=== block 1 ===
==> block_1/io_fan.png <==
Drawn at 8 px/µm.
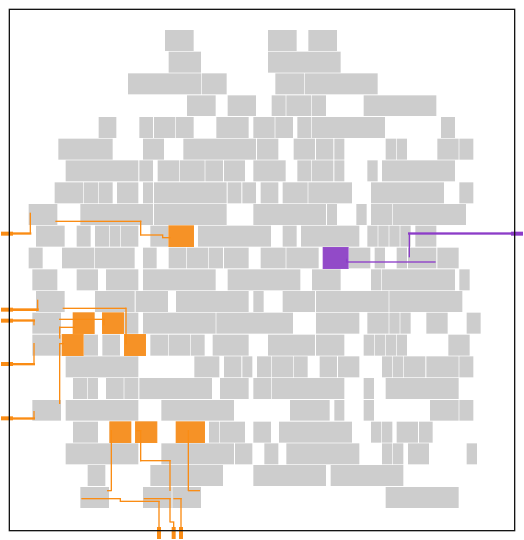

==> config.mk <==
export PLATFORM = sky130hd
export DESIGN_NAME = serial_sub_ctrl_flat
export DESIGN_NICKNAME = d
export VERILOG_FILES = /design/src/rtl/serial_sub_pkg.sv /design/src/rtl/serial_sub_ctrl_if.sv /design/src/rtl/serial_sub_ctrl_full_sub.sv /design/src/rtl/serial_sub_ctrl.sv /design/src/flat_wrapper.sv
export SDC_FILE = /design/constraint.sdc
export NUM_CORES = 1
export LEC_CHECK = 0
export CORE_AREA = 2 2 61 63
export CTS_BUF_LIST = sky130_fd_sc_hd__clkbuf_16
export DETAILED_ROUTE_END_ITERATION = 16
export DIE_AREA = 0 0 63 65
export MAX_ROUTING_LAYER = met4
export PLACE_DENSITY = 0.84
export RECOVER_POWER = 100
export SLEW_MARGIN = 20
export SYNTH_ARGS = -nofsm -noshare
export SYNTH_HDL_FRONTEND = slang
export SYNTH_SLANG_ARGS = --single-unit
==> constraint.sdc <==
create_clock -name clk -period 1.2 [get_ports clk]
set_input_delay 0.36 -clock clk [delete_from_list [all_inputs] [get_ports clk]]
set_output_delay 0.36 -clock clk [all_outputs]
set_load 0.01 [all_outputs]
==> src/rtl/serial_sub_pkg.sv <==
// Shared constants for the bit-serial subtractor: state encoding and default width.
package serial_sub_pkg;
  localparam int WIDTH_DEF = 8;

  typedef enum logic [1:0] {
    IDLE  = 2'd0,
    SHIFT = 2'd1,
    DONE  = 2'd2
  } state_e;
endpackage

==> src/rtl/serial_sub_ctrl_if.sv <==
// Request/result bundle of serial_sub_ctrl. Define SERIAL_SUB_OVF_EN to add the ovf flag.
interface serial_sub_ctrl_if #(parameter int WIDTH = serial_sub_pkg::WIDTH_DEF);
  logic             start;
  logic [WIDTH-1:0] a;
  logic [WIDTH-1:0] b;
  logic             bin;
  logic             busy;
  logic             done;
  logic [WIDTH-1:0] diff;
  logic             bout;
`ifdef SERIAL_SUB_OVF_EN
  logic             ovf;

  modport master (output start, a, b, bin, input busy, done, diff, bout, ovf);
  modport slave  (input start, a, b, bin, output busy, done, diff, bout, ovf);
`else
  modport master (output start, a, b, bin, input busy, done, diff, bout);
  modport slave  (input start, a, b, bin, output busy, done, diff, bout);
`endif
endinterface

==> src/rtl/serial_sub_ctrl_full_sub.sv <==
// One-bit full subtractor cell: d = a - b - bin with borrow out.
module full_sub (
  input  logic a_i,
  input  logic b_i,
  input  logic bin_i,
  output logic d_o,
  output logic bout_o
);
  assign d_o    = a_i ^ b_i ^ bin_i;
  assign bout_o = (~a_i & b_i) | (~(a_i ^ b_i) & bin_i);
endmodule

==> src/rtl/serial_sub_ctrl.sv <==
// Bit-serial subtractor, LSB first, one bit per cycle through a single full_sub cell.
// Define SERIAL_SUB_OVF_EN to add the signed-overflow output.
module serial_sub_ctrl
  import serial_sub_pkg::*;
#(
  parameter int WIDTH = WIDTH_DEF
) (
  input logic              clk,
  input logic              rst_n,
  serial_sub_ctrl_if.slave bus
);
  localparam int CW = $clog2(WIDTH + 1);

  state_e           state_q, state_d;
  logic [CW-1:0]    cnt_q;
  logic [WIDTH-1:0] a_q, b_q, res_q;
  logic             borrow_q, bout_q;
  logic             dbit, bnext, last;

  full_sub u_cell (
    .a_i    (a_q[0]),
    .b_i    (b_q[0]),
    .bin_i  (borrow_q),
    .d_o    (dbit),
    .bout_o (bnext)
  );

  assign last = (cnt_q == CW'(WIDTH - 1));

  always_ff @(posedge clk or negedge rst_n) begin
    if (!rst_n) state_q <= IDLE;
    else        state_q <= state_d;
  end

  always_comb begin
    state_d = state_q;
    case (state_q)
      IDLE:    if (bus.start) state_d = SHIFT;
      SHIFT:   if (last)      state_d = DONE;
      DONE:                   state_d = IDLE;
      default:                state_d = IDLE;
    endcase
  end

  always_comb begin
    bus.busy = (state_q == SHIFT);
    bus.done = (state_q == DONE);
  end

  // res_q doubles as the visible diff; it only moves between an accepted start and DONE
  always_ff @(posedge clk or negedge rst_n) begin
    if (!rst_n) begin
      cnt_q    <= '0;
      a_q      <= '0;
      b_q      <= '0;
      res_q    <= '0;
      borrow_q <= 1'b0;
      bout_q   <= 1'b0;
    end else if (state_q == IDLE && bus.start) begin
      cnt_q    <= '0;
      a_q      <= bus.a;
      b_q      <= bus.b;
      borrow_q <= bus.bin;
    end else if (state_q == SHIFT) begin
      cnt_q    <= cnt_q + 1'b1;
      a_q      <= a_q >> 1;
      b_q      <= b_q >> 1;
      res_q    <= {dbit, res_q[WIDTH-1:1]};
      borrow_q <= bnext;
      if (last) bout_q <= bnext;
    end
  end

  assign bus.diff = res_q;
  assign bus.bout = bout_q;

`ifdef SERIAL_SUB_OVF_EN
  logic ovf_q;

  // On the last cycle borrow_q is the borrow into the MSB stage
  always_ff @(posedge clk or negedge rst_n) begin
    if (!rst_n)                      ovf_q <= 1'b0;
    else if (state_q == SHIFT && last) ovf_q <= borrow_q ^ bnext;
  end

  assign bus.ovf = ovf_q;
`endif
endmodule

==> src/flat_wrapper.sv <==
// flat-port wrapper written by rule: the top's interface ports become plain ports
module serial_sub_ctrl_flat import serial_sub_pkg::*;
#(
  parameter int WIDTH = WIDTH_DEF
)
  (clk, rst_n, bus_start, bus_a, bus_b, bus_bin, bus_busy, bus_done, bus_diff, bus_bout);
  serial_sub_ctrl_if #(.WIDTH(WIDTH)) bus_i ();
  input logic clk;
  input logic rst_n;
  input wire logic [$bits(bus_i.start)-1:0] bus_start;
  input wire logic [$bits(bus_i.a)-1:0] bus_a;
  input wire logic [$bits(bus_i.b)-1:0] bus_b;
  input wire logic [$bits(bus_i.bin)-1:0] bus_bin;
  output wire logic [$bits(bus_i.busy)-1:0] bus_busy;
  output wire logic [$bits(bus_i.done)-1:0] bus_done;
  output wire logic [$bits(bus_i.diff)-1:0] bus_diff;
  output wire logic [$bits(bus_i.bout)-1:0] bus_bout;
  assign bus_i.start = bus_start;
  assign bus_i.a = bus_a;
  assign bus_i.b = bus_b;
  assign bus_i.bin = bus_bin;
  assign bus_busy = bus_i.busy;
  assign bus_done = bus_i.done;
  assign bus_diff = bus_i.diff;
  assign bus_bout = bus_i.bout;
  serial_sub_ctrl #(.WIDTH(WIDTH)) u_core (.clk(clk), .rst_n(rst_n), .bus(bus_i));
endmodule
=== block 2 ===
$ cat config.mk
export PLATFORM = sky130hd
export DESIGN_NAME = multicycle_ctrl_flat
export DESIGN_NICKNAME = d
export VERILOG_FILES = /design/src/rtl/multicycle_ctrl_if.sv /design/src/rtl/multicycle_ctrl.sv /design/src/flat_wrapper.sv
export SDC_FILE = /design/constraint.sdc
export NUM_CORES = 1
export LEC_CHECK = 0
export ABC_AREA = 1
export CELL_PAD_IN_SITES_DETAIL_PLACEMENT = 1
export CELL_PAD_IN_SITES_GLOBAL_PLACEMENT = 1
export CORE_MARGIN = 2
export CORE_UTILIZATION = 40
export CTS_CLUSTER_DIAMETER = 50
export CTS_CLUSTER_SIZE = 25
export DETAILED_ROUTE_END_ITERATION = 8
export GPL_ROUTABILITY_DRIVEN = 0
export HOLD_SLACK_MARGIN = 0.03
export PLACE_DENSITY_LB_ADDON = 0.1
export SYNTH_ARGS = -nofsm -noshare
export SYNTH_HDL_FRONTEND = slang
export SYNTH_SLANG_ARGS = --single-unit
$ cat constraint.sdc
create_clock -name clk -period 5.3 [get_ports clk]
set_clock_uncertainty 0.05 [all_clocks]
set_input_delay 1.59 -clock clk [delete_from_list [all_inputs] [get_ports clk]]
set_output_delay 1.59 -clock clk [all_outputs]
set_load 0.05 [all_outputs]
$ cat src/rtl/multicycle_ctrl_if.sv
// Controller-to-datapath bundle for the multi-cycle LEGv8 sequencer.
interface multicycle_ctrl_if #(
    parameter int unsigned CNT_W = 32
);
    logic [10:0]      op;
    logic             zero;
    logic             memAck;
    logic             irWrite;
    logic             pcWrite;
    logic             pcSrc;
    logic             AluSrc;
    logic [3:0]       AluControl;
    logic             memRead;
    logic             memWrite;
    logic             memAddrSrc;
    logic             regWrite;
    logic             memToReg;
    logic             instrDone;
    logic             err;
    logic [CNT_W-1:0] retired;
    logic [2:0]       state;

    // Controller side
    modport master (
        input  op, zero, memAck,
        output irWrite, pcWrite, pcSrc, AluSrc, AluControl, memRead, memWrite,
               memAddrSrc, regWrite, memToReg, instrDone, err, retired, state
    );

    // Datapath / memory side
    modport slave (
        output op, zero, memAck,
        input  irWrite, pcWrite, pcSrc, AluSrc, AluControl, memRead, memWrite,
               memAddrSrc, regWrite, memToReg, instrDone, err, retired, state
    );
endinterface

$ cat src/rtl/multicycle_ctrl.sv
// Multi-cycle LEGv8 sequencing controller: fetch/decode/exec/mem/wb with
// shared memory port, memory-ack watchdog and retired-instruction counter.
module multicycle_ctrl #(
    parameter int unsigned TIMEOUT = 256,
    parameter int unsigned CNT_W   = 32
) (
    input  logic              clk,
    input  logic              reset,
    multicycle_ctrl_if.master bus
);
    localparam int unsigned     WD_W    = 16;
    localparam logic [WD_W-1:0] WD_LAST = WD_W'(TIMEOUT - 1);

    localparam logic [3:0] ALU_AND   = 4'b0000;
    localparam logic [3:0] ALU_ORR   = 4'b0001;
    localparam logic [3:0] ALU_ADD   = 4'b0010;
    localparam logic [3:0] ALU_SUB   = 4'b0110;
    localparam logic [3:0] ALU_PASSB = 4'b0111;

    typedef enum logic [2:0] {
        S_FETCH  = 3'd0,
        S_DECODE = 3'd1,
        S_EXEC   = 3'd2,
        S_MEM    = 3'd3,
        S_WB     = 3'd4,
        S_ERR    = 3'd5
    } state_t;

    typedef enum logic [3:0] {
        C_NONE, C_ADD, C_SUB, C_AND, C_ORR, C_LDUR, C_STUR, C_CBZ, C_B
    } cls_t;

    state_t           state_q, state_d;
    cls_t             cls_q, cls_d, dec_cls;
    logic [WD_W-1:0]  wd_q, wd_d;
    logic [CNT_W-1:0] ret_q;
    logic             retire;
    logic             ir_write, pc_write, pc_src, alu_src;
    logic [3:0]       alu_ctl;
    logic             mem_read, mem_write, mem_addr_src;
    logic             reg_write, mem_to_reg, in_err;

    // Opcode classifier; anything unrecognised maps to C_NONE
    always_comb begin
        dec_cls = C_NONE;
        if      (bus.op == 11'h458)        dec_cls = C_ADD;
        else if (bus.op == 11'h658)        dec_cls = C_SUB;
        else if (bus.op == 11'h450)        dec_cls = C_AND;
        else if (bus.op == 11'h550)        dec_cls = C_ORR;
        else if (bus.op == 11'h7C2)        dec_cls = C_LDUR;
        else if (bus.op == 11'h7C0)        dec_cls = C_STUR;
        else if (bus.op[10:3] == 8'hB4)    dec_cls = C_CBZ;
        else if (bus.op[10:5] == 6'h05)    dec_cls = C_B;
    end

    // State, class, watchdog and retire-count registers
    always_ff @(posedge clk) begin
        if (reset) begin
            state_q <= S_FETCH;
            cls_q   <= C_NONE;
            wd_q    <= '0;
            ret_q   <= '0;
        end else begin
            state_q <= state_d;
            cls_q   <= cls_d;
            wd_q    <= wd_d;
            if (retire) ret_q <= ret_q + CNT_W'(1);
        end
    end

    // Next-state and strobe decode
    always_comb begin
        state_d      = state_q;
        cls_d        = cls_q;
        wd_d         = wd_q;
        ir_write     = 1'b0;
        pc_write     = 1'b0;
        pc_src       = 1'b0;
        alu_src      = 1'b0;
        alu_ctl      = ALU_AND;
        mem_read     = 1'b0;
        mem_write    = 1'b0;
        mem_addr_src = 1'b0;
        reg_write    = 1'b0;
        mem_to_reg   = 1'b0;
        retire       = 1'b0;
        in_err       = 1'b0;

        case (state_q)
            S_FETCH: begin
                mem_read = 1'b1;
                if (bus.memAck) begin
                    ir_write = 1'b1;
                    pc_write = 1'b1;
                    state_d  = S_DECODE;
                end else if (wd_q == WD_LAST) begin
                    state_d = S_ERR;
                end else begin
                    wd_d = wd_q + WD_W'(1);
                end
            end
            S_DECODE: begin
                cls_d   = dec_cls;
                state_d = (dec_cls == C_NONE) ? S_ERR : S_EXEC;
            end
            S_EXEC: begin
                case (cls_q)
                    C_ADD: begin alu_ctl = ALU_ADD; state_d = S_WB; end
                    C_SUB: begin alu_ctl = ALU_SUB; state_d = S_WB; end
                    C_AND: begin alu_ctl = ALU_AND; state_d = S_WB; end
                    C_ORR: begin alu_ctl = ALU_ORR; state_d = S_WB; end
                    C_LDUR, C_STUR: begin
                        alu_src = 1'b1;
                        alu_ctl = ALU_ADD;
                        state_d = S_MEM;
                    end
                    C_CBZ: begin
                        alu_ctl  = ALU_PASSB;
                        pc_write = bus.zero;
                        pc_src   = bus.zero;
                        retire   = 1'b1;
                        state_d  = S_FETCH;
                    end
                    C_B: begin
                        pc_write = 1'b1;
                        pc_src   = 1'b1;
                        retire   = 1'b1;
                        state_d  = S_FETCH;
                    end
                    default: state_d = S_ERR;
                endcase
            end
            S_MEM: begin
                // Hold the address computation stable for the whole access
                alu_src      = 1'b1;
                alu_ctl      = ALU_ADD;
                mem_addr_src = 1'b1;
                mem_read     = (cls_q == C_LDUR);
                mem_write    = (cls_q == C_STUR);
                if (bus.memAck) begin
                    if (cls_q == C_LDUR) begin
                        state_d = S_WB;
                    end else begin
                        retire  = 1'b1;
                        state_d = S_FETCH;
                    end
                end else if (wd_q == WD_LAST) begin
                    state_d = S_ERR;
                end else begin
                    wd_d = wd_q + WD_W'(1);
                end
            end
            S_WB: begin
                reg_write  = 1'b1;
                mem_to_reg = (cls_q == C_LDUR);
                retire     = 1'b1;
                state_d    = S_FETCH;
            end
            S_ERR: begin
                in_err = 1'b1;
            end
            default: state_d = S_FETCH;
        endcase

        if (state_d != state_q) wd_d = '0;
    end

    // All outputs held low while reset is asserted
    assign bus.irWrite    = ir_write     & ~reset;
    assign bus.pcWrite    = pc_write     & ~reset;
    assign bus.pcSrc      = pc_src       & ~reset;
    assign bus.AluSrc     = alu_src      & ~reset;
    assign bus.AluControl = reset ? 4'b0000 : alu_ctl;
    assign bus.memRead    = mem_read     & ~reset;
    assign bus.memWrite   = mem_write    & ~reset;
    assign bus.memAddrSrc = mem_addr_src & ~reset;
    assign bus.regWrite   = reg_write    & ~reset;
    assign bus.memToReg   = mem_to_reg   & ~reset;
    assign bus.instrDone  = retire       & ~reset;
    assign bus.err        = in_err       & ~reset;
    assign bus.retired    = reset ? '0 : ret_q;
    assign bus.state      = reset ? 3'd0 : 3'(state_q);
endmodule
$ cat src/flat_wrapper.sv
// flat-port wrapper written by rule: the top's interface ports become plain ports
module multicycle_ctrl_flat 
#(
    parameter int unsigned TIMEOUT = 256,
    parameter int unsigned CNT_W   = 32
)
  (clk, reset, bus_op, bus_zero, bus_memAck, bus_irWrite, bus_pcWrite, bus_pcSrc, bus_AluSrc, bus_AluControl, bus_memRead, bus_memWrite, bus_memAddrSrc, bus_regWrite, bus_memToReg, bus_instrDone, bus_err, bus_retired, bus_state);
  multicycle_ctrl_if #(.CNT_W(CNT_W)) bus_i ();
  input  logic clk;
  input  logic reset;
  input wire logic [$bits(bus_i.op)-1:0] bus_op;
  input wire logic [$bits(bus_i.zero)-1:0] bus_zero;
  input wire logic [$bits(bus_i.memAck)-1:0] bus_memAck;
  output wire logic [$bits(bus_i.irWrite)-1:0] bus_irWrite;
  output wire logic [$bits(bus_i.pcWrite)-1:0] bus_pcWrite;
  output wire logic [$bits(bus_i.pcSrc)-1:0] bus_pcSrc;
  output wire logic [$bits(bus_i.AluSrc)-1:0] bus_AluSrc;
  output wire logic [$bits(bus_i.AluControl)-1:0] bus_AluControl;
  output wire logic [$bits(bus_i.memRead)-1:0] bus_memRead;
  output wire logic [$bits(bus_i.memWrite)-1:0] bus_memWrite;
  output wire logic [$bits(bus_i.memAddrSrc)-1:0] bus_memAddrSrc;
  output wire logic [$bits(bus_i.regWrite)-1:0] bus_regWrite;
  output wire logic [$bits(bus_i.memToReg)-1:0] bus_memToReg;
  output wire logic [$bits(bus_i.instrDone)-1:0] bus_instrDone;
  output wire logic [$bits(bus_i.err)-1:0] bus_err;
  output wire logic [$bits(bus_i.retired)-1:0] bus_retired;
  output wire logic [$bits(bus_i.state)-1:0] bus_state;
  assign bus_i.op = bus_op;
  assign bus_i.zero = bus_zero;
  assign bus_i.memAck = bus_memAck;
  assign bus_irWrite = bus_i.irWrite;
  assign bus_pcWrite = bus_i.pcWrite;
  assign bus_pcSrc = bus_i.pcSrc;
  assign bus_AluSrc = bus_i.AluSrc;
  assign bus_AluControl = bus_i.AluControl;
  assign bus_memRead = bus_i.memRead;
  assign bus_memWrite = bus_i.memWrite;
  assign bus_memAddrSrc = bus_i.memAddrSrc;
  assign bus_regWrite = bus_i.regWrite;
  assign bus_memToReg = bus_i.memToReg;
  assign bus_instrDone = bus_i.instrDone;
  assign bus_err = bus_i.err;
  assign bus_retired = bus_i.retired;
  assign bus_state = bus_i.state;
  multicycle_ctrl #(.TIMEOUT(TIMEOUT), .CNT_W(CNT_W)) u_core (.clk(clk), .reset(reset), .bus(bus_i));
endmodule
=== block 3 ===
`src/rtl/control_fsm.sv`:
```
// Multi-cycle control unit for the 8-bit simple processor: fetches an instruction
// over a req/ack handshake, then sequences DECODE/EXEC/WB and drives datapath selects.
module control_fsm #(
    parameter int unsigned RETIRE_W = 8
) (
    input  logic                clk,
    input  logic                reset,
    input  logic                imem_ack,
    input  logic [7:0]          instr,
    input  logic                alu_zero,
    output logic                imem_req,
    output logic [7:0]          ir,
    output logic                pc_write,
    output logic                jump,
    output logic                immediate,
    output logic                destination,
    output logic                alu_op,
    output logic                reg_write,
    output logic                halted,
    output logic [RETIRE_W-1:0] retired
);

    typedef enum logic [2:0] {
        S_IDLE,
        S_FETCH,
        S_DECODE,
        S_EXEC,
        S_WB,
        S_HALT
    } state_e;

    localparam logic [1:0] CLS_I = 2'b01;
    localparam logic [1:0] CLS_J = 2'b10;
    localparam logic [1:0] CLS_H = 2'b11;

    state_e              state_q, state_d;
    logic [7:0]          ir_q, ir_d;
    logic                zero_q, zero_d;
    logic [RETIRE_W-1:0] retired_q, retired_d;

    logic imem_req_q, imem_req_d;
    logic pc_write_q, pc_write_d;
    logic jump_q, jump_d;
    logic immediate_q, immediate_d;
    logic destination_q, destination_d;
    logic alu_op_q, alu_op_d;
    logic reg_write_q, reg_write_d;
    logic halted_q, halted_d;

    logic is_ri_d;
    logic is_i_d;

    // Next state plus output decode of that next state, so outputs are registered Moore.
    always_comb begin
        state_d       = state_q;
        ir_d          = ir_q;
        zero_d        = zero_q;
        retired_d     = retired_q;
        imem_req_d    = 1'b0;
        pc_write_d    = 1'b0;
        jump_d        = 1'b0;
        immediate_d   = 1'b0;
        destination_d = 1'b0;
        alu_op_d      = 1'b0;
        reg_write_d   = 1'b0;
        halted_d      = 1'b0;

        unique case (state_q)
            S_IDLE:   state_d = S_FETCH;
            S_FETCH: begin
                if (imem_ack) begin
                    ir_d    = instr;
                    state_d = S_DECODE;
                end
            end
            S_DECODE: state_d = (ir_q[7:6] == CLS_H) ? S_HALT : S_EXEC;
            S_EXEC:   state_d = S_WB;
            S_WB: begin
                state_d   = S_FETCH;
                retired_d = retired_q + RETIRE_W'(1);
                if (!ir_q[7]) begin
                    zero_d = alu_zero;
                end
            end
            S_HALT:   state_d = S_HALT;
            default:  state_d = S_IDLE;
        endcase

        is_ri_d = !ir_d[7];
        is_i_d  = (ir_d[7:6] == CLS_I);

        imem_req_d = (state_d == S_FETCH);
        halted_d   = (state_d == S_HALT);

        if ((state_d == S_EXEC || state_d == S_WB) && is_ri_d) begin
            alu_op_d      = is_i_d ? ir_d[0] : ir_d[5];
            immediate_d   = is_i_d;
            destination_d = is_i_d;
        end

        // Conditional jumps see the flag from the last R/I writeback.
        if (state_d == S_WB) begin
            pc_write_d  = 1'b1;
            reg_write_d = is_ri_d;
            jump_d      = (ir_d[7:6] == CLS_J) && (!ir_d[5] || zero_q);
        end
    end

    always_ff @(posedge clk) begin
        if (reset) begin
            state_q       <= S_IDLE;
            ir_q          <= 8'h00;
            zero_q        <= 1'b0;
            retired_q     <= '0;
            imem_req_q    <= 1'b0;
            pc_write_q    <= 1'b0;
            jump_q        <= 1'b0;
            immediate_q   <= 1'b0;
            destination_q <= 1'b0;
            alu_op_q      <= 1'b0;
            reg_write_q   <= 1'b0;
            halted_q      <= 1'b0;
        end else begin
            state_q       <= state_d;
            ir_q          <= ir_d;
            zero_q        <= zero_d;
            retired_q     <= retired_d;
            imem_req_q    <= imem_req_d;
            pc_write_q    <= pc_write_d;
            jump_q        <= jump_d;
            immediate_q   <= immediate_d;
            destination_q <= destination_d;
            alu_op_q      <= alu_op_d;
            reg_write_q   <= reg_write_d;
            halted_q      <= halted_d;
        end
    end

    assign imem_req    = imem_req_q;
    assign ir          = ir_q;
    assign pc_write    = pc_write_q;
    assign jump        = jump_q;
    assign immediate   = immediate_q;
    assign destination = destination_q;
    assign alu_op      = alu_op_q;
    assign reg_write   = reg_write_q;
    assign halted      = halted_q;
    assign retired     = retired_q;

endmodule

```
`config.mk`:
```
export PLATFORM = sky130hd
export DESIGN_NAME = control_fsm
export DESIGN_NICKNAME = d
export VERILOG_FILES = /design/src/rtl/control_fsm.sv
export SDC_FILE = /design/constraint.sdc
export NUM_CORES = 1
export LEC_CHECK = 0
export CAP_MARGIN = 5
export CORE_ASPECT_RATIO = 0.75
export CORE_MARGIN = 3
export CORE_UTILIZATION = 48
export DETAILED_ROUTE_END_ITERATION = 10
export PLACE_DENSITY = 0.93
export SETUP_SLACK_MARGIN = 0.02
export SLEW_MARGIN = 15
export SYNTH_ARGS = -nofsm -noshare
export SYNTH_HDL_FRONTEND = slang
export SYNTH_SLANG_ARGS = --single-unit
```
`constraint.sdc`:
```
create_clock -name clk -period 4.7 [get_ports clk]
set_input_delay 1.41 -clock clk [delete_from_list [all_inputs] [get_ports clk]]
set_output_delay 1.41 -clock clk [all_outputs]
set_load 0.02 [all_outputs]
```
=== block 4 ===
$ cat src/rtl/rs232_baud_ctrl393.sv
// Baud-rate controller for the logger RS232 receiver: auto-detects the bit period from
// low-pulse widths on ser_di (or takes a software value) and sequences receiver re-sync.
module rs232_baud_ctrl393 #(
    parameter logic [15:0] DEFAULT_HALF = 16'd347,
    parameter logic [15:0] MIN_PULSE    = 16'd16,
    parameter int          SAMPLES      = 8,
    parameter int          ERR_LIMIT    = 3,
    parameter int          GOOD_CLEAR   = 16
) (
    input  logic        xclk,
    input  logic        mrst_n,
    input  logic        en,
    input  logic        manual,
    input  logic [15:0] manual_half_period,
    input  logic        ser_di,
    input  logic        rcv_start,
    input  logic        rcv_error,
    output logic [15:0] bit_half_period,
    output logic        ser_rst,
    output logic        locked,
    output logic [2:0]  state,
    output logic [15:0] min_pulse
);

    typedef enum logic [2:0] {
        ST_IDLE    = 3'd0,
        ST_MANUAL  = 3'd1,
        ST_MEASURE = 3'd2,
        ST_LOCKED  = 3'd3,
        ST_RESYNC  = 3'd4
    } state_t;

    localparam logic [7:0] SAMPLES_W    = 8'(SAMPLES);
    localparam logic [3:0] ERR_LIMIT_W  = 4'(ERR_LIMIT);
    localparam logic [7:0] GOOD_CLEAR_W = 8'(GOOD_CLEAR);

    // Rounded half of a 16-bit period; the 17-bit sum keeps 16'hFFFF from wrapping.
    function automatic logic [15:0] half_round(input logic [15:0] v);
        logic [16:0] sum;
        sum = {1'b0, v} + 17'd1;
        return sum[16:1];
    endfunction

    logic        ser_meta_r;
    logic        ser_s_r;
    logic        ser_s_d_r;
    logic        fe_s;
    logic        re_s;
    logic [15:0] width_r;
    logic [15:0] len_s;
    logic        pulse_ok_s;
    logic [15:0] acc_min_s;

    state_t      state_r;
    state_t      state_n_s;
    logic [15:0] bhp_r;
    logic [15:0] bhp_n_s;
    logic [15:0] min_r;
    logic [15:0] min_n_s;
    logic [7:0]  samp_r;
    logic [7:0]  samp_n_s;
    logic [3:0]  err_r;
    logic [3:0]  err_n_s;
    logic [7:0]  good_r;
    logic [7:0]  good_n_s;
    logic [15:0] mhp_d_r;
    logic        trig_s;
    logic        pulse_ext_r;
    logic        ser_rst_r;
    logic        locked_r;

    // Two-flop synchronizer plus one-cycle delay for edge detection.
    always_ff @(posedge xclk or negedge mrst_n) begin
        if (!mrst_n) begin
            ser_meta_r <= 1'b1;
            ser_s_r    <= 1'b1;
            ser_s_d_r  <= 1'b1;
        end else begin
            ser_meta_r <= ser_di;
            ser_s_r    <= ser_meta_r;
            ser_s_d_r  <= ser_s_r;
        end
    end

    assign fe_s = ser_s_d_r & ~ser_s_r;
    assign re_s = ~ser_s_d_r & ser_s_r;

    // Low-pulse width counter: starts at 1 on the falling edge, saturates at all-ones.
    always_ff @(posedge xclk or negedge mrst_n) begin
        if (!mrst_n) begin
            width_r <= 16'd0;
        end else if (fe_s) begin
            width_r <= 16'd1;
        end else if (!ser_s_r && (width_r != 16'hFFFF)) begin
            width_r <= width_r + 16'd1;
        end else begin
            width_r <= width_r;
        end
    end

    // A saturated count means a break, never a bit period.
    assign len_s      = width_r;
    assign pulse_ok_s = re_s && (len_s >= MIN_PULSE) && (len_s != 16'hFFFF);
    assign acc_min_s  = (len_s < min_r) ? len_s : min_r;

    // Next-state and datapath update; en low outranks manual, which outranks in-state events.
    always_comb begin
        state_n_s = state_r;
        bhp_n_s   = bhp_r;
        min_n_s   = min_r;
        samp_n_s  = samp_r;
        err_n_s   = err_r;
        good_n_s  = good_r;
        trig_s    = 1'b0;
        if (!en) begin
            state_n_s = ST_IDLE;
        end else begin
            case (state_r)
                ST_IDLE: begin
                    if (manual) begin
                        state_n_s = ST_MANUAL;
                        bhp_n_s   = manual_half_period;
                        trig_s    = 1'b1;
                    end else begin
                        state_n_s = ST_MEASURE;
                        min_n_s   = 16'hFFFF;
                        samp_n_s  = 8'd0;
                    end
                end
                ST_MANUAL: begin
                    if (!manual) begin
                        state_n_s = ST_MEASURE;
                        min_n_s   = 16'hFFFF;
                        samp_n_s  = 8'd0;
                    end else if (manual_half_period != mhp_d_r) begin
                        bhp_n_s = manual_half_period;
                        trig_s  = 1'b1;
                    end else begin
                        bhp_n_s = bhp_r;
                    end
                end
                ST_MEASURE: begin
                    if (manual) begin
                        state_n_s = ST_MANUAL;
                        bhp_n_s   = manual_half_period;
                        trig_s    = 1'b1;
                    end else if (pulse_ok_s) begin
                        min_n_s  = acc_min_s;
                        samp_n_s = samp_r + 8'd1;
                        if ((samp_r + 8'd1) == SAMPLES_W) begin
                            state_n_s = ST_LOCKED;
                            bhp_n_s   = half_round(acc_min_s);
                            err_n_s   = 4'd0;
                            good_n_s  = 8'd0;
                            trig_s    = 1'b1;
                        end else begin
                            state_n_s = ST_MEASURE;
                        end
                    end else begin
                        state_n_s = ST_MEASURE;
                    end
                end
                ST_LOCKED: begin
                    if (manual) begin
                        state_n_s = ST_MANUAL;
                        bhp_n_s   = manual_half_period;
                        trig_s    = 1'b1;
                    end else if (err_r == ERR_LIMIT_W) begin
                        state_n_s = ST_RESYNC;
                    end else if (rcv_error) begin
                        err_n_s  = (err_r == 4'hF) ? 4'hF : (err_r + 4'd1);
                        good_n_s = 8'd0;
                    end else if (rcv_start) begin
                        if ((good_r + 8'd1) == GOOD_CLEAR_W) begin
                            err_n_s  = 4'd0;
                            good_n_s = 8'd0;
                        end else begin
                            good_n_s = good_r + 8'd1;
                        end
                    end else begin
                        state_n_s = ST_LOCKED;
                    end
                end
                ST_RESYNC: begin
                    state_n_s = ST_MEASURE;
                    err_n_s   = 4'd0;
                    good_n_s  = 8'd0;
                    min_n_s   = 16'hFFFF;
                    samp_n_s  = 8'd0;
                end
                default: begin
                    state_n_s = ST_IDLE;
                end
            endcase
        end
    end

    // FSM state register.
    always_ff @(posedge xclk or negedge mrst_n) begin
        if (!mrst_n) begin
            state_r <= ST_IDLE;
        end else begin
            state_r <= state_n_s;
        end
    end

    // Measurement, error bookkeeping and the delivered half period.
    always_ff @(posedge xclk or negedge mrst_n) begin
        if (!mrst_n) begin
            bhp_r   <= DEFAULT_HALF;
            min_r   <= 16'hFFFF;
            samp_r  <= 8'd0;
            err_r   <= 4'd0;
            good_r  <= 8'd0;
            mhp_d_r <= 16'd0;
        end else begin
            bhp_r   <= bhp_n_s;
            min_r   <= min_n_s;
            samp_r  <= samp_n_s;
            err_r   <= err_n_s;
            good_r  <= good_n_s;
            mhp_d_r <= manual_half_period;
        end
    end

    // Registered ser_rst: level in IDLE/RESYNC, 2-cycle pulse per trigger (re-trigger extends).
    always_ff @(posedge xclk or negedge mrst_n) begin
        if (!mrst_n) begin
            ser_rst_r   <= 1'b1;
            pulse_ext_r <= 1'b0;
            locked_r    <= 1'b0;
        end else begin
            ser_rst_r   <= (state_n_s == ST_IDLE) || (state_n_s == ST_RESYNC) ||
                           trig_s || pulse_ext_r;
            pulse_ext_r <= trig_s;
            locked_r    <= (state_n_s == ST_MANUAL) || (state_n_s == ST_LOCKED);
        end
    end

    assign bit_half_period = bhp_r;
    assign ser_rst         = ser_rst_r;
    assign locked          = locked_r;
    assign state           = state_r;
    assign min_pulse       = min_r;

endmodule

$ cat config.mk
export PLATFORM = sky130hd
export DESIGN_NAME = rs232_baud_ctrl393
export DESIGN_NICKNAME = d
export VERILOG_FILES = /design/src/rtl/rs232_baud_ctrl393.sv
export SDC_FILE = /design/constraint.sdc
export NUM_CORES = 1
export LEC_CHECK = 0
export CORE_AREA = 5 5 108 110
export CTS_BUF_LIST = sky130_fd_sc_hd__clkbuf_8
export DETAILED_ROUTE_END_ITERATION = 12
export DIE_AREA = 0 0 113 115
export GPL_TIMING_DRIVEN = 0
export PLACE_DENSITY_LB_ADDON = 0.2
export SLEW_MARGIN = 0
export SYNTH_ARGS = -nofsm -noshare
export SYNTH_HDL_FRONTEND = slang
export SYNTH_SLANG_ARGS = --single-unit
$ cat constraint.sdc
create_clock -name xclk -period 4 [get_ports xclk]
set_clock_uncertainty 0.2 [all_clocks]
set_input_delay 0.6 -clock xclk [delete_from_list [all_inputs] [get_ports xclk]]
set_output_delay 0.6 -clock xclk [all_outputs]
set_load 0.01 [all_outputs]
==> block_3/io_fan.png <==
Drawn at 8 px/µm.
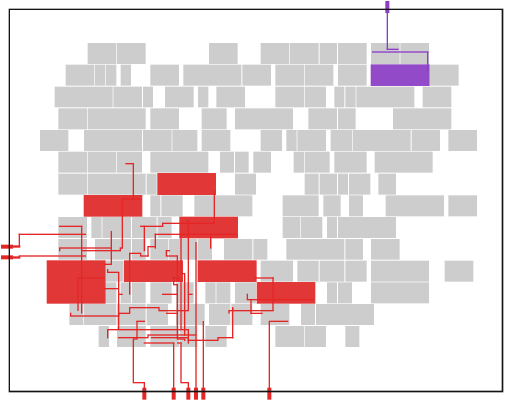
| color | port | direction | edge | end cells | buffers | wire |
|---|---|---|---|---|---|---|
| red | `retired` | output | 6 bottom, 2 left | 8 | 8 | 316 µm |
| purple | `immediate` | output | top | 1 | 1 | 15.2 µm |

==> results_slide.txt, block 3 <==
Synthesis and Place & Route Summary

Outcome
  – Outcome: completed

Cells and area
  – Largest cell class by area: flip-flops and latches
  – Fraction of area in registers: between 30 and 40%
  – Inverters excl. clock: 1
  – Non-Filler Instances: ~170

Final timing
  – Number of endpoints with negative hold slack in the final report: 0

Route
  – DRT antenna net count: 0
  – Post-detailed-route DRC marker count: 0

Global routing
  – All-layer global routing usage: 17.7%

Place
  – Count of input and output buffers: 35
  – HPWL after DPL: between 1500 and 2000 µm
  – Placed Instances: 165
  – Area after detailed placement: 0.00145 mm²

Job
  – Max-Cap Viols: 0

Min path
  – Tightest Hold Check Type: flop to flop
  – Worst Hold Path EP: zero_q$_SDFFE_PP0P_

Yosys
  – Count of library flops with an enable pin: 0
  – Netlist area before placement: 0.00111 mm²
  – Cell accounting for the most synthesized area: sky130_fd_sc_hd__dfxtp_1

Power and ir drop
  – Comb. pwr: 52.0 µW
  – Internal power summed over all cells: 296 µW
  – Clock power frac: 24.3%

Setup path
  – Worst Path Max Fanout: 10
  – Slowest cell on the critical path: sky130_fd_sc_hd__clkdlybuf4s50_1
block 3: cells by family after synthesis:
| group | share of synthesized area (%) |
|---|---|
| AOI/OAI and AO/OA | 11.1 |
| DFF | 48.8 |
| buffers and inverters | 3.50 |
| muxes | 10.1 |
| xor gates and xnor gates | 1.58 |
| adders and majority gates | 1.13 |
| and+or+nand+nor | 23.8 |
block 3: layout by cell type (no fill, tap or decap), types with 3 or more instances in the layout:
master / netlist / final
sky130_fd_sc_hd__nor2_1: 14 / 14
sky130_fd_sc_hd__nor2b_1: 3 / 3
sky130_fd_sc_hd__o31ai_1: 3 / 3
sky130_fd_sc_hd__dfxtp_1: 27 / 27
sky130_fd_sc_hd__or4_1: 3 / 3
sky130_fd_sc_hd__clkbuf_4: 0 / 3
sky130_fd_sc_hd__nand2_1: 3 / 3
sky130_fd_sc_hd__mux2i_1: 10 / 10
sky130_fd_sc_hd__a21oi_1: 8 / 8
sky130_fd_sc_hd__or3_1: 3 / 3
sky130_fd_sc_hd__clkdlybuf4s50_1: 0 / 35
block 3: layer usage:
metal  track usage (%)  up-vias  share of wire (%)
met5                 0        -                  0
met4              4.24        0               0.84
met3              4.85        2                4.0
met2              30.2       22                 50
met1              22.6      447                 45
li1                  -      468                  -
==> block_4/layer_met3.png <==
Drawn at 3 px/µm.
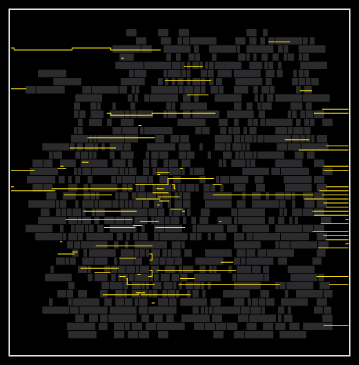
wire length on this layer: 797 µm
nets with wire on the layer: 69
longest straight run: 33.6 µm

==> results_slide.txt, block 4 <==
Synthesis and Place & Route Summary

Outcome
  – Outcome: completed

Cells and area
  – Inverters excl. clock: 30
  – Total area of multi-input combinational cells: 0.00285 mm²
  – Largest cell class by area: multi-input combinational cells
  – Area Growth Syn to Fin: 21.8%
  – Layout Nets: 705

Yosys
  – Sequential-to-total area share from yosys stat: between 40% and 50%
  – Cell accounting for the most synthesized area: sky130_fd_sc_hd__dfrtp_1
  – Number of distinct library cells after synthesis: 65
  – Cell count after synthesis: 576

Floorplanning
  – Die y size: 115 µm
  – Well Taps: 140

Setup path
  – Reg-to-reg endpoint: bit_half_period[13]$_DFFE_PN0P_
  – Crit-path leading delay family: simple AND/OR/NAND/NOR gates
  – Crit path DRT: roughly 4.1 ns
  – Largest stage delay, worst path: 0.57 ns

Route
  – Post-detailed-route DRC marker count: 0
  – Wire length on met1: 6130 µm
  – DRT antenna net count: 0

Power and ir drop
  – Seq group: between 1 and 1.5 mW
  – Switch share: roughly 30%

Final timing
  – Final period util: 97.6%

Clock network
  – Clock input transition at the sequential cells of the worst setup and hold paths: 0.10 ns

Global routing
  – First-pass GRT wire length: 22600 µm
==> block 4: metrics by stage <==
step                      setup slack, ns  total power, mW  util (%)
final                              0.0974             2.30      62.3
after global routing              -0.0266             2.42      62.3
after CTS                          0.0113             2.28      60.7
after detailed placement           -0.362             1.61      58.5
after global placement              -1.27             1.59      58.3
after floorplan                     0.180             1.38         -
==> block 4: cells by family after synthesis <==
group                    after synthesis  share of synthesized area [%]
flip-flops                            93                           43.5
adder cells (fa/ha/maj)               21                           4.84
buffers and inverters                 60                           5.42
AND/OR/NAND/NOR                      216                           19.8
multiplexers                           7                           1.36
AND-OR/OR-AND                        125                           16.3
XOR/XNOR                              54                           8.72
==> block 4: sequential cells by signal (all words and copies together) (netlist names) <==
| register | cells |
|---|---|
| ser_meta_r | 1 |
| samp_r | 8 |
| mhp_d_r | 16 |
| bit_half_period | 16 |
| state | 3 |
| locked | 1 |
| good_r | 8 |
| err_r | 4 |
| ser_s_r | 1 |
| ser_rst | 1 |
| pulse_ext_r | 1 |
| min_pulse | 16 |
| len_s | 16 |
| ser_s_d_r | 1 |
==> block_1/placement_by_type.png <==
Drawn at 4 px/µm.
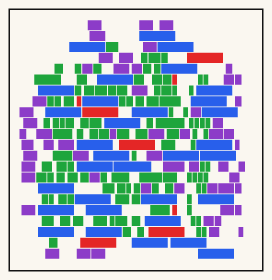
| color | class | cells | share of their area |
|---|---|---|---|
| red | clock drivers and dummy loads | 8 | 6.4% |
| purple | other buffers and delay cells | 57 | 23% |
| green | combinational and other logic | 109 | 33% |
| blue | flops | 32 | 38% |
fraction of area in registers: 36.6%
number of rows created at floorplan: 22
area of all placed cells without fillers: 0.00219 mm²
core footprint: 0.00350 mm²

==> block_1/clk_routes.png <==
Drawn at 8 px/µm.
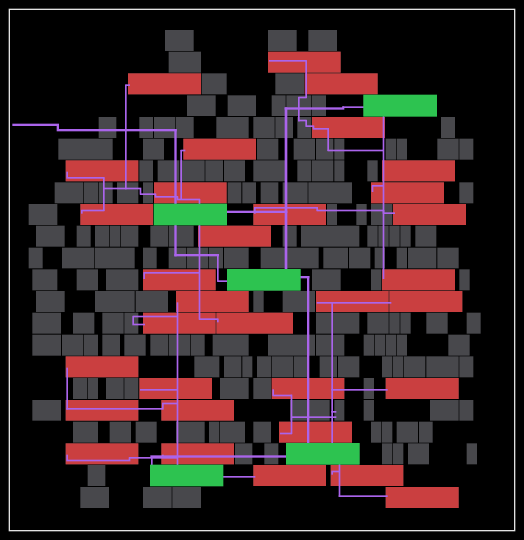
[green] clock drivers | count: 5
[red] flip-flops | count: 32
[purple] clock wires | length: 424 µm
routed clock nets: 6
flops lie: widely spread
Clock power frac: 20.6%
worst-skew pair later-pin latency: 0.27 ns
clock network power consumption: 1.17 mW
Layout Skew: 0.00416 ns

## Picture notes: block_1/io_fan.png
| color | port | direction | edge | end cells | buffers | wire |
|---|---|---|---|---|---|---|
| orange | `bus_a` | input | 5 left, 3 bottom | 8 | 8 | 120 µm |
| purple | `bus_bin` | input | right | 1 | 1 | 27.0 µm |
number of top-level design ports: 31
count of input and output buffers: 30

==> results_slide.txt, block 1 <==
Synthesis and Place & Route Summary

Yosys
  – Number of nets at floorplan: about 170
  – Cell count after synthesis: 150
  – Proportion of netlist area held by the largest area contributor: 54.5%
  – Area reported by Yosys stat: 0.00147 mm²

Power and ir drop
  – Switch share: 36.5%
  – Register share of total power: 33.2%
  – Pleak: ~1.0 nW
  – Switching power of the nets: 2.07 mW

Cells and area
  – Inverters excl. clock: 5
  – Combined flip-flop and latch cell area: roughly 800 µm²
  – Relative area of clock buffers and inverters in the final design: 6.22%
  – Layout multi-input combinational cell count: around 100

Clock network
  – CTS sink count: 32
  – Root buffer selected by CTS: sky130_fd_sc_hd__clkbuf_16
  – Clock buffer count from CTS: 5

Job
  – OpenROAD warning count: 28

Global routing
  – First-pass GRT wire length: 5540 µm
  – Number of antenna violations at the first check in global routing: 0
  – Total gr overflow: 0

Setup path
  – Worst Path Max Fanout: 3
  – Worst setup startpoint: u_core.state_q[0]$_DFFE_PN0P_
  – R2R setup slack: -0.09 ns

Floorplanning
  – Die width: roughly 63 µm
  – Well Taps: 48

Route
  – Mean number of vias per cell: 5.04
  – Max layer used: met4
  – Iteration-0 DRC count of the detailed router: 35

Final timing
  – TNS Setup: -0.855 ns
  – Number of endpoints with negative hold slack in the final report: 0
  – Worst-margin pin slew: around 0.43 ns
  – Number of endpoints failing setup at the final stage: 20
  – Min setup slack post-route: -0.166 ns

Min path
  – Hold Startpoint: u_core.bus.diff[0]$_DFFE_PN0P_

Outcome
  – Failing checks: negative setup slack
  – Outcome: complete, but fails checks
block 1: repair_timing:
item	CTS	global route
gates resized	56	50
endpoints found under the setup margin	33	25
hold endpoints to repair	0	0
setup buffers	2	6
cloned	2	1
pin swaps	1	18
block 1: sequential cells by signal (all words and copies together), names as in the netlist:
signal / flops
u_core.borrow_q: 1
u_core.a_q: 8
u_core.bus.bout: 1
u_core.cnt_q: 4
u_core.state_q: 2
u_core.b_q: 8
u_core.bus.diff: 8
block 1: metal layers:
metal  up-vias  global-route usage [%]
met3         7                    6.25
met5         -                       -
met4         0                    7.50
met1       609                    22.7
li1        631                       -
met2        33                    28.3
block 1: cell families after synthesis:
family	Yosys count	share of synthesized area, %
AOI/OAI and AO/OA	48	20.5
adders and majority gates	2	2.21
buffers and inverters	14	5.28
DFF	32	54.5
muxes	2	1.36
and+or+nand+nor	52	16.1
block 1: power by group through the flow:
stage	combinational, mW	clock [mW]	sequential, mW
6_report	2.62	1.17	1.88
5_1_grt	2.91	1.25	1.95
4_1_cts	2.23	1.19	1.85
3_5_place_dp	2.23	0	1.86
3_3_place_gp	2.15	0	1.84
2_1_floorplan	1.27	0	1.89
==> block_2/layer_met3.png <==
Drawn at 4 px/µm.
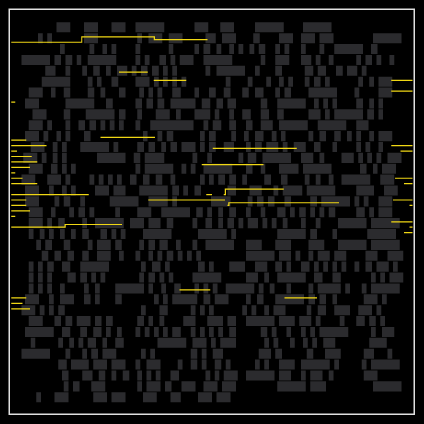
longest straight run: 27.4 µm
share of all routed wire: 3.2%
wire length on this layer: 338 µm
detailed-route via count: 3816
global-route met3 utilization: 3.19%
Post-Route WL: 10500 µm

==> results_slide.txt, block 2 <==
Synthesis and Place & Route Summary

Outcome
  – Outcome: completed

Power and ir drop
  – Switching power of the nets: between 200 and 300 µW
  – Final total power: 867 µW
  – Logic gate share of total power: 17.3%

Final timing
  – Worst-margin pin slew: 0.527 ns
  – Final period util: between 90 and 100%
  – Number of slew-limit violations in the final report: 0

Yosys
  – Compound-Gate Fraction of Synth Area: roughly 8.3%
  – Sequential-to-total area share from yosys stat: between 20% and 30%
  – Avg Cell Area, Syn: 6.40 µm²
  – Flops & latches, synth: 55

Job
  – Max-Cap Viols: 0

Cells and area
  – Combined flip-flop and latch cell area: 0.00110 mm²
  – Most flop-heavy register: u_core.ret_q

Place
  – Area after detailed placement: 0.00446 mm²

Route
  – Post-DR wirelength/cell: between 10 and 15 µm

Floorplanning
  – Chip area: between 0.01 and 0.015 mm²

Clock network
  – Post-CTS resize count: 0

Setup path
  – Sum of buffers and inverters on the critical path: 3
  – Category of the worst setup path capture point: primary output
  – Crit-path leading delay family: buffers and inverters
block 2: placed cells by master, fill, tap and decap left out, drive strengths merged, types with 2 or more instances in the layout:
master and instances:
ha 2, o21ai 17, a21oi 33, xor2 18
a211oi 3, inv 98, nand3 39, nor2 119
nor3 45, clkinv 2, dfxtp 55, nand2 106
nor4 5, xnor2 4, buf 5, nor3b 3
nand4 15, clkbuf 5, clkdlybuf4s50 60
block 2: power groups by stage:
stage                     clock network (mW)  logic (mW)  registers [mW]
after global placement                     0       0.147           0.436
after floorplan                            0       0.115           0.433
after CTS                              0.300       0.152           0.427
after global routing                   0.313       0.165           0.428
final                                  0.290       0.150           0.427
after detailed placement                   0       0.152           0.436
block 2: cells by family (layout without fill, tap and decap cells):
logic type / after synthesis / in the layout
AND-OR/OR-AND: 58 / 58
buffers and inverters: 113 / 171
other: 1 / 1
flip-flops: 55 / 55
adder cells (fa/ha/maj): 2 / 2
multiplexers: 1 / 1
AND/OR/NAND/NOR: 335 / 335
XOR/XNOR: 22 / 22

## Gallery

Clock wiring as the flow saved it.
picture 1
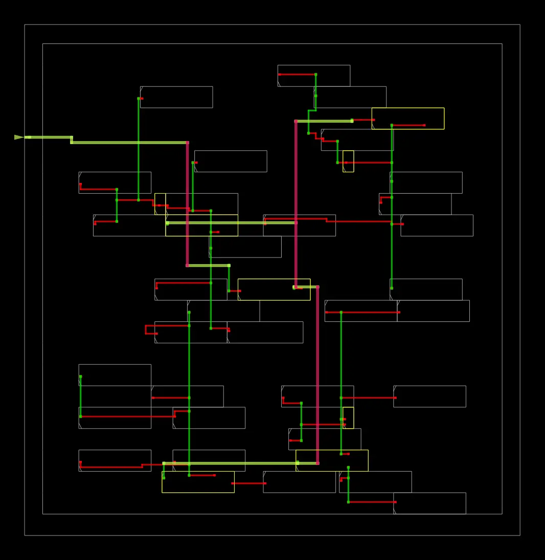
picture 2
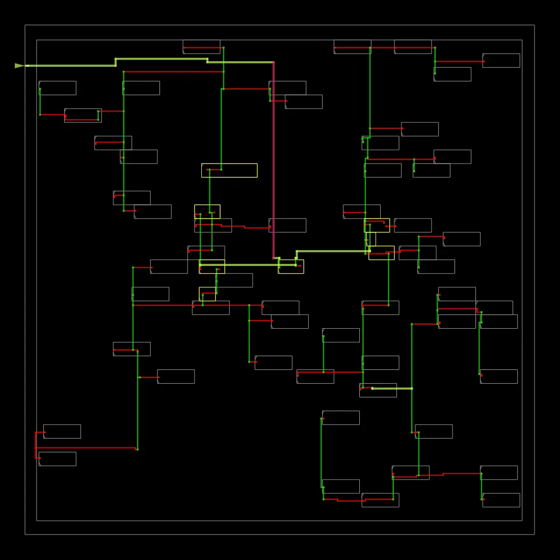
picture 3
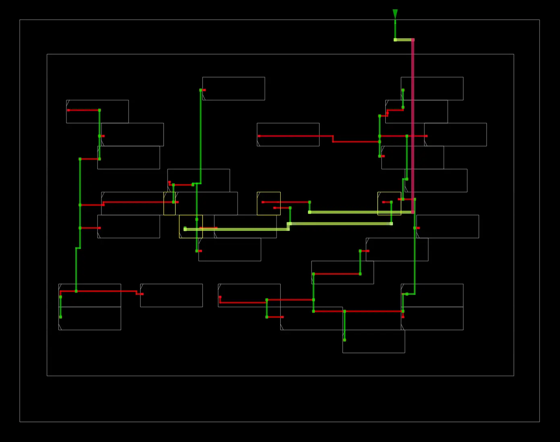
picture 4
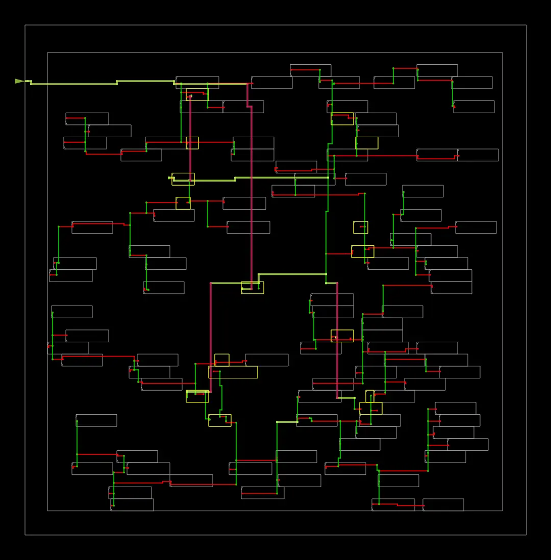
- block 2 = picture 2
- block 3 = picture 3
- block 4 = picture 4
- block 1 = picture 1
Of these, most clock buffers: picture 4
Of these, most sequential cells: picture 4


=== block 5 ===
==> block_5/layer_met3.png <==
Drawn at 4 px/µm.
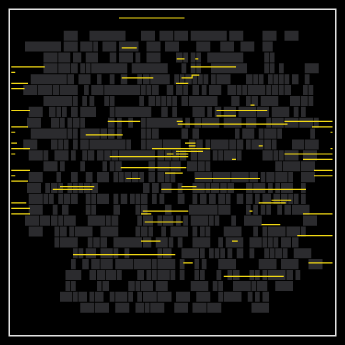

==> src/rtl/prog_counter.sv <==
`default_nettype none
// ============================================================================
// Module   : prog_counter
// Brief    : Programmable up/down counter with bounds, wrap/saturate/one-shot
//            modes and an enable prescaler.
// Revision : 1.0
// ============================================================================
module prog_counter #(
  parameter int WIDTH   = 8,
  parameter int PRESC_W = 4
) (
  input  logic               clk,
  input  logic               rst_n,
  input  logic               clr,
  input  logic               load,
  input  logic [WIDTH-1:0]   load_value,
  input  logic               en,
  input  logic               dir,
  input  logic [1:0]         mode,
  input  logic [WIDTH-1:0]   step,
  input  logic [WIDTH-1:0]   min_value,
  input  logic [WIDTH-1:0]   max_value,
  input  logic [PRESC_W-1:0] presc,
  output logic [WIDTH-1:0]   count,
  output logic               tick,
  output logic               done,
  output logic               at_max,
  output logic               at_min
);

  localparam logic [1:0] c_mode_sat     = 2'b01;
  localparam logic [1:0] c_mode_oneshot = 2'b10;

  logic [WIDTH-1:0]   r_count;
  logic               r_tick;
  logic               r_done;
  logic [PRESC_W-1:0] r_pcnt;

  logic [WIDTH-1:0]   w_up_room;
  logic [WIDTH-1:0]   w_dn_room;
  logic               w_ovf;
  logic [WIDTH-1:0]   w_sat_bound;
  logic [WIDTH-1:0]   w_wrap_bound;
  logic [WIDTH-1:0]   w_stepped;

  // Headroom differences are plain WIDTH-bit unsigned; an out-of-range count
  // is caught by the >= / <= terms before the wrapped difference matters.
  always_comb begin
    w_up_room    = max_value - r_count;
    w_dn_room    = r_count - min_value;
    w_ovf        = dir ? ((r_count >= max_value) || (w_up_room < step))
                       : ((r_count <= min_value) || (w_dn_room < step));
    w_sat_bound  = dir ? max_value : min_value;
    w_wrap_bound = dir ? min_value : max_value;
    w_stepped    = dir ? (r_count + step) : (r_count - step);
  end

  always_ff @(posedge clk or negedge rst_n) begin
    if (!rst_n) begin
      r_count <= '0;
      r_tick  <= 1'b0;
      r_done  <= 1'b0;
      r_pcnt  <= '0;
    end else if (clr) begin
      r_count <= min_value;
      r_tick  <= 1'b0;
      r_done  <= 1'b0;
      r_pcnt  <= '0;
    end else if (load) begin
      r_count <= load_value;
      r_tick  <= 1'b0;
      r_done  <= 1'b0;
      r_pcnt  <= '0;
    end else begin
      r_tick <= 1'b0;
      if (en) begin
        if (r_pcnt == presc) begin
          r_pcnt <= '0;
          // A finished one-shot freezes the count while the prescaler runs on.
          if (!(mode == c_mode_oneshot && r_done)) begin
            if (!w_ovf) begin
              r_count <= w_stepped;
            end else if (mode == c_mode_sat) begin
              r_count <= w_sat_bound;
              r_tick  <= (r_count != w_sat_bound);
            end else if (mode == c_mode_oneshot) begin
              r_count <= w_sat_bound;
              r_tick  <= 1'b1;
              r_done  <= 1'b1;
            end else begin
              r_count <= w_wrap_bound;
              r_tick  <= 1'b1;
            end
          end
        end else begin
          r_pcnt <= r_pcnt + 1'b1;
        end
      end
    end
  end

  assign count  = r_count;
  assign tick   = r_tick;
  assign done   = r_done;
  assign at_max = (r_count == max_value);
  assign at_min = (r_count == min_value);

endmodule
`default_nettype wire
==> config.mk <==
export PLATFORM = sky130hd
export DESIGN_NAME = prog_counter
export DESIGN_NICKNAME = d
export VERILOG_FILES = /design/src/rtl/prog_counter.sv
export SDC_FILE = /design/constraint.sdc
export NUM_CORES = 1
export LEC_CHECK = 0
export ABC_AREA = 1
export CORE_MARGIN = 3
export CORE_UTILIZATION = 50
export CTS_BUF_LIST = sky130_fd_sc_hd__clkbuf_8
export DETAILED_ROUTE_END_ITERATION = 10
export GPL_ROUTABILITY_DRIVEN = 0
export PLACE_DENSITY = 0.78
export SETUP_SLACK_MARGIN = 0.2
export SLEW_MARGIN = 30
export SYNTH_ARGS = -nofsm -noshare
export SYNTH_HDL_FRONTEND = slang
export SYNTH_SLANG_ARGS = --single-unit
==> constraint.sdc <==
create_clock -name clk -period 5.41 [get_ports clk]
set_input_delay 0.8115 -clock clk [delete_from_list [all_inputs] [get_ports clk]]
set_output_delay 0.8115 -clock clk [all_outputs]
set_load 0.1 [all_outputs]
=== block 6 ===
File: config.mk
export PLATFORM = sky130hd
export DESIGN_NAME = maxpool_binarize
export DESIGN_NICKNAME = d
export VERILOG_FILES = /design/src/rtl/maxpool_binarize.sv
export SDC_FILE = /design/constraint.sdc
export NUM_CORES = 1
export LEC_CHECK = 0
export CAP_MARGIN = 20
export CELL_PAD_IN_SITES_DETAIL_PLACEMENT = 1
export CELL_PAD_IN_SITES_GLOBAL_PLACEMENT = 2
export CORE_MARGIN = 2
export CORE_UTILIZATION = 40
export CTS_CLUSTER_DIAMETER = 40
export DETAILED_ROUTE_END_ITERATION = 16
export HOLD_SLACK_MARGIN = 0.03
export PLACE_DENSITY = 0.89
export SLEW_MARGIN = 0
export SYNTH_ARGS = -nofsm -noshare
export SYNTH_HDL_FRONTEND = slang
export SYNTH_SLANG_ARGS = --single-unit
File: constraint.sdc
create_clock -name clk -period 19.5 [get_ports clk]
set_clock_uncertainty 0.05 [all_clocks]
set_input_delay 2.925 -clock clk [delete_from_list [all_inputs] [get_ports clk]]
set_output_delay 2.925 -clock clk [all_outputs]
set_load 0.02 [all_outputs]
File: src/rtl/maxpool_binarize.sv
// Streaming max-pool + binarize stage.
// Each accepted beat carries LANES signed activations. The beat max is taken,
// accumulated over POOL_BEATS beats into a window max, doubled and compared
// against the per-channel threshold pair selected by the sign of the window max.
// Pipeline: A (beat max) -> ACC (running max) -> B (window + threshold) -> OUT.
// The last beat of a window accepted at edge t gives out_valid after edge t+3.
module maxpool_binarize #(
    parameter int DW         = 9,
    parameter int LANES      = 7,
    parameter int POOL_BEATS = 2,
    parameter int CH         = 8,
    parameter int TW         = 11,   // must be >= DW+2 so that 2*max fits
    localparam int CW        = (CH > 1) ? $clog2(CH) : 1
) (
    input  logic                  clk,
    input  logic                  rst,
    input  logic                  clr,
    input  logic                  in_valid,
    output logic                  in_ready,
    input  logic [LANES*DW-1:0]   in_data,
    input  logic                  thr_we,
    input  logic [CW-1:0]         thr_addr,
    input  logic [2*TW+1:0]       thr_data,
    output logic                  out_valid,
    input  logic                  out_ready,
    output logic                  out_bit,
    output logic [CW-1:0]         out_ch
);

    localparam int BW = (POOL_BEATS > 1) ? $clog2(POOL_BEATS) : 1;
    localparam int EW = 2*TW + 2;

    logic stall, accept;

    // The whole pipeline freezes while a result waits at the output.
    assign stall    = out_valid && !out_ready;
    assign in_ready = !stall;
    assign accept   = in_valid && in_ready && !clr;

    // Stage A: signed max over the lanes of the incoming beat (lane 0 in MSBs).
    logic signed [DW-1:0] lane_max;
    always_comb begin
        lane_max = $signed(in_data[LANES*DW-1 -: DW]);
        for (int i = 1; i < LANES; i++) begin
            if ($signed(in_data[(LANES-i)*DW-1 -: DW]) > lane_max)
                lane_max = $signed(in_data[(LANES-i)*DW-1 -: DW]);
        end
    end

    logic                 a_vld, a_last;
    logic signed [DW-1:0] a_max;
    logic [BW-1:0]        beat_cnt;

    // Stage A register and beat counter; a_last tags the closing beat of a window.
    always_ff @(posedge clk) begin
        if (rst || clr) begin
            a_vld    <= 1'b0;
            a_last   <= 1'b0;
            a_max    <= '0;
            beat_cnt <= '0;
        end else if (!stall) begin
            a_vld <= accept;
            if (accept) begin
                a_max    <= lane_max;
                a_last   <= (beat_cnt == BW'(POOL_BEATS-1));
                beat_cnt <= (beat_cnt == BW'(POOL_BEATS-1)) ? '0 : beat_cnt + BW'(1);
            end
        end
    end

    // Running max: the first beat of a window overwrites, later beats compare.
    logic signed [DW-1:0] acc, acc_nxt;
    logic                 acc_first, acc_done;

    always_comb begin
        acc_nxt = (acc_first || (a_max > acc)) ? a_max : acc;
    end

    // Accumulator register; acc_done marks that acc holds a finished window.
    always_ff @(posedge clk) begin
        if (rst || clr) begin
            acc       <= '0;
            acc_first <= 1'b1;
            acc_done  <= 1'b0;
        end else if (!stall) begin
            acc_done <= a_vld && a_last;
            if (a_vld) begin
                acc       <= acc_nxt;
                acc_first <= a_last;
            end
        end
    end

    // Threshold table: {plus_sign, thr_plus, minus_sign, thr_minus} per channel.
    logic [EW-1:0] thr_mem [CH];

    // Table writes land at the edge; a same-edge read in stage B sees the old entry.
    always_ff @(posedge clk) begin
        if (rst) begin
            for (int i = 0; i < CH; i++) thr_mem[i] <= '0;
        end else if (thr_we && (int'(thr_addr) < CH)) begin
            thr_mem[thr_addr] <= thr_data;
        end
    end

    logic                 b_vld;
    logic signed [DW-1:0] b_max;
    logic [CW-1:0]        b_ch, ch_cnt;
    logic [EW-1:0]        b_thr;

    // Stage B: capture the window max with its channel and threshold entry.
    always_ff @(posedge clk) begin
        if (rst || clr) begin
            b_vld  <= 1'b0;
            b_max  <= '0;
            b_ch   <= '0;
            b_thr  <= '0;
            ch_cnt <= '0;
        end else if (!stall) begin
            b_vld <= acc_done;
            if (acc_done) begin
                b_max  <= acc;
                b_ch   <= ch_cnt;
                b_thr  <= thr_mem[ch_cnt];
                ch_cnt <= (ch_cnt == CW'(CH-1)) ? '0 : ch_cnt + CW'(1);
            end
        end
    end

    // Compare: 2*max against the sign-selected threshold; sign picks polarity.
    logic signed [TW-1:0] v, thr_sel;
    logic                 sign_sel, gt;
    always_comb begin
        v = {{(TW-DW-1){b_max[DW-1]}}, b_max, 1'b0};
        if (b_max[DW-1]) begin
            sign_sel = b_thr[TW];
            thr_sel  = $signed(b_thr[TW-1:0]);
        end else begin
            sign_sel = b_thr[EW-1];
            thr_sel  = $signed(b_thr[EW-2:TW+1]);
        end
        gt = (v > thr_sel);
    end

    // Output register; holds its contents until the consumer takes them.
    always_ff @(posedge clk) begin
        if (rst || clr) begin
            out_valid <= 1'b0;
            out_bit   <= 1'b0;
            out_ch    <= '0;
        end else if (!stall) begin
            out_valid <= b_vld;
            if (b_vld) begin
                out_bit <= gt ^ ~sign_sel;
                out_ch  <= b_ch;
            end
        end
    end

endmodule

=== block 7 ===
File: config.mk
export PLATFORM = sky130hd
export DESIGN_NAME = console_uart_tx
export DESIGN_NICKNAME = d
export VERILOG_FILES = /design/src/rtl/console_uart_tx.sv
export SDC_FILE = /design/constraint.sdc
export NUM_CORES = 1
export LEC_CHECK = 0
export ABC_AREA = 1
export CAP_MARGIN = 10
export CORE_ASPECT_RATIO = 2
export CORE_MARGIN = 8
export CORE_UTILIZATION = 55
export CTS_CLUSTER_SIZE = 20
export DETAILED_ROUTE_END_ITERATION = 16
export PLACE_DENSITY_LB_ADDON = 0.2
export SYNTH_ARGS = -nofsm -noshare
export SYNTH_HDL_FRONTEND = slang
export SYNTH_SLANG_ARGS = --single-unit
File: constraint.sdc
create_clock -name clock -period 3.2 [get_ports clock]
set_input_delay 0.96 -clock clock [delete_from_list [all_inputs] [get_ports clock]]
set_output_delay 0.96 -clock clock [all_outputs]
set_load 0.01 [all_outputs]
File: src/rtl/console_uart_tx.sv
// console_uart_tx: snoops dmem byte stores to TX_ADDR, queues them, sends each as an 8N1 frame.
// Latency: store at edge k -> FIFO at k, popped at k+1, start bit on tx after k+1; frame = 10*CLKS_PER_BIT.
// Backpressure: none toward the pipeline; a store while full (and no same-cycle pop) is dropped, sets overflow.
// Ports:
//   clock, clear       core clock, synchronous active-high reset
//   wren, addr, din    MEM-stage store snoop (only din[7:0] carried)
//   tx                 serial line, idle high, registered
//   busy, full         frame in progress or FIFO non-empty / FIFO at capacity
//   overflow, count    sticky drop flag / FIFO occupancy 0..FIFO_DEPTH
module console_uart_tx #(
  parameter int unsigned CLKS_PER_BIT = 16,
  parameter int unsigned FIFO_DEPTH   = 8,
  parameter logic [7:0]  TX_ADDR      = 8'hFF
) (
  input  logic                          clock,
  input  logic                          clear,
  input  logic                          wren,
  input  logic [7:0]                    addr,
  input  logic [31:0]                   din,
  output logic                          tx,
  output logic                          busy,
  output logic                          full,
  output logic                          overflow,
  output logic [$clog2(FIFO_DEPTH):0]   count
);

  localparam int unsigned PTR_W  = $clog2(FIFO_DEPTH);
  localparam int unsigned CNT_W  = PTR_W + 1;
  localparam int unsigned BAUD_W = $clog2(CLKS_PER_BIT);

  typedef enum logic [1:0] {IDLE, START, DATA, STOP} state_t;

  state_t            state;
  logic [BAUD_W-1:0] baudCnt;
  logic [2:0]        bitIdx;
  logic [7:0]        shiftReg;
  logic              txReg;

  logic [7:0]        fifoMem [FIFO_DEPTH];
  logic [PTR_W-1:0]  wrPtr;
  logic [PTR_W-1:0]  rdPtr;
  logic [CNT_W-1:0]  cnt;
  logic              ovfReg;

  logic push;
  logic pop;
  logic pushAccept;
  logic notEmpty;
  logic isFull;
  logic baudDone;
  logic unusedDinHi;

  // Upper store bits are never part of a console byte.
  assign unusedDinHi = ^din[31:8];

  assign push     = wren && (addr == TX_ADDR);
  assign notEmpty = (cnt != '0);
  assign isFull   = (cnt == CNT_W'(FIFO_DEPTH));
  assign baudDone = (baudCnt == BAUD_W'(CLKS_PER_BIT - 1));

  // Pops come only from the FSM: when idle, or at the last cycle of a stop bit
  // so the next start bit follows without an idle gap.
  assign pop = notEmpty && ((state == IDLE) || ((state == STOP) && baudDone));

  // A pop in the same cycle frees a slot, so a push while full still lands.
  assign pushAccept = push && (!isFull || pop);

  // Storage carries no reset; occupancy is tracked by the pointers/count.
  always_ff @(posedge clock) begin
    if (pushAccept) begin
      fifoMem[wrPtr] <= din[7:0];
    end
  end

  always_ff @(posedge clock) begin
    if (clear) begin
      wrPtr  <= '0;
      rdPtr  <= '0;
      cnt    <= '0;
      ovfReg <= 1'b0;
    end else begin
      if (pushAccept) begin
        wrPtr <= wrPtr + 1'b1;
      end
      if (pop) begin
        rdPtr <= rdPtr + 1'b1;
      end
      if (pushAccept && !pop) begin
        cnt <= cnt + 1'b1;
      end else if (pop && !pushAccept) begin
        cnt <= cnt - 1'b1;
      end
      if (push && !pushAccept) begin
        ovfReg <= 1'b1;
      end
    end
  end

  always_ff @(posedge clock) begin
    if (clear) begin
      state    <= IDLE;
      baudCnt  <= '0;
      bitIdx   <= '0;
      shiftReg <= '0;
      txReg    <= 1'b1;
    end else begin
      case (state)
        IDLE: begin
          txReg   <= 1'b1;
          baudCnt <= '0;
          if (pop) begin
            shiftReg <= fifoMem[rdPtr];
            txReg    <= 1'b0;
            state    <= START;
          end
        end
        START: begin
          if (baudDone) begin
            baudCnt <= '0;
            bitIdx  <= '0;
            txReg   <= shiftReg[0];
            state   <= DATA;
          end else begin
            baudCnt <= baudCnt + 1'b1;
          end
        end
        DATA: begin
          if (baudDone) begin
            baudCnt <= '0;
            if (bitIdx == 3'd7) begin
              txReg <= 1'b1;
              state <= STOP;
            end else begin
              bitIdx   <= bitIdx + 1'b1;
              shiftReg <= shiftReg >> 1;
              // Next bit is shiftReg[1] because the shift lands this same edge.
              txReg    <= shiftReg[1];
            end
          end else begin
            baudCnt <= baudCnt + 1'b1;
          end
        end
        STOP: begin
          if (baudDone) begin
            baudCnt <= '0;
            if (pop) begin
              shiftReg <= fifoMem[rdPtr];
              txReg    <= 1'b0;
              state    <= START;
            end else begin
              txReg <= 1'b1;
              state <= IDLE;
            end
          end else begin
            baudCnt <= baudCnt + 1'b1;
          end
        end
        default: begin
          txReg <= 1'b1;
          state <= IDLE;
        end
      endcase
    end
  end

  assign tx       = txReg;
  assign busy     = (state != IDLE) || notEmpty;
  assign full     = isFull;
  assign overflow = ovfReg;
  assign count    = cnt;

endmodule

=== block 8 ===
==> config.mk <==
export PLATFORM = sky130hd
export DESIGN_NAME = simon_stream_scheduler_flat
export DESIGN_NICKNAME = d
export VERILOG_FILES = /design/src/rtl/simon_stream_scheduler_if.sv /design/src/rtl/simon_stream_scheduler.sv /design/src/flat_wrapper.sv
export SDC_FILE = /design/constraint.sdc
export NUM_CORES = 1
export LEC_CHECK = 0
export CORE_AREA = 5 5 266 268
export DETAILED_ROUTE_END_ITERATION = 8
export DIE_AREA = 0 0 271 273
export MAX_ROUTING_LAYER = met4
export PLACE_DENSITY = 0.58
export SLEW_MARGIN = 20
export SYNTH_ARGS = -nofsm -noshare
export SYNTH_HDL_FRONTEND = slang
export SYNTH_SLANG_ARGS = --single-unit
==> constraint.sdc <==
create_clock -name clk -period 4.5 [get_ports clk]
set_input_delay 0.9 -clock clk [delete_from_list [all_inputs] [get_ports clk]]
set_output_delay 0.9 -clock clk [all_outputs]
set_load 0.05 [all_outputs]
==> src/rtl/simon_stream_scheduler_if.sv <==
// Ingress FIFO, egress FIFO and round-engine signals of the Simon stream scheduler.
// master = scheduler side, slave = FIFOs and engine.
interface simon_stream_scheduler_if #(
    parameter int DATA_WIDTH = 128
);
    // Handshake: a word moves on a rising clk edge where vld && rdy; the source
    // holds vld and data stable until then.
    logic [DATA_WIDTH-1:0] ingress_fifo_dout;
    logic                  ingress_fifo_vld;
    logic                  ingress_fifo_rdy;
    logic [DATA_WIDTH-1:0] egress_fifo_din;
    logic                  egress_fifo_vld;
    logic                  egress_fifo_rdy;
    logic [DATA_WIDTH-1:0] core_key;
    logic                  core_key_load;
    logic [DATA_WIDTH-1:0] core_din;
    logic                  core_mode;
    logic                  core_start;
    logic                  core_busy;
    logic                  core_done;
    logic [DATA_WIDTH-1:0] core_dout;

    modport master (
        input  ingress_fifo_dout, ingress_fifo_vld, egress_fifo_rdy,
        input  core_busy, core_done, core_dout,
        output ingress_fifo_rdy, egress_fifo_din, egress_fifo_vld,
        output core_key, core_key_load, core_din, core_mode, core_start
    );

    modport slave (
        output ingress_fifo_dout, ingress_fifo_vld, egress_fifo_rdy,
        output core_busy, core_done, core_dout,
        input  ingress_fifo_rdy, egress_fifo_din, egress_fifo_vld,
        input  core_key, core_key_load, core_din, core_mode, core_start
    );
endinterface

==> src/rtl/simon_stream_scheduler.sv <==
// Command sequencer: pops headers/keys/blocks from the ingress FIFO, drives the
// Simon round engine one block at a time and pushes each result to the egress FIFO.
module simon_stream_scheduler #(
    parameter int DATA_WIDTH = 128,
    parameter int CNT_WIDTH  = 16
) (
    input  logic                     clk,
    input  logic                     rst,
    simon_stream_scheduler_if.master bus,
    output logic                     key_loaded,
    output logic                     err_opcode,
    output logic                     err_nokey,
    output logic [31:0]              blocks_done,
    output logic [2:0]               dbg_state
);
    typedef enum logic [2:0] {
        S_IDLE  = 3'd0,
        S_KEY   = 3'd1,
        S_FEED  = 3'd2,
        S_WAIT  = 3'd3,
        S_PUSH  = 3'd4,
        S_FLUSH = 3'd5
    } state_t;

    state_t                state_q, state_d;
    logic [CNT_WIDTH-1:0]  cnt_q, cnt_d;
    logic [DATA_WIDTH-1:0] key_q, key_d;
    logic                  key_load_q, key_load_d;
    logic [DATA_WIDTH-1:0] din_q, din_d;
    logic                  mode_q, mode_d;
    logic                  start_q, start_d;
    logic [DATA_WIDTH-1:0] eg_din_q, eg_din_d;
    logic                  eg_vld_q, eg_vld_d;
    logic                  key_loaded_q, key_loaded_d;
    logic                  err_opcode_q, err_opcode_d;
    logic                  err_nokey_q, err_nokey_d;
    logic [31:0]           blocks_q, blocks_d;

    logic                  in_rdy;
    logic                  pop;
    logic [7:0]            opcode;
    logic [CNT_WIDTH-1:0]  hdr_n;

    assign opcode = bus.ingress_fifo_dout[DATA_WIDTH-1 -: 8];
    assign hdr_n  = bus.ingress_fifo_dout[CNT_WIDTH-1:0];

    // Only non-registered output; forced low while reset is held.
    always_comb begin
        in_rdy = 1'b0;
        case (state_q)
            S_IDLE, S_KEY, S_FLUSH: in_rdy = 1'b1;
            S_FEED:                 in_rdy = ~bus.core_busy;
            default:                in_rdy = 1'b0;
        endcase
        if (!rst) in_rdy = 1'b0;
    end

    assign pop = bus.ingress_fifo_vld & in_rdy;

    always_comb begin
        state_d      = state_q;
        cnt_d        = cnt_q;
        key_d        = key_q;
        key_load_d   = 1'b0;
        din_d        = din_q;
        mode_d       = mode_q;
        start_d      = 1'b0;
        eg_din_d     = eg_din_q;
        eg_vld_d     = eg_vld_q;
        key_loaded_d = key_loaded_q;
        err_opcode_d = err_opcode_q;
        err_nokey_d  = err_nokey_q;
        blocks_d     = blocks_q;
        case (state_q)
            S_IDLE: begin
                if (pop) begin
                    case (opcode)
                        8'h01: state_d = S_KEY;
                        8'h02, 8'h03: begin
                            // N == 0 is a no-op: stay in IDLE
                            if (hdr_n != '0) begin
                                cnt_d = hdr_n;
                                if (!key_loaded_q) begin
                                    err_nokey_d = 1'b1;
                                    state_d     = S_FLUSH;
                                end else begin
                                    mode_d  = opcode[0];
                                    state_d = S_FEED;
                                end
                            end
                        end
                        default: err_opcode_d = 1'b1;
                    endcase
                end
            end
            S_KEY: begin
                if (pop) begin
                    key_d        = bus.ingress_fifo_dout;
                    key_load_d   = 1'b1;
                    key_loaded_d = 1'b1;
                    state_d      = S_IDLE;
                end
            end
            S_FEED: begin
                if (pop) begin
                    din_d   = bus.ingress_fifo_dout;
                    start_d = 1'b1;
                    state_d = S_WAIT;
                end
            end
            S_WAIT: begin
                if (bus.core_done) begin
                    eg_din_d = bus.core_dout;
                    eg_vld_d = 1'b1;
                    state_d  = S_PUSH;
                end
            end
            S_PUSH: begin
                if (bus.egress_fifo_rdy) begin
                    eg_vld_d = 1'b0;
                    blocks_d = blocks_q + 32'd1;
                    cnt_d    = cnt_q - CNT_WIDTH'(1);
                    state_d  = (cnt_q == CNT_WIDTH'(1)) ? S_IDLE : S_FEED;
                end
            end
            S_FLUSH: begin
                if (pop) begin
                    cnt_d   = cnt_q - CNT_WIDTH'(1);
                    state_d = (cnt_q == CNT_WIDTH'(1)) ? S_IDLE : S_FLUSH;
                end
            end
            default: state_d = S_IDLE;
        endcase
    end

    always_ff @(posedge clk or negedge rst) begin
        if (!rst) begin
            state_q      <= S_IDLE;
            cnt_q        <= '0;
            key_q        <= '0;
            key_load_q   <= 1'b0;
            din_q        <= '0;
            mode_q       <= 1'b0;
            start_q      <= 1'b0;
            eg_din_q     <= '0;
            eg_vld_q     <= 1'b0;
            key_loaded_q <= 1'b0;
            err_opcode_q <= 1'b0;
            err_nokey_q  <= 1'b0;
            blocks_q     <= '0;
        end else begin
            state_q      <= state_d;
            cnt_q        <= cnt_d;
            key_q        <= key_d;
            key_load_q   <= key_load_d;
            din_q        <= din_d;
            mode_q       <= mode_d;
            start_q      <= start_d;
            eg_din_q     <= eg_din_d;
            eg_vld_q     <= eg_vld_d;
            key_loaded_q <= key_loaded_d;
            err_opcode_q <= err_opcode_d;
            err_nokey_q  <= err_nokey_d;
            blocks_q     <= blocks_d;
        end
    end

    assign bus.ingress_fifo_rdy = in_rdy;
    assign bus.egress_fifo_din  = eg_din_q;
    assign bus.egress_fifo_vld  = eg_vld_q;
    assign bus.core_key         = key_q;
    assign bus.core_key_load    = key_load_q;
    assign bus.core_din         = din_q;
    assign bus.core_mode        = mode_q;
    assign bus.core_start       = start_q;
    assign key_loaded           = key_loaded_q;
    assign err_opcode           = err_opcode_q;
    assign err_nokey            = err_nokey_q;
    assign blocks_done          = blocks_q;
    assign dbg_state            = state_q;
endmodule

==> src/flat_wrapper.sv <==
// flat-port wrapper written by rule: the top's interface ports become plain ports
module simon_stream_scheduler_flat 
#(
    parameter int DATA_WIDTH = 128,
    parameter int CNT_WIDTH  = 16
)
  (clk, rst, key_loaded, err_opcode, err_nokey, blocks_done, dbg_state, bus_ingress_fifo_dout, bus_ingress_fifo_vld, bus_egress_fifo_rdy, bus_core_busy, bus_core_done, bus_core_dout, bus_ingress_fifo_rdy, bus_egress_fifo_din, bus_egress_fifo_vld, bus_core_key, bus_core_key_load, bus_core_din, bus_core_mode, bus_core_start);
  simon_stream_scheduler_if #(.DATA_WIDTH(DATA_WIDTH)) bus_i ();
  input  logic clk;
  input  logic rst;
  output logic key_loaded;
  output logic err_opcode;
  output logic err_nokey;
  output logic [31:0] blocks_done;
  output logic [2:0] dbg_state;
  input wire logic [$bits(bus_i.ingress_fifo_dout)-1:0] bus_ingress_fifo_dout;
  input wire logic [$bits(bus_i.ingress_fifo_vld)-1:0] bus_ingress_fifo_vld;
  input wire logic [$bits(bus_i.egress_fifo_rdy)-1:0] bus_egress_fifo_rdy;
  input wire logic [$bits(bus_i.core_busy)-1:0] bus_core_busy;
  input wire logic [$bits(bus_i.core_done)-1:0] bus_core_done;
  input wire logic [$bits(bus_i.core_dout)-1:0] bus_core_dout;
  output wire logic [$bits(bus_i.ingress_fifo_rdy)-1:0] bus_ingress_fifo_rdy;
  output wire logic [$bits(bus_i.egress_fifo_din)-1:0] bus_egress_fifo_din;
  output wire logic [$bits(bus_i.egress_fifo_vld)-1:0] bus_egress_fifo_vld;
  output wire logic [$bits(bus_i.core_key)-1:0] bus_core_key;
  output wire logic [$bits(bus_i.core_key_load)-1:0] bus_core_key_load;
  output wire logic [$bits(bus_i.core_din)-1:0] bus_core_din;
  output wire logic [$bits(bus_i.core_mode)-1:0] bus_core_mode;
  output wire logic [$bits(bus_i.core_start)-1:0] bus_core_start;
  assign bus_i.ingress_fifo_dout = bus_ingress_fifo_dout;
  assign bus_i.ingress_fifo_vld = bus_ingress_fifo_vld;
  assign bus_i.egress_fifo_rdy = bus_egress_fifo_rdy;
  assign bus_i.core_busy = bus_core_busy;
  assign bus_i.core_done = bus_core_done;
  assign bus_i.core_dout = bus_core_dout;
  assign bus_ingress_fifo_rdy = bus_i.ingress_fifo_rdy;
  assign bus_egress_fifo_din = bus_i.egress_fifo_din;
  assign bus_egress_fifo_vld = bus_i.egress_fifo_vld;
  assign bus_core_key = bus_i.core_key;
  assign bus_core_key_load = bus_i.core_key_load;
  assign bus_core_din = bus_i.core_din;
  assign bus_core_mode = bus_i.core_mode;
  assign bus_core_start = bus_i.core_start;
  simon_stream_scheduler #(.DATA_WIDTH(DATA_WIDTH), .CNT_WIDTH(CNT_WIDTH)) u_core (.clk(clk), .rst(rst), .bus(bus_i), .key_loaded(key_loaded), .err_opcode(err_opcode), .err_nokey(err_nokey), .blocks_done(blocks_done), .dbg_state(dbg_state));
endmodule
==> block_7/io_fan.png <==
Drawn at 4 px/µm.
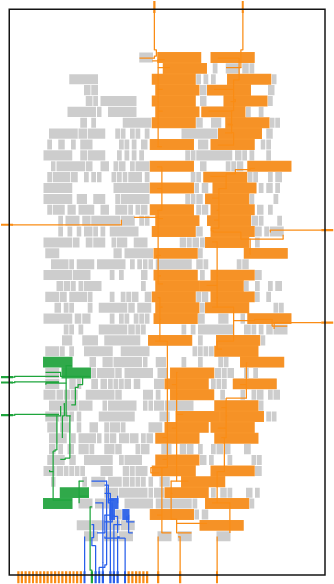
| color | port | direction | edge | end cells | buffers | wire |
|---|---|---|---|---|---|---|
| blue | `addr` | input | bottom | 3 | 8 | 167 µm |
| green | `count` | output | 3 left, 1 bottom | 4 | 4 | 161 µm |
| orange | `din` | input | 27 bottom, 2 top, 2 right, 1 left | 64 | 8 | 559 µm |
number of top-level design ports: 51
count of input and output buffers: 26

==> results_slide.txt, block 7 <==
Synthesis and Place & Route Summary

Global routing
  – First-pass GRT wire length: between 10000 and 15000 µm
  – Global-route met3 utilization: under 10%

Floorplanning
  – Die y size: around 140 µm

Route
  – Wire length on met1: approximately 3200 µm
  – DRT antenna net count: 0

Setup path
  – Reg-to-reg endpoint: count[3]$_SDFFE_PP0P_
  – Crit path DRT: 3.47 ns
  – Largest stage delay, worst path: 0.45 ns
  – Worst Path Max Fanout: 4

Cells and area
  – Layout Nets: 538

Power and ir drop
  – Comb. pwr: 1.45 mW
  – Clock network power consumption: 962 µW
  – Switching power of the nets: 1.45 mW

Final timing
  – Final period util: 90.5%
  – Peak clock frequency supported by timing: 345 MHz

Outcome
  – Outcome: completed

Place
  – GP Congestion: 0.823

Yosys
  – Avg Cell Area, Syn: 9.67 µm²
[block 7: cells in the mapped netlist, drive strengths merged (2+ instances only)]
cell,number
inv,31
buf,14
clkbuf,4
edfxtp,64
o21ai,18
ha,13
nand3,43
a21boi,2
or2,2
nand2,109
dfxtp,32
nor3,3
o211ai,2
nand4,2
a21oi,29
xor2,3
nor2,69
[block 7: cell families (layout without fill, tap and decap cells)]
logic type | Yosys count | count (layout) | share of synthesized area [%]
compound gates | 54 | 54 | 6.72
xor+xnor | 4 | 4 | 0.815
fa+ha+maj | 14 | 14 | 4.25
buf+inv | 49 | 90 | 5.18
flops | 96 | 96 | 59.6
simple gates | 228 | 228 | 23.5
[block 7: layout make-up]
class / instances / area [µm²] / area share (%)
Clock buffer: 9 / 225 / 4.53
Clock inverter: 7 / 46.3 / 0.931
Inverter: 31 / 116 / 2.34
Multi-Input combinational cell: 300 / 1520 / 30.5
Sequential cell: 96 / 2560 / 51.5
Tap cell: 94 / 118 / 2.37
Timing Repair Buffer: 43 / 388 / 7.80
[block 7: worst max-delay path: cells and delay by family]
family	cells	cell delay (ns)
compound gates	3	0.40
buf+inv	3	0.59
simple gates	7	0.75
fa+ha+maj	2	0.45
==> block_8/clk_routes.png <==
Drawn at 1.5 px/µm.
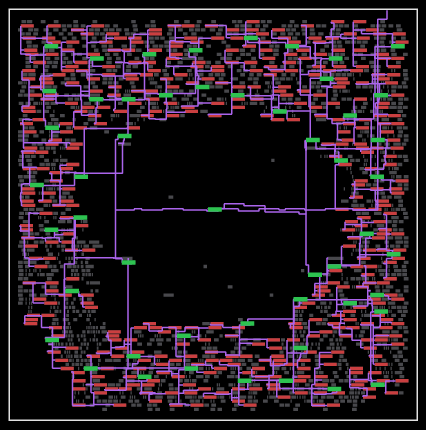
[green] clock drivers | count: 51
[purple] clock wires | length: 6330 µm
[red] flip-flops | count: 442
flops lie: widely spread
Clock power frac: 19.8%
Layout Skew: 0.0115 ns
clock network power consumption: 4.26 mW
worst-skew pair later-pin latency: 0.58 ns

==> results_slide.txt, block 8 <==
Synthesis and Place & Route Summary

Final timing
  – Number of slew-limit violations in the final report: 0
  – Number of endpoints with negative hold slack in the final report: 0

Outcome
  – Outcome: completed

Floorplanning
  – Core footprint: 0.0681 mm²

Job
  – Max-Cap Viols: 0

Power and ir drop
  – Switching power of the nets: 9.75 mW

Route
  – Mean number of vias per cell: 4.43
  – Post-DR wirelength/cell: 20.3 µm

Yosys
  – Number of nets at floorplan: between 1500 and 2000
  – Flops & latches, synth: 442
  – Compound-Gate Fraction of Synth Area: 2.73%
  – Netlist area before placement: between 0.015 and 0.02 mm²

Setup path
  – R2R setup slack: approximately 1.7 ns
  – Largest stage delay, worst path: roughly 0.84 ns
  – Kind of launch point of the worst setup path: primary input

Clock network
  – TritonCTS clock tree: yes

Global routing
  – Met1 layer usage reported by global route: 19.4%
  – Largest net degree at the start of global routing: 153
-- block 8: final cells by class --
cell class | count | area (µm²)
Fill cell | 6548 | 40700
Sequential cell | 442 | 11100
Timing Repair Buffer | 704 | 7090
Multi-Input combinational cell | 892 | 6370
Clock buffer | 80 | 1590
Tap cell | 882 | 1100
Clock inverter | 10 | 151
Inverter | 6 | 25.0
Antenna cell | 6 | 15.0
-- block 8: power groups by stage --
stage / Clock (mW) / Combinational, mW / Sequential, mW
final: 4.26 / 10.8 / 6.43
after global routing: 4.56 / 11.2 / 6.62
after CTS: 4.40 / 11.0 / 6.42
after detailed placement: 0 / 10.9 / 6.46
after global placement: 0 / 10.9 / 6.40
after floorplan: 0 / 1.75 / 11.4
-- block 8: flip-flops by register name, indices dropped and copies added (netlist names) --
register,cells
u_core.blocks_done,32
u_core.bus.core_din,128
u_core.bus.core_key,128
u_core.bus.core_key_load,1
u_core.bus.core_mode,1
u_core.bus.core_start,1
u_core.bus.egress_fifo_din,128
u_core.bus.egress_fifo_vld,1
u_core.cnt_q,16
u_core.dbg_state,3
u_core.err_nokey,1
u_core.err_opcode,1
u_core.key_loaded,1
==> block_6/clocks.png <==
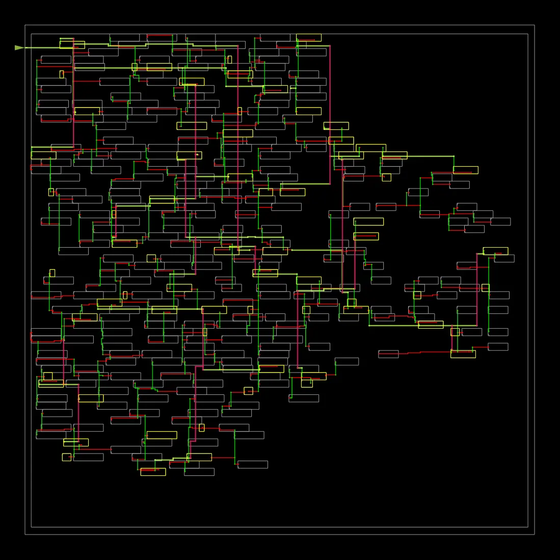
count of flip-flops and latches: 260
clock network power consumption: 701 µW

==> block_6/io_fan.png <==
Drawn at 2 px/µm.
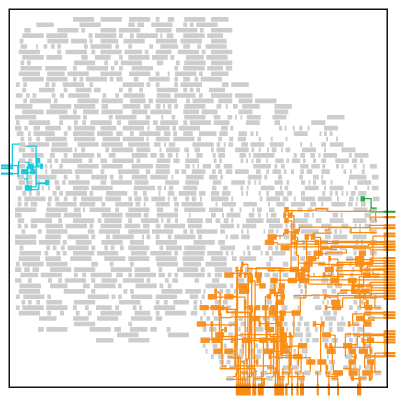
| color | port | direction | edge | end cells | buffers | wire |
|---|---|---|---|---|---|---|
| cyan | `thr_addr` | input | left | 7 | 3 | 128 µm |
| green | `out_ready` | input | right | 1 | 1 | 20.6 µm |
| orange | `in_data` | input | 35 right, 28 bottom | 132 | 63 | 3240 µm |

==> results_slide.txt, block 6 <==
Synthesis and Place & Route Summary

Final timing
  – Number of slew-limit violations in the final report: 0
  – Unrepaired setup endpoints after global routing: no

Route
  – DRT antenna net count: 0
  – Max layer used: met5

Yosys
  – Synth async-reset ratio: 0%
  – Number of nets at floorplan: 1291
  – Total of warnings raised by yosys: 0
  – Cell accounting for the most synthesized area: sky130_fd_sc_hd__edfxtp_1

Outcome
  – Outcome: completed

Power and ir drop
  – Pleak: 5.89 nW
  – Final total power: ~1.7 mW

Global routing
  – Number of antenna violations at the first check in global routing: 1
  – Global-route layer with the greatest usage: met2

Floorplanning
  – Die y size: 188 µm
  – Number of rows created at floorplan: 67

Setup path
  – Largest stage delay, worst path: approximately 0.5 ns
  – R2R setup slack: 16.40 ns
  – Worst Path Class, Setup: primary input to flop
  – Category of the worst setup path capture point: flop
  – Instance count on the critical path: around 46

Min path
  – Tightest Hold Check Type: flop to flop

Clock network
  – Worst-skew pair later-pin latency: between 0.5 and 0.6 ns
==> block 6: power breakdown <==
part	leakage, nW	total, mW	internal, mW	switching [mW]
Sequential	2.39	0.634	0.623	0.0109
Clock	0.633	0.701	0.436	0.264
Combinational	2.87	0.356	0.153	0.202
Total	5.89	1.69	1.21	0.477
==> block 6: cells by family after synthesis <==
family | share of synthesized area (%)
flops | 52.5
fa+ha+maj | 6.91
mux | 13.3
simple gates | 16.5
compound gates | 7.37
buf+inv | 3.32
xor+xnor | 0.129
==> block 6: sequential cells by signal (all words and copies together), names as in the netlist <==
name       cells
acc_first      1
beat_cnt       1
acc            9
out_bit        1
a_max          9
b_thr         24
a_vld          1
a_last         1
ch_cnt         3
b_vld          1
thr_mem      192
out_valid      1
b_max          9
b_ch           3
acc_done       1
out_ch         3
==> block 6: final cells by class <==
class | instances | area share [%]
sequential | 260 | 43.5
multi-input combinational | 747 | 36.7
timing repair buffer | 119 | 7.11
clock buffer | 44 | 6.26
tap | 448 | 3.42
clock inverter | 24 | 1.72
inverter | 53 | 1.21
antenna | 1 | 0.0153
==> block_5/io_fan.png <==
Drawn at 6 px/µm.
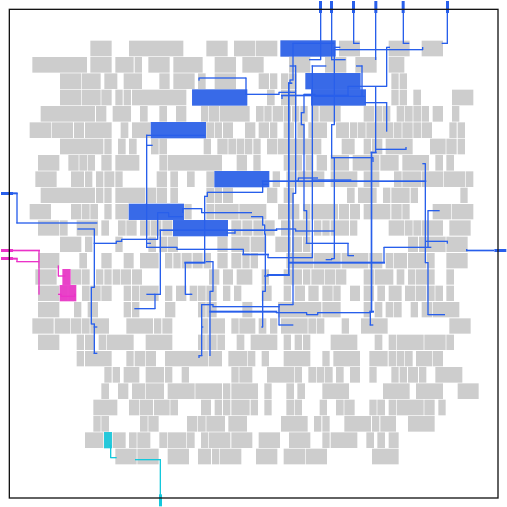
| color | port | direction | edge | end cells | buffers | wire |
|---|---|---|---|---|---|---|
| blue | `count` | output | 6 top, 1 left, 1 right | 8 | 8 | 815 µm |
| magenta | `mode` | input | left | 3 | 2 | 22.8 µm |
| cyan | `at_max` | output | bottom | 1 | 1 | 13.3 µm |
number of top-level design ports: 56
count of input and output buffers: 55

## Picture notes: block_5/layer_met3.png
main direction: horizontal
share of all routed wire: 5.9%
Post-Route WL: 7840 µm
detailed-route via count: 3041
global-route met3 utilization: 2.33%

==> results_slide.txt, block 5 <==
Synthesis and Place & Route Summary

Outcome
  – Outcome: completed

Min path
  – Worst Hold Path EP: done$_DFFE_PN0P_

Global routing
  – First-pass GRT wire length: 13000 µm
  – Met1 layer usage reported by global route: approximately a third
  – Largest net degree at the start of global routing: 25

Final timing
  – Min setup slack post-route: between 1 and 1.5 ns
  – TNS Setup: 0 ns
  – Number of endpoints failing setup at the final stage: 0

Yosys
  – Flops & latches, synth: 14
  – Top flip-flop cell by instance count after synthesis: sky130_fd_sc_hd__dfrtp_1
  – Count of library flops with an enable pin: 0
  – Cell count after synthesis: between 400 and 500
  – Cell accounting for the most synthesized area: sky130_fd_sc_hd__ha_1
  – Area reported by Yosys stat: 0.00283 mm²
  – Number of distinct library cells after synthesis: 31

Cells and area
  – Antenna cell count: 0

Place
  – Placed Instances: 568

Setup path
  – Slowest cell on the critical path: sky130_fd_sc_hd__clkdlybuf4s50_1
[block 5: cells in the final DEF (no fill, tap or decap), drive strengths merged, types with 3 or more instances in the layout]
cell and instances:
nand3b 3, a21oi 45, nand2 137, o211ai 6
clkbuf 3, nand4 4, ha 39, a31oi 3
inv 67, dfrtp 14, xor2 18, xnor2 15
nand3 28, clkdlybuf4s50 55, fa 3, o21ai 26
nor2 26
[block 5: power by group through the flow]
stage               combinational [mW]  clock [mW]  sequential (mW)
finish                           0.739      0.0875            0.154
global route                     0.834      0.0935            0.157
CTS                              0.734      0.0891            0.154
detailed placement               0.729           0            0.156
global placement                 0.713           0            0.155
floorplan                        0.470           0            0.230
[block 5: cell type report]
| type | instances | area [µm²] |
|---|---|---|
| Sequential cell | 14 | 350 |
| Tap cell | 70 | 87.6 |
| Timing Repair Buffer | 56 | 558 |
| Fill cell | 512 | 1840 |
| Inverter | 67 | 251 |
| Clock buffer | 3 | 41.3 |
| Multi-Input combinational cell | 361 | 2170 |
[block 5: routing by layer]
metal | wire length [µm] | vias up
met5 | 0 | -
met1 | 3530 | 1351
met3 | 460 | 16
li1 | - | 1573
met4 | 163 | 0
met2 | 3690 | 101

==> screenshots <==
Placement by cell class.
image #1
Drawn at 2 px/µm.
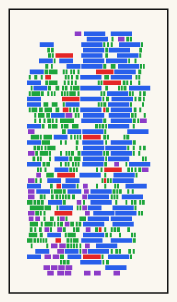
image #2
Drawn at 1 px/µm.
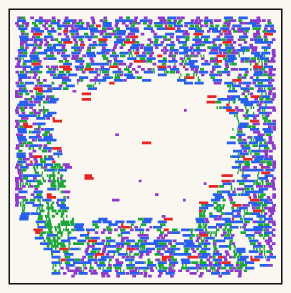
image #3
Drawn at 1.5 px/µm.
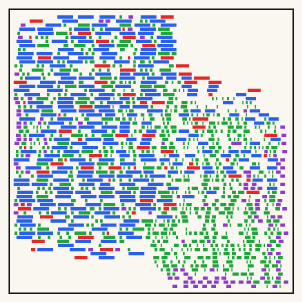
image #4
Drawn at 3 px/µm.
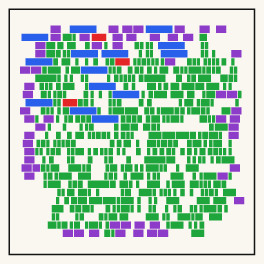
For block 5, see image #4.
For block 7, see image #1.
For block 6, see image #3.
For block 8, see image #2.
Of these, most sequential cells: image #2
Of these, smallest die: image #4

Key to image #1:
| color | class | cells | share of their area |
|---|---|---|---|
| blue | flops | 96 | 53% |
| purple | other buffers and delay cells | 43 | 8.0% |
| green | combinational and other logic | 331 | 34% |
| red | clock drivers and dummy loads | 16 | 5.6% |



==> screenshots <==
I/O nets highlighted.
shot_01.png
Drawn at 4 px/µm.
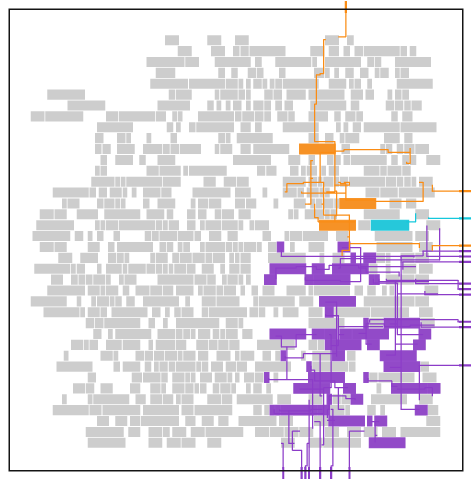
shot_02.png
Drawn at 1.5 px/µm.
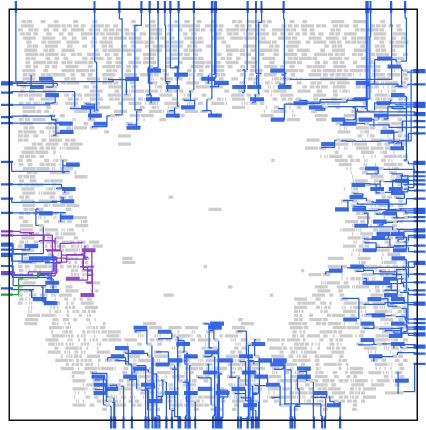
shot_03.png
Drawn at 4 px/µm.
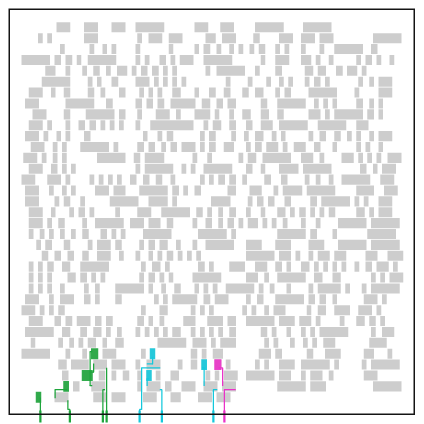
| from | picture |
|---|---|
| block 4 | shot_01.png |
| block 2 | shot_03.png |
| block 8 | shot_02.png |


## Gallery

Clock wiring as the flow saved it.
panel A
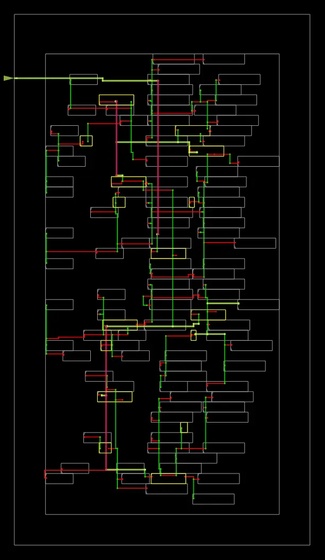
panel B
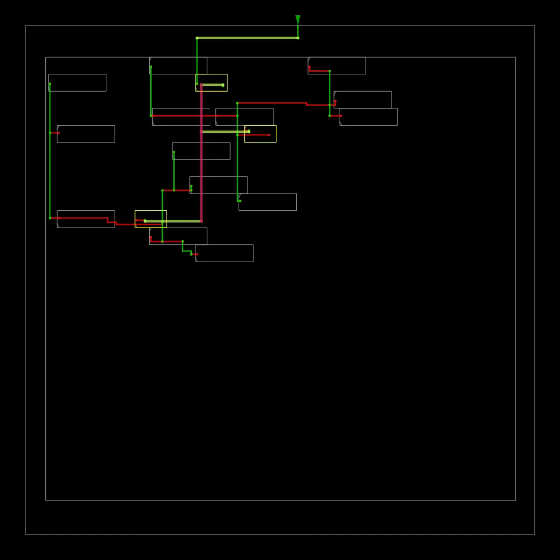
panel C
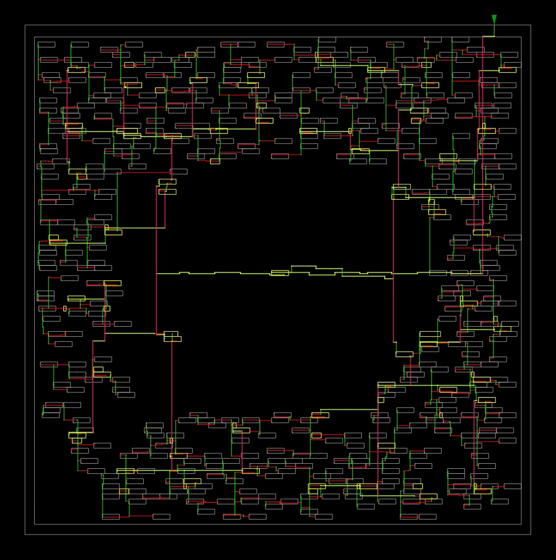
Block 8 is panel C.
Block 7 is panel A.
Block 5 is panel B.
The one with the fewest clock buffers is panel B.
The one with the fewest sequential cells is panel B.

No activity file was given, so power comes from the tool's default toggle rates.
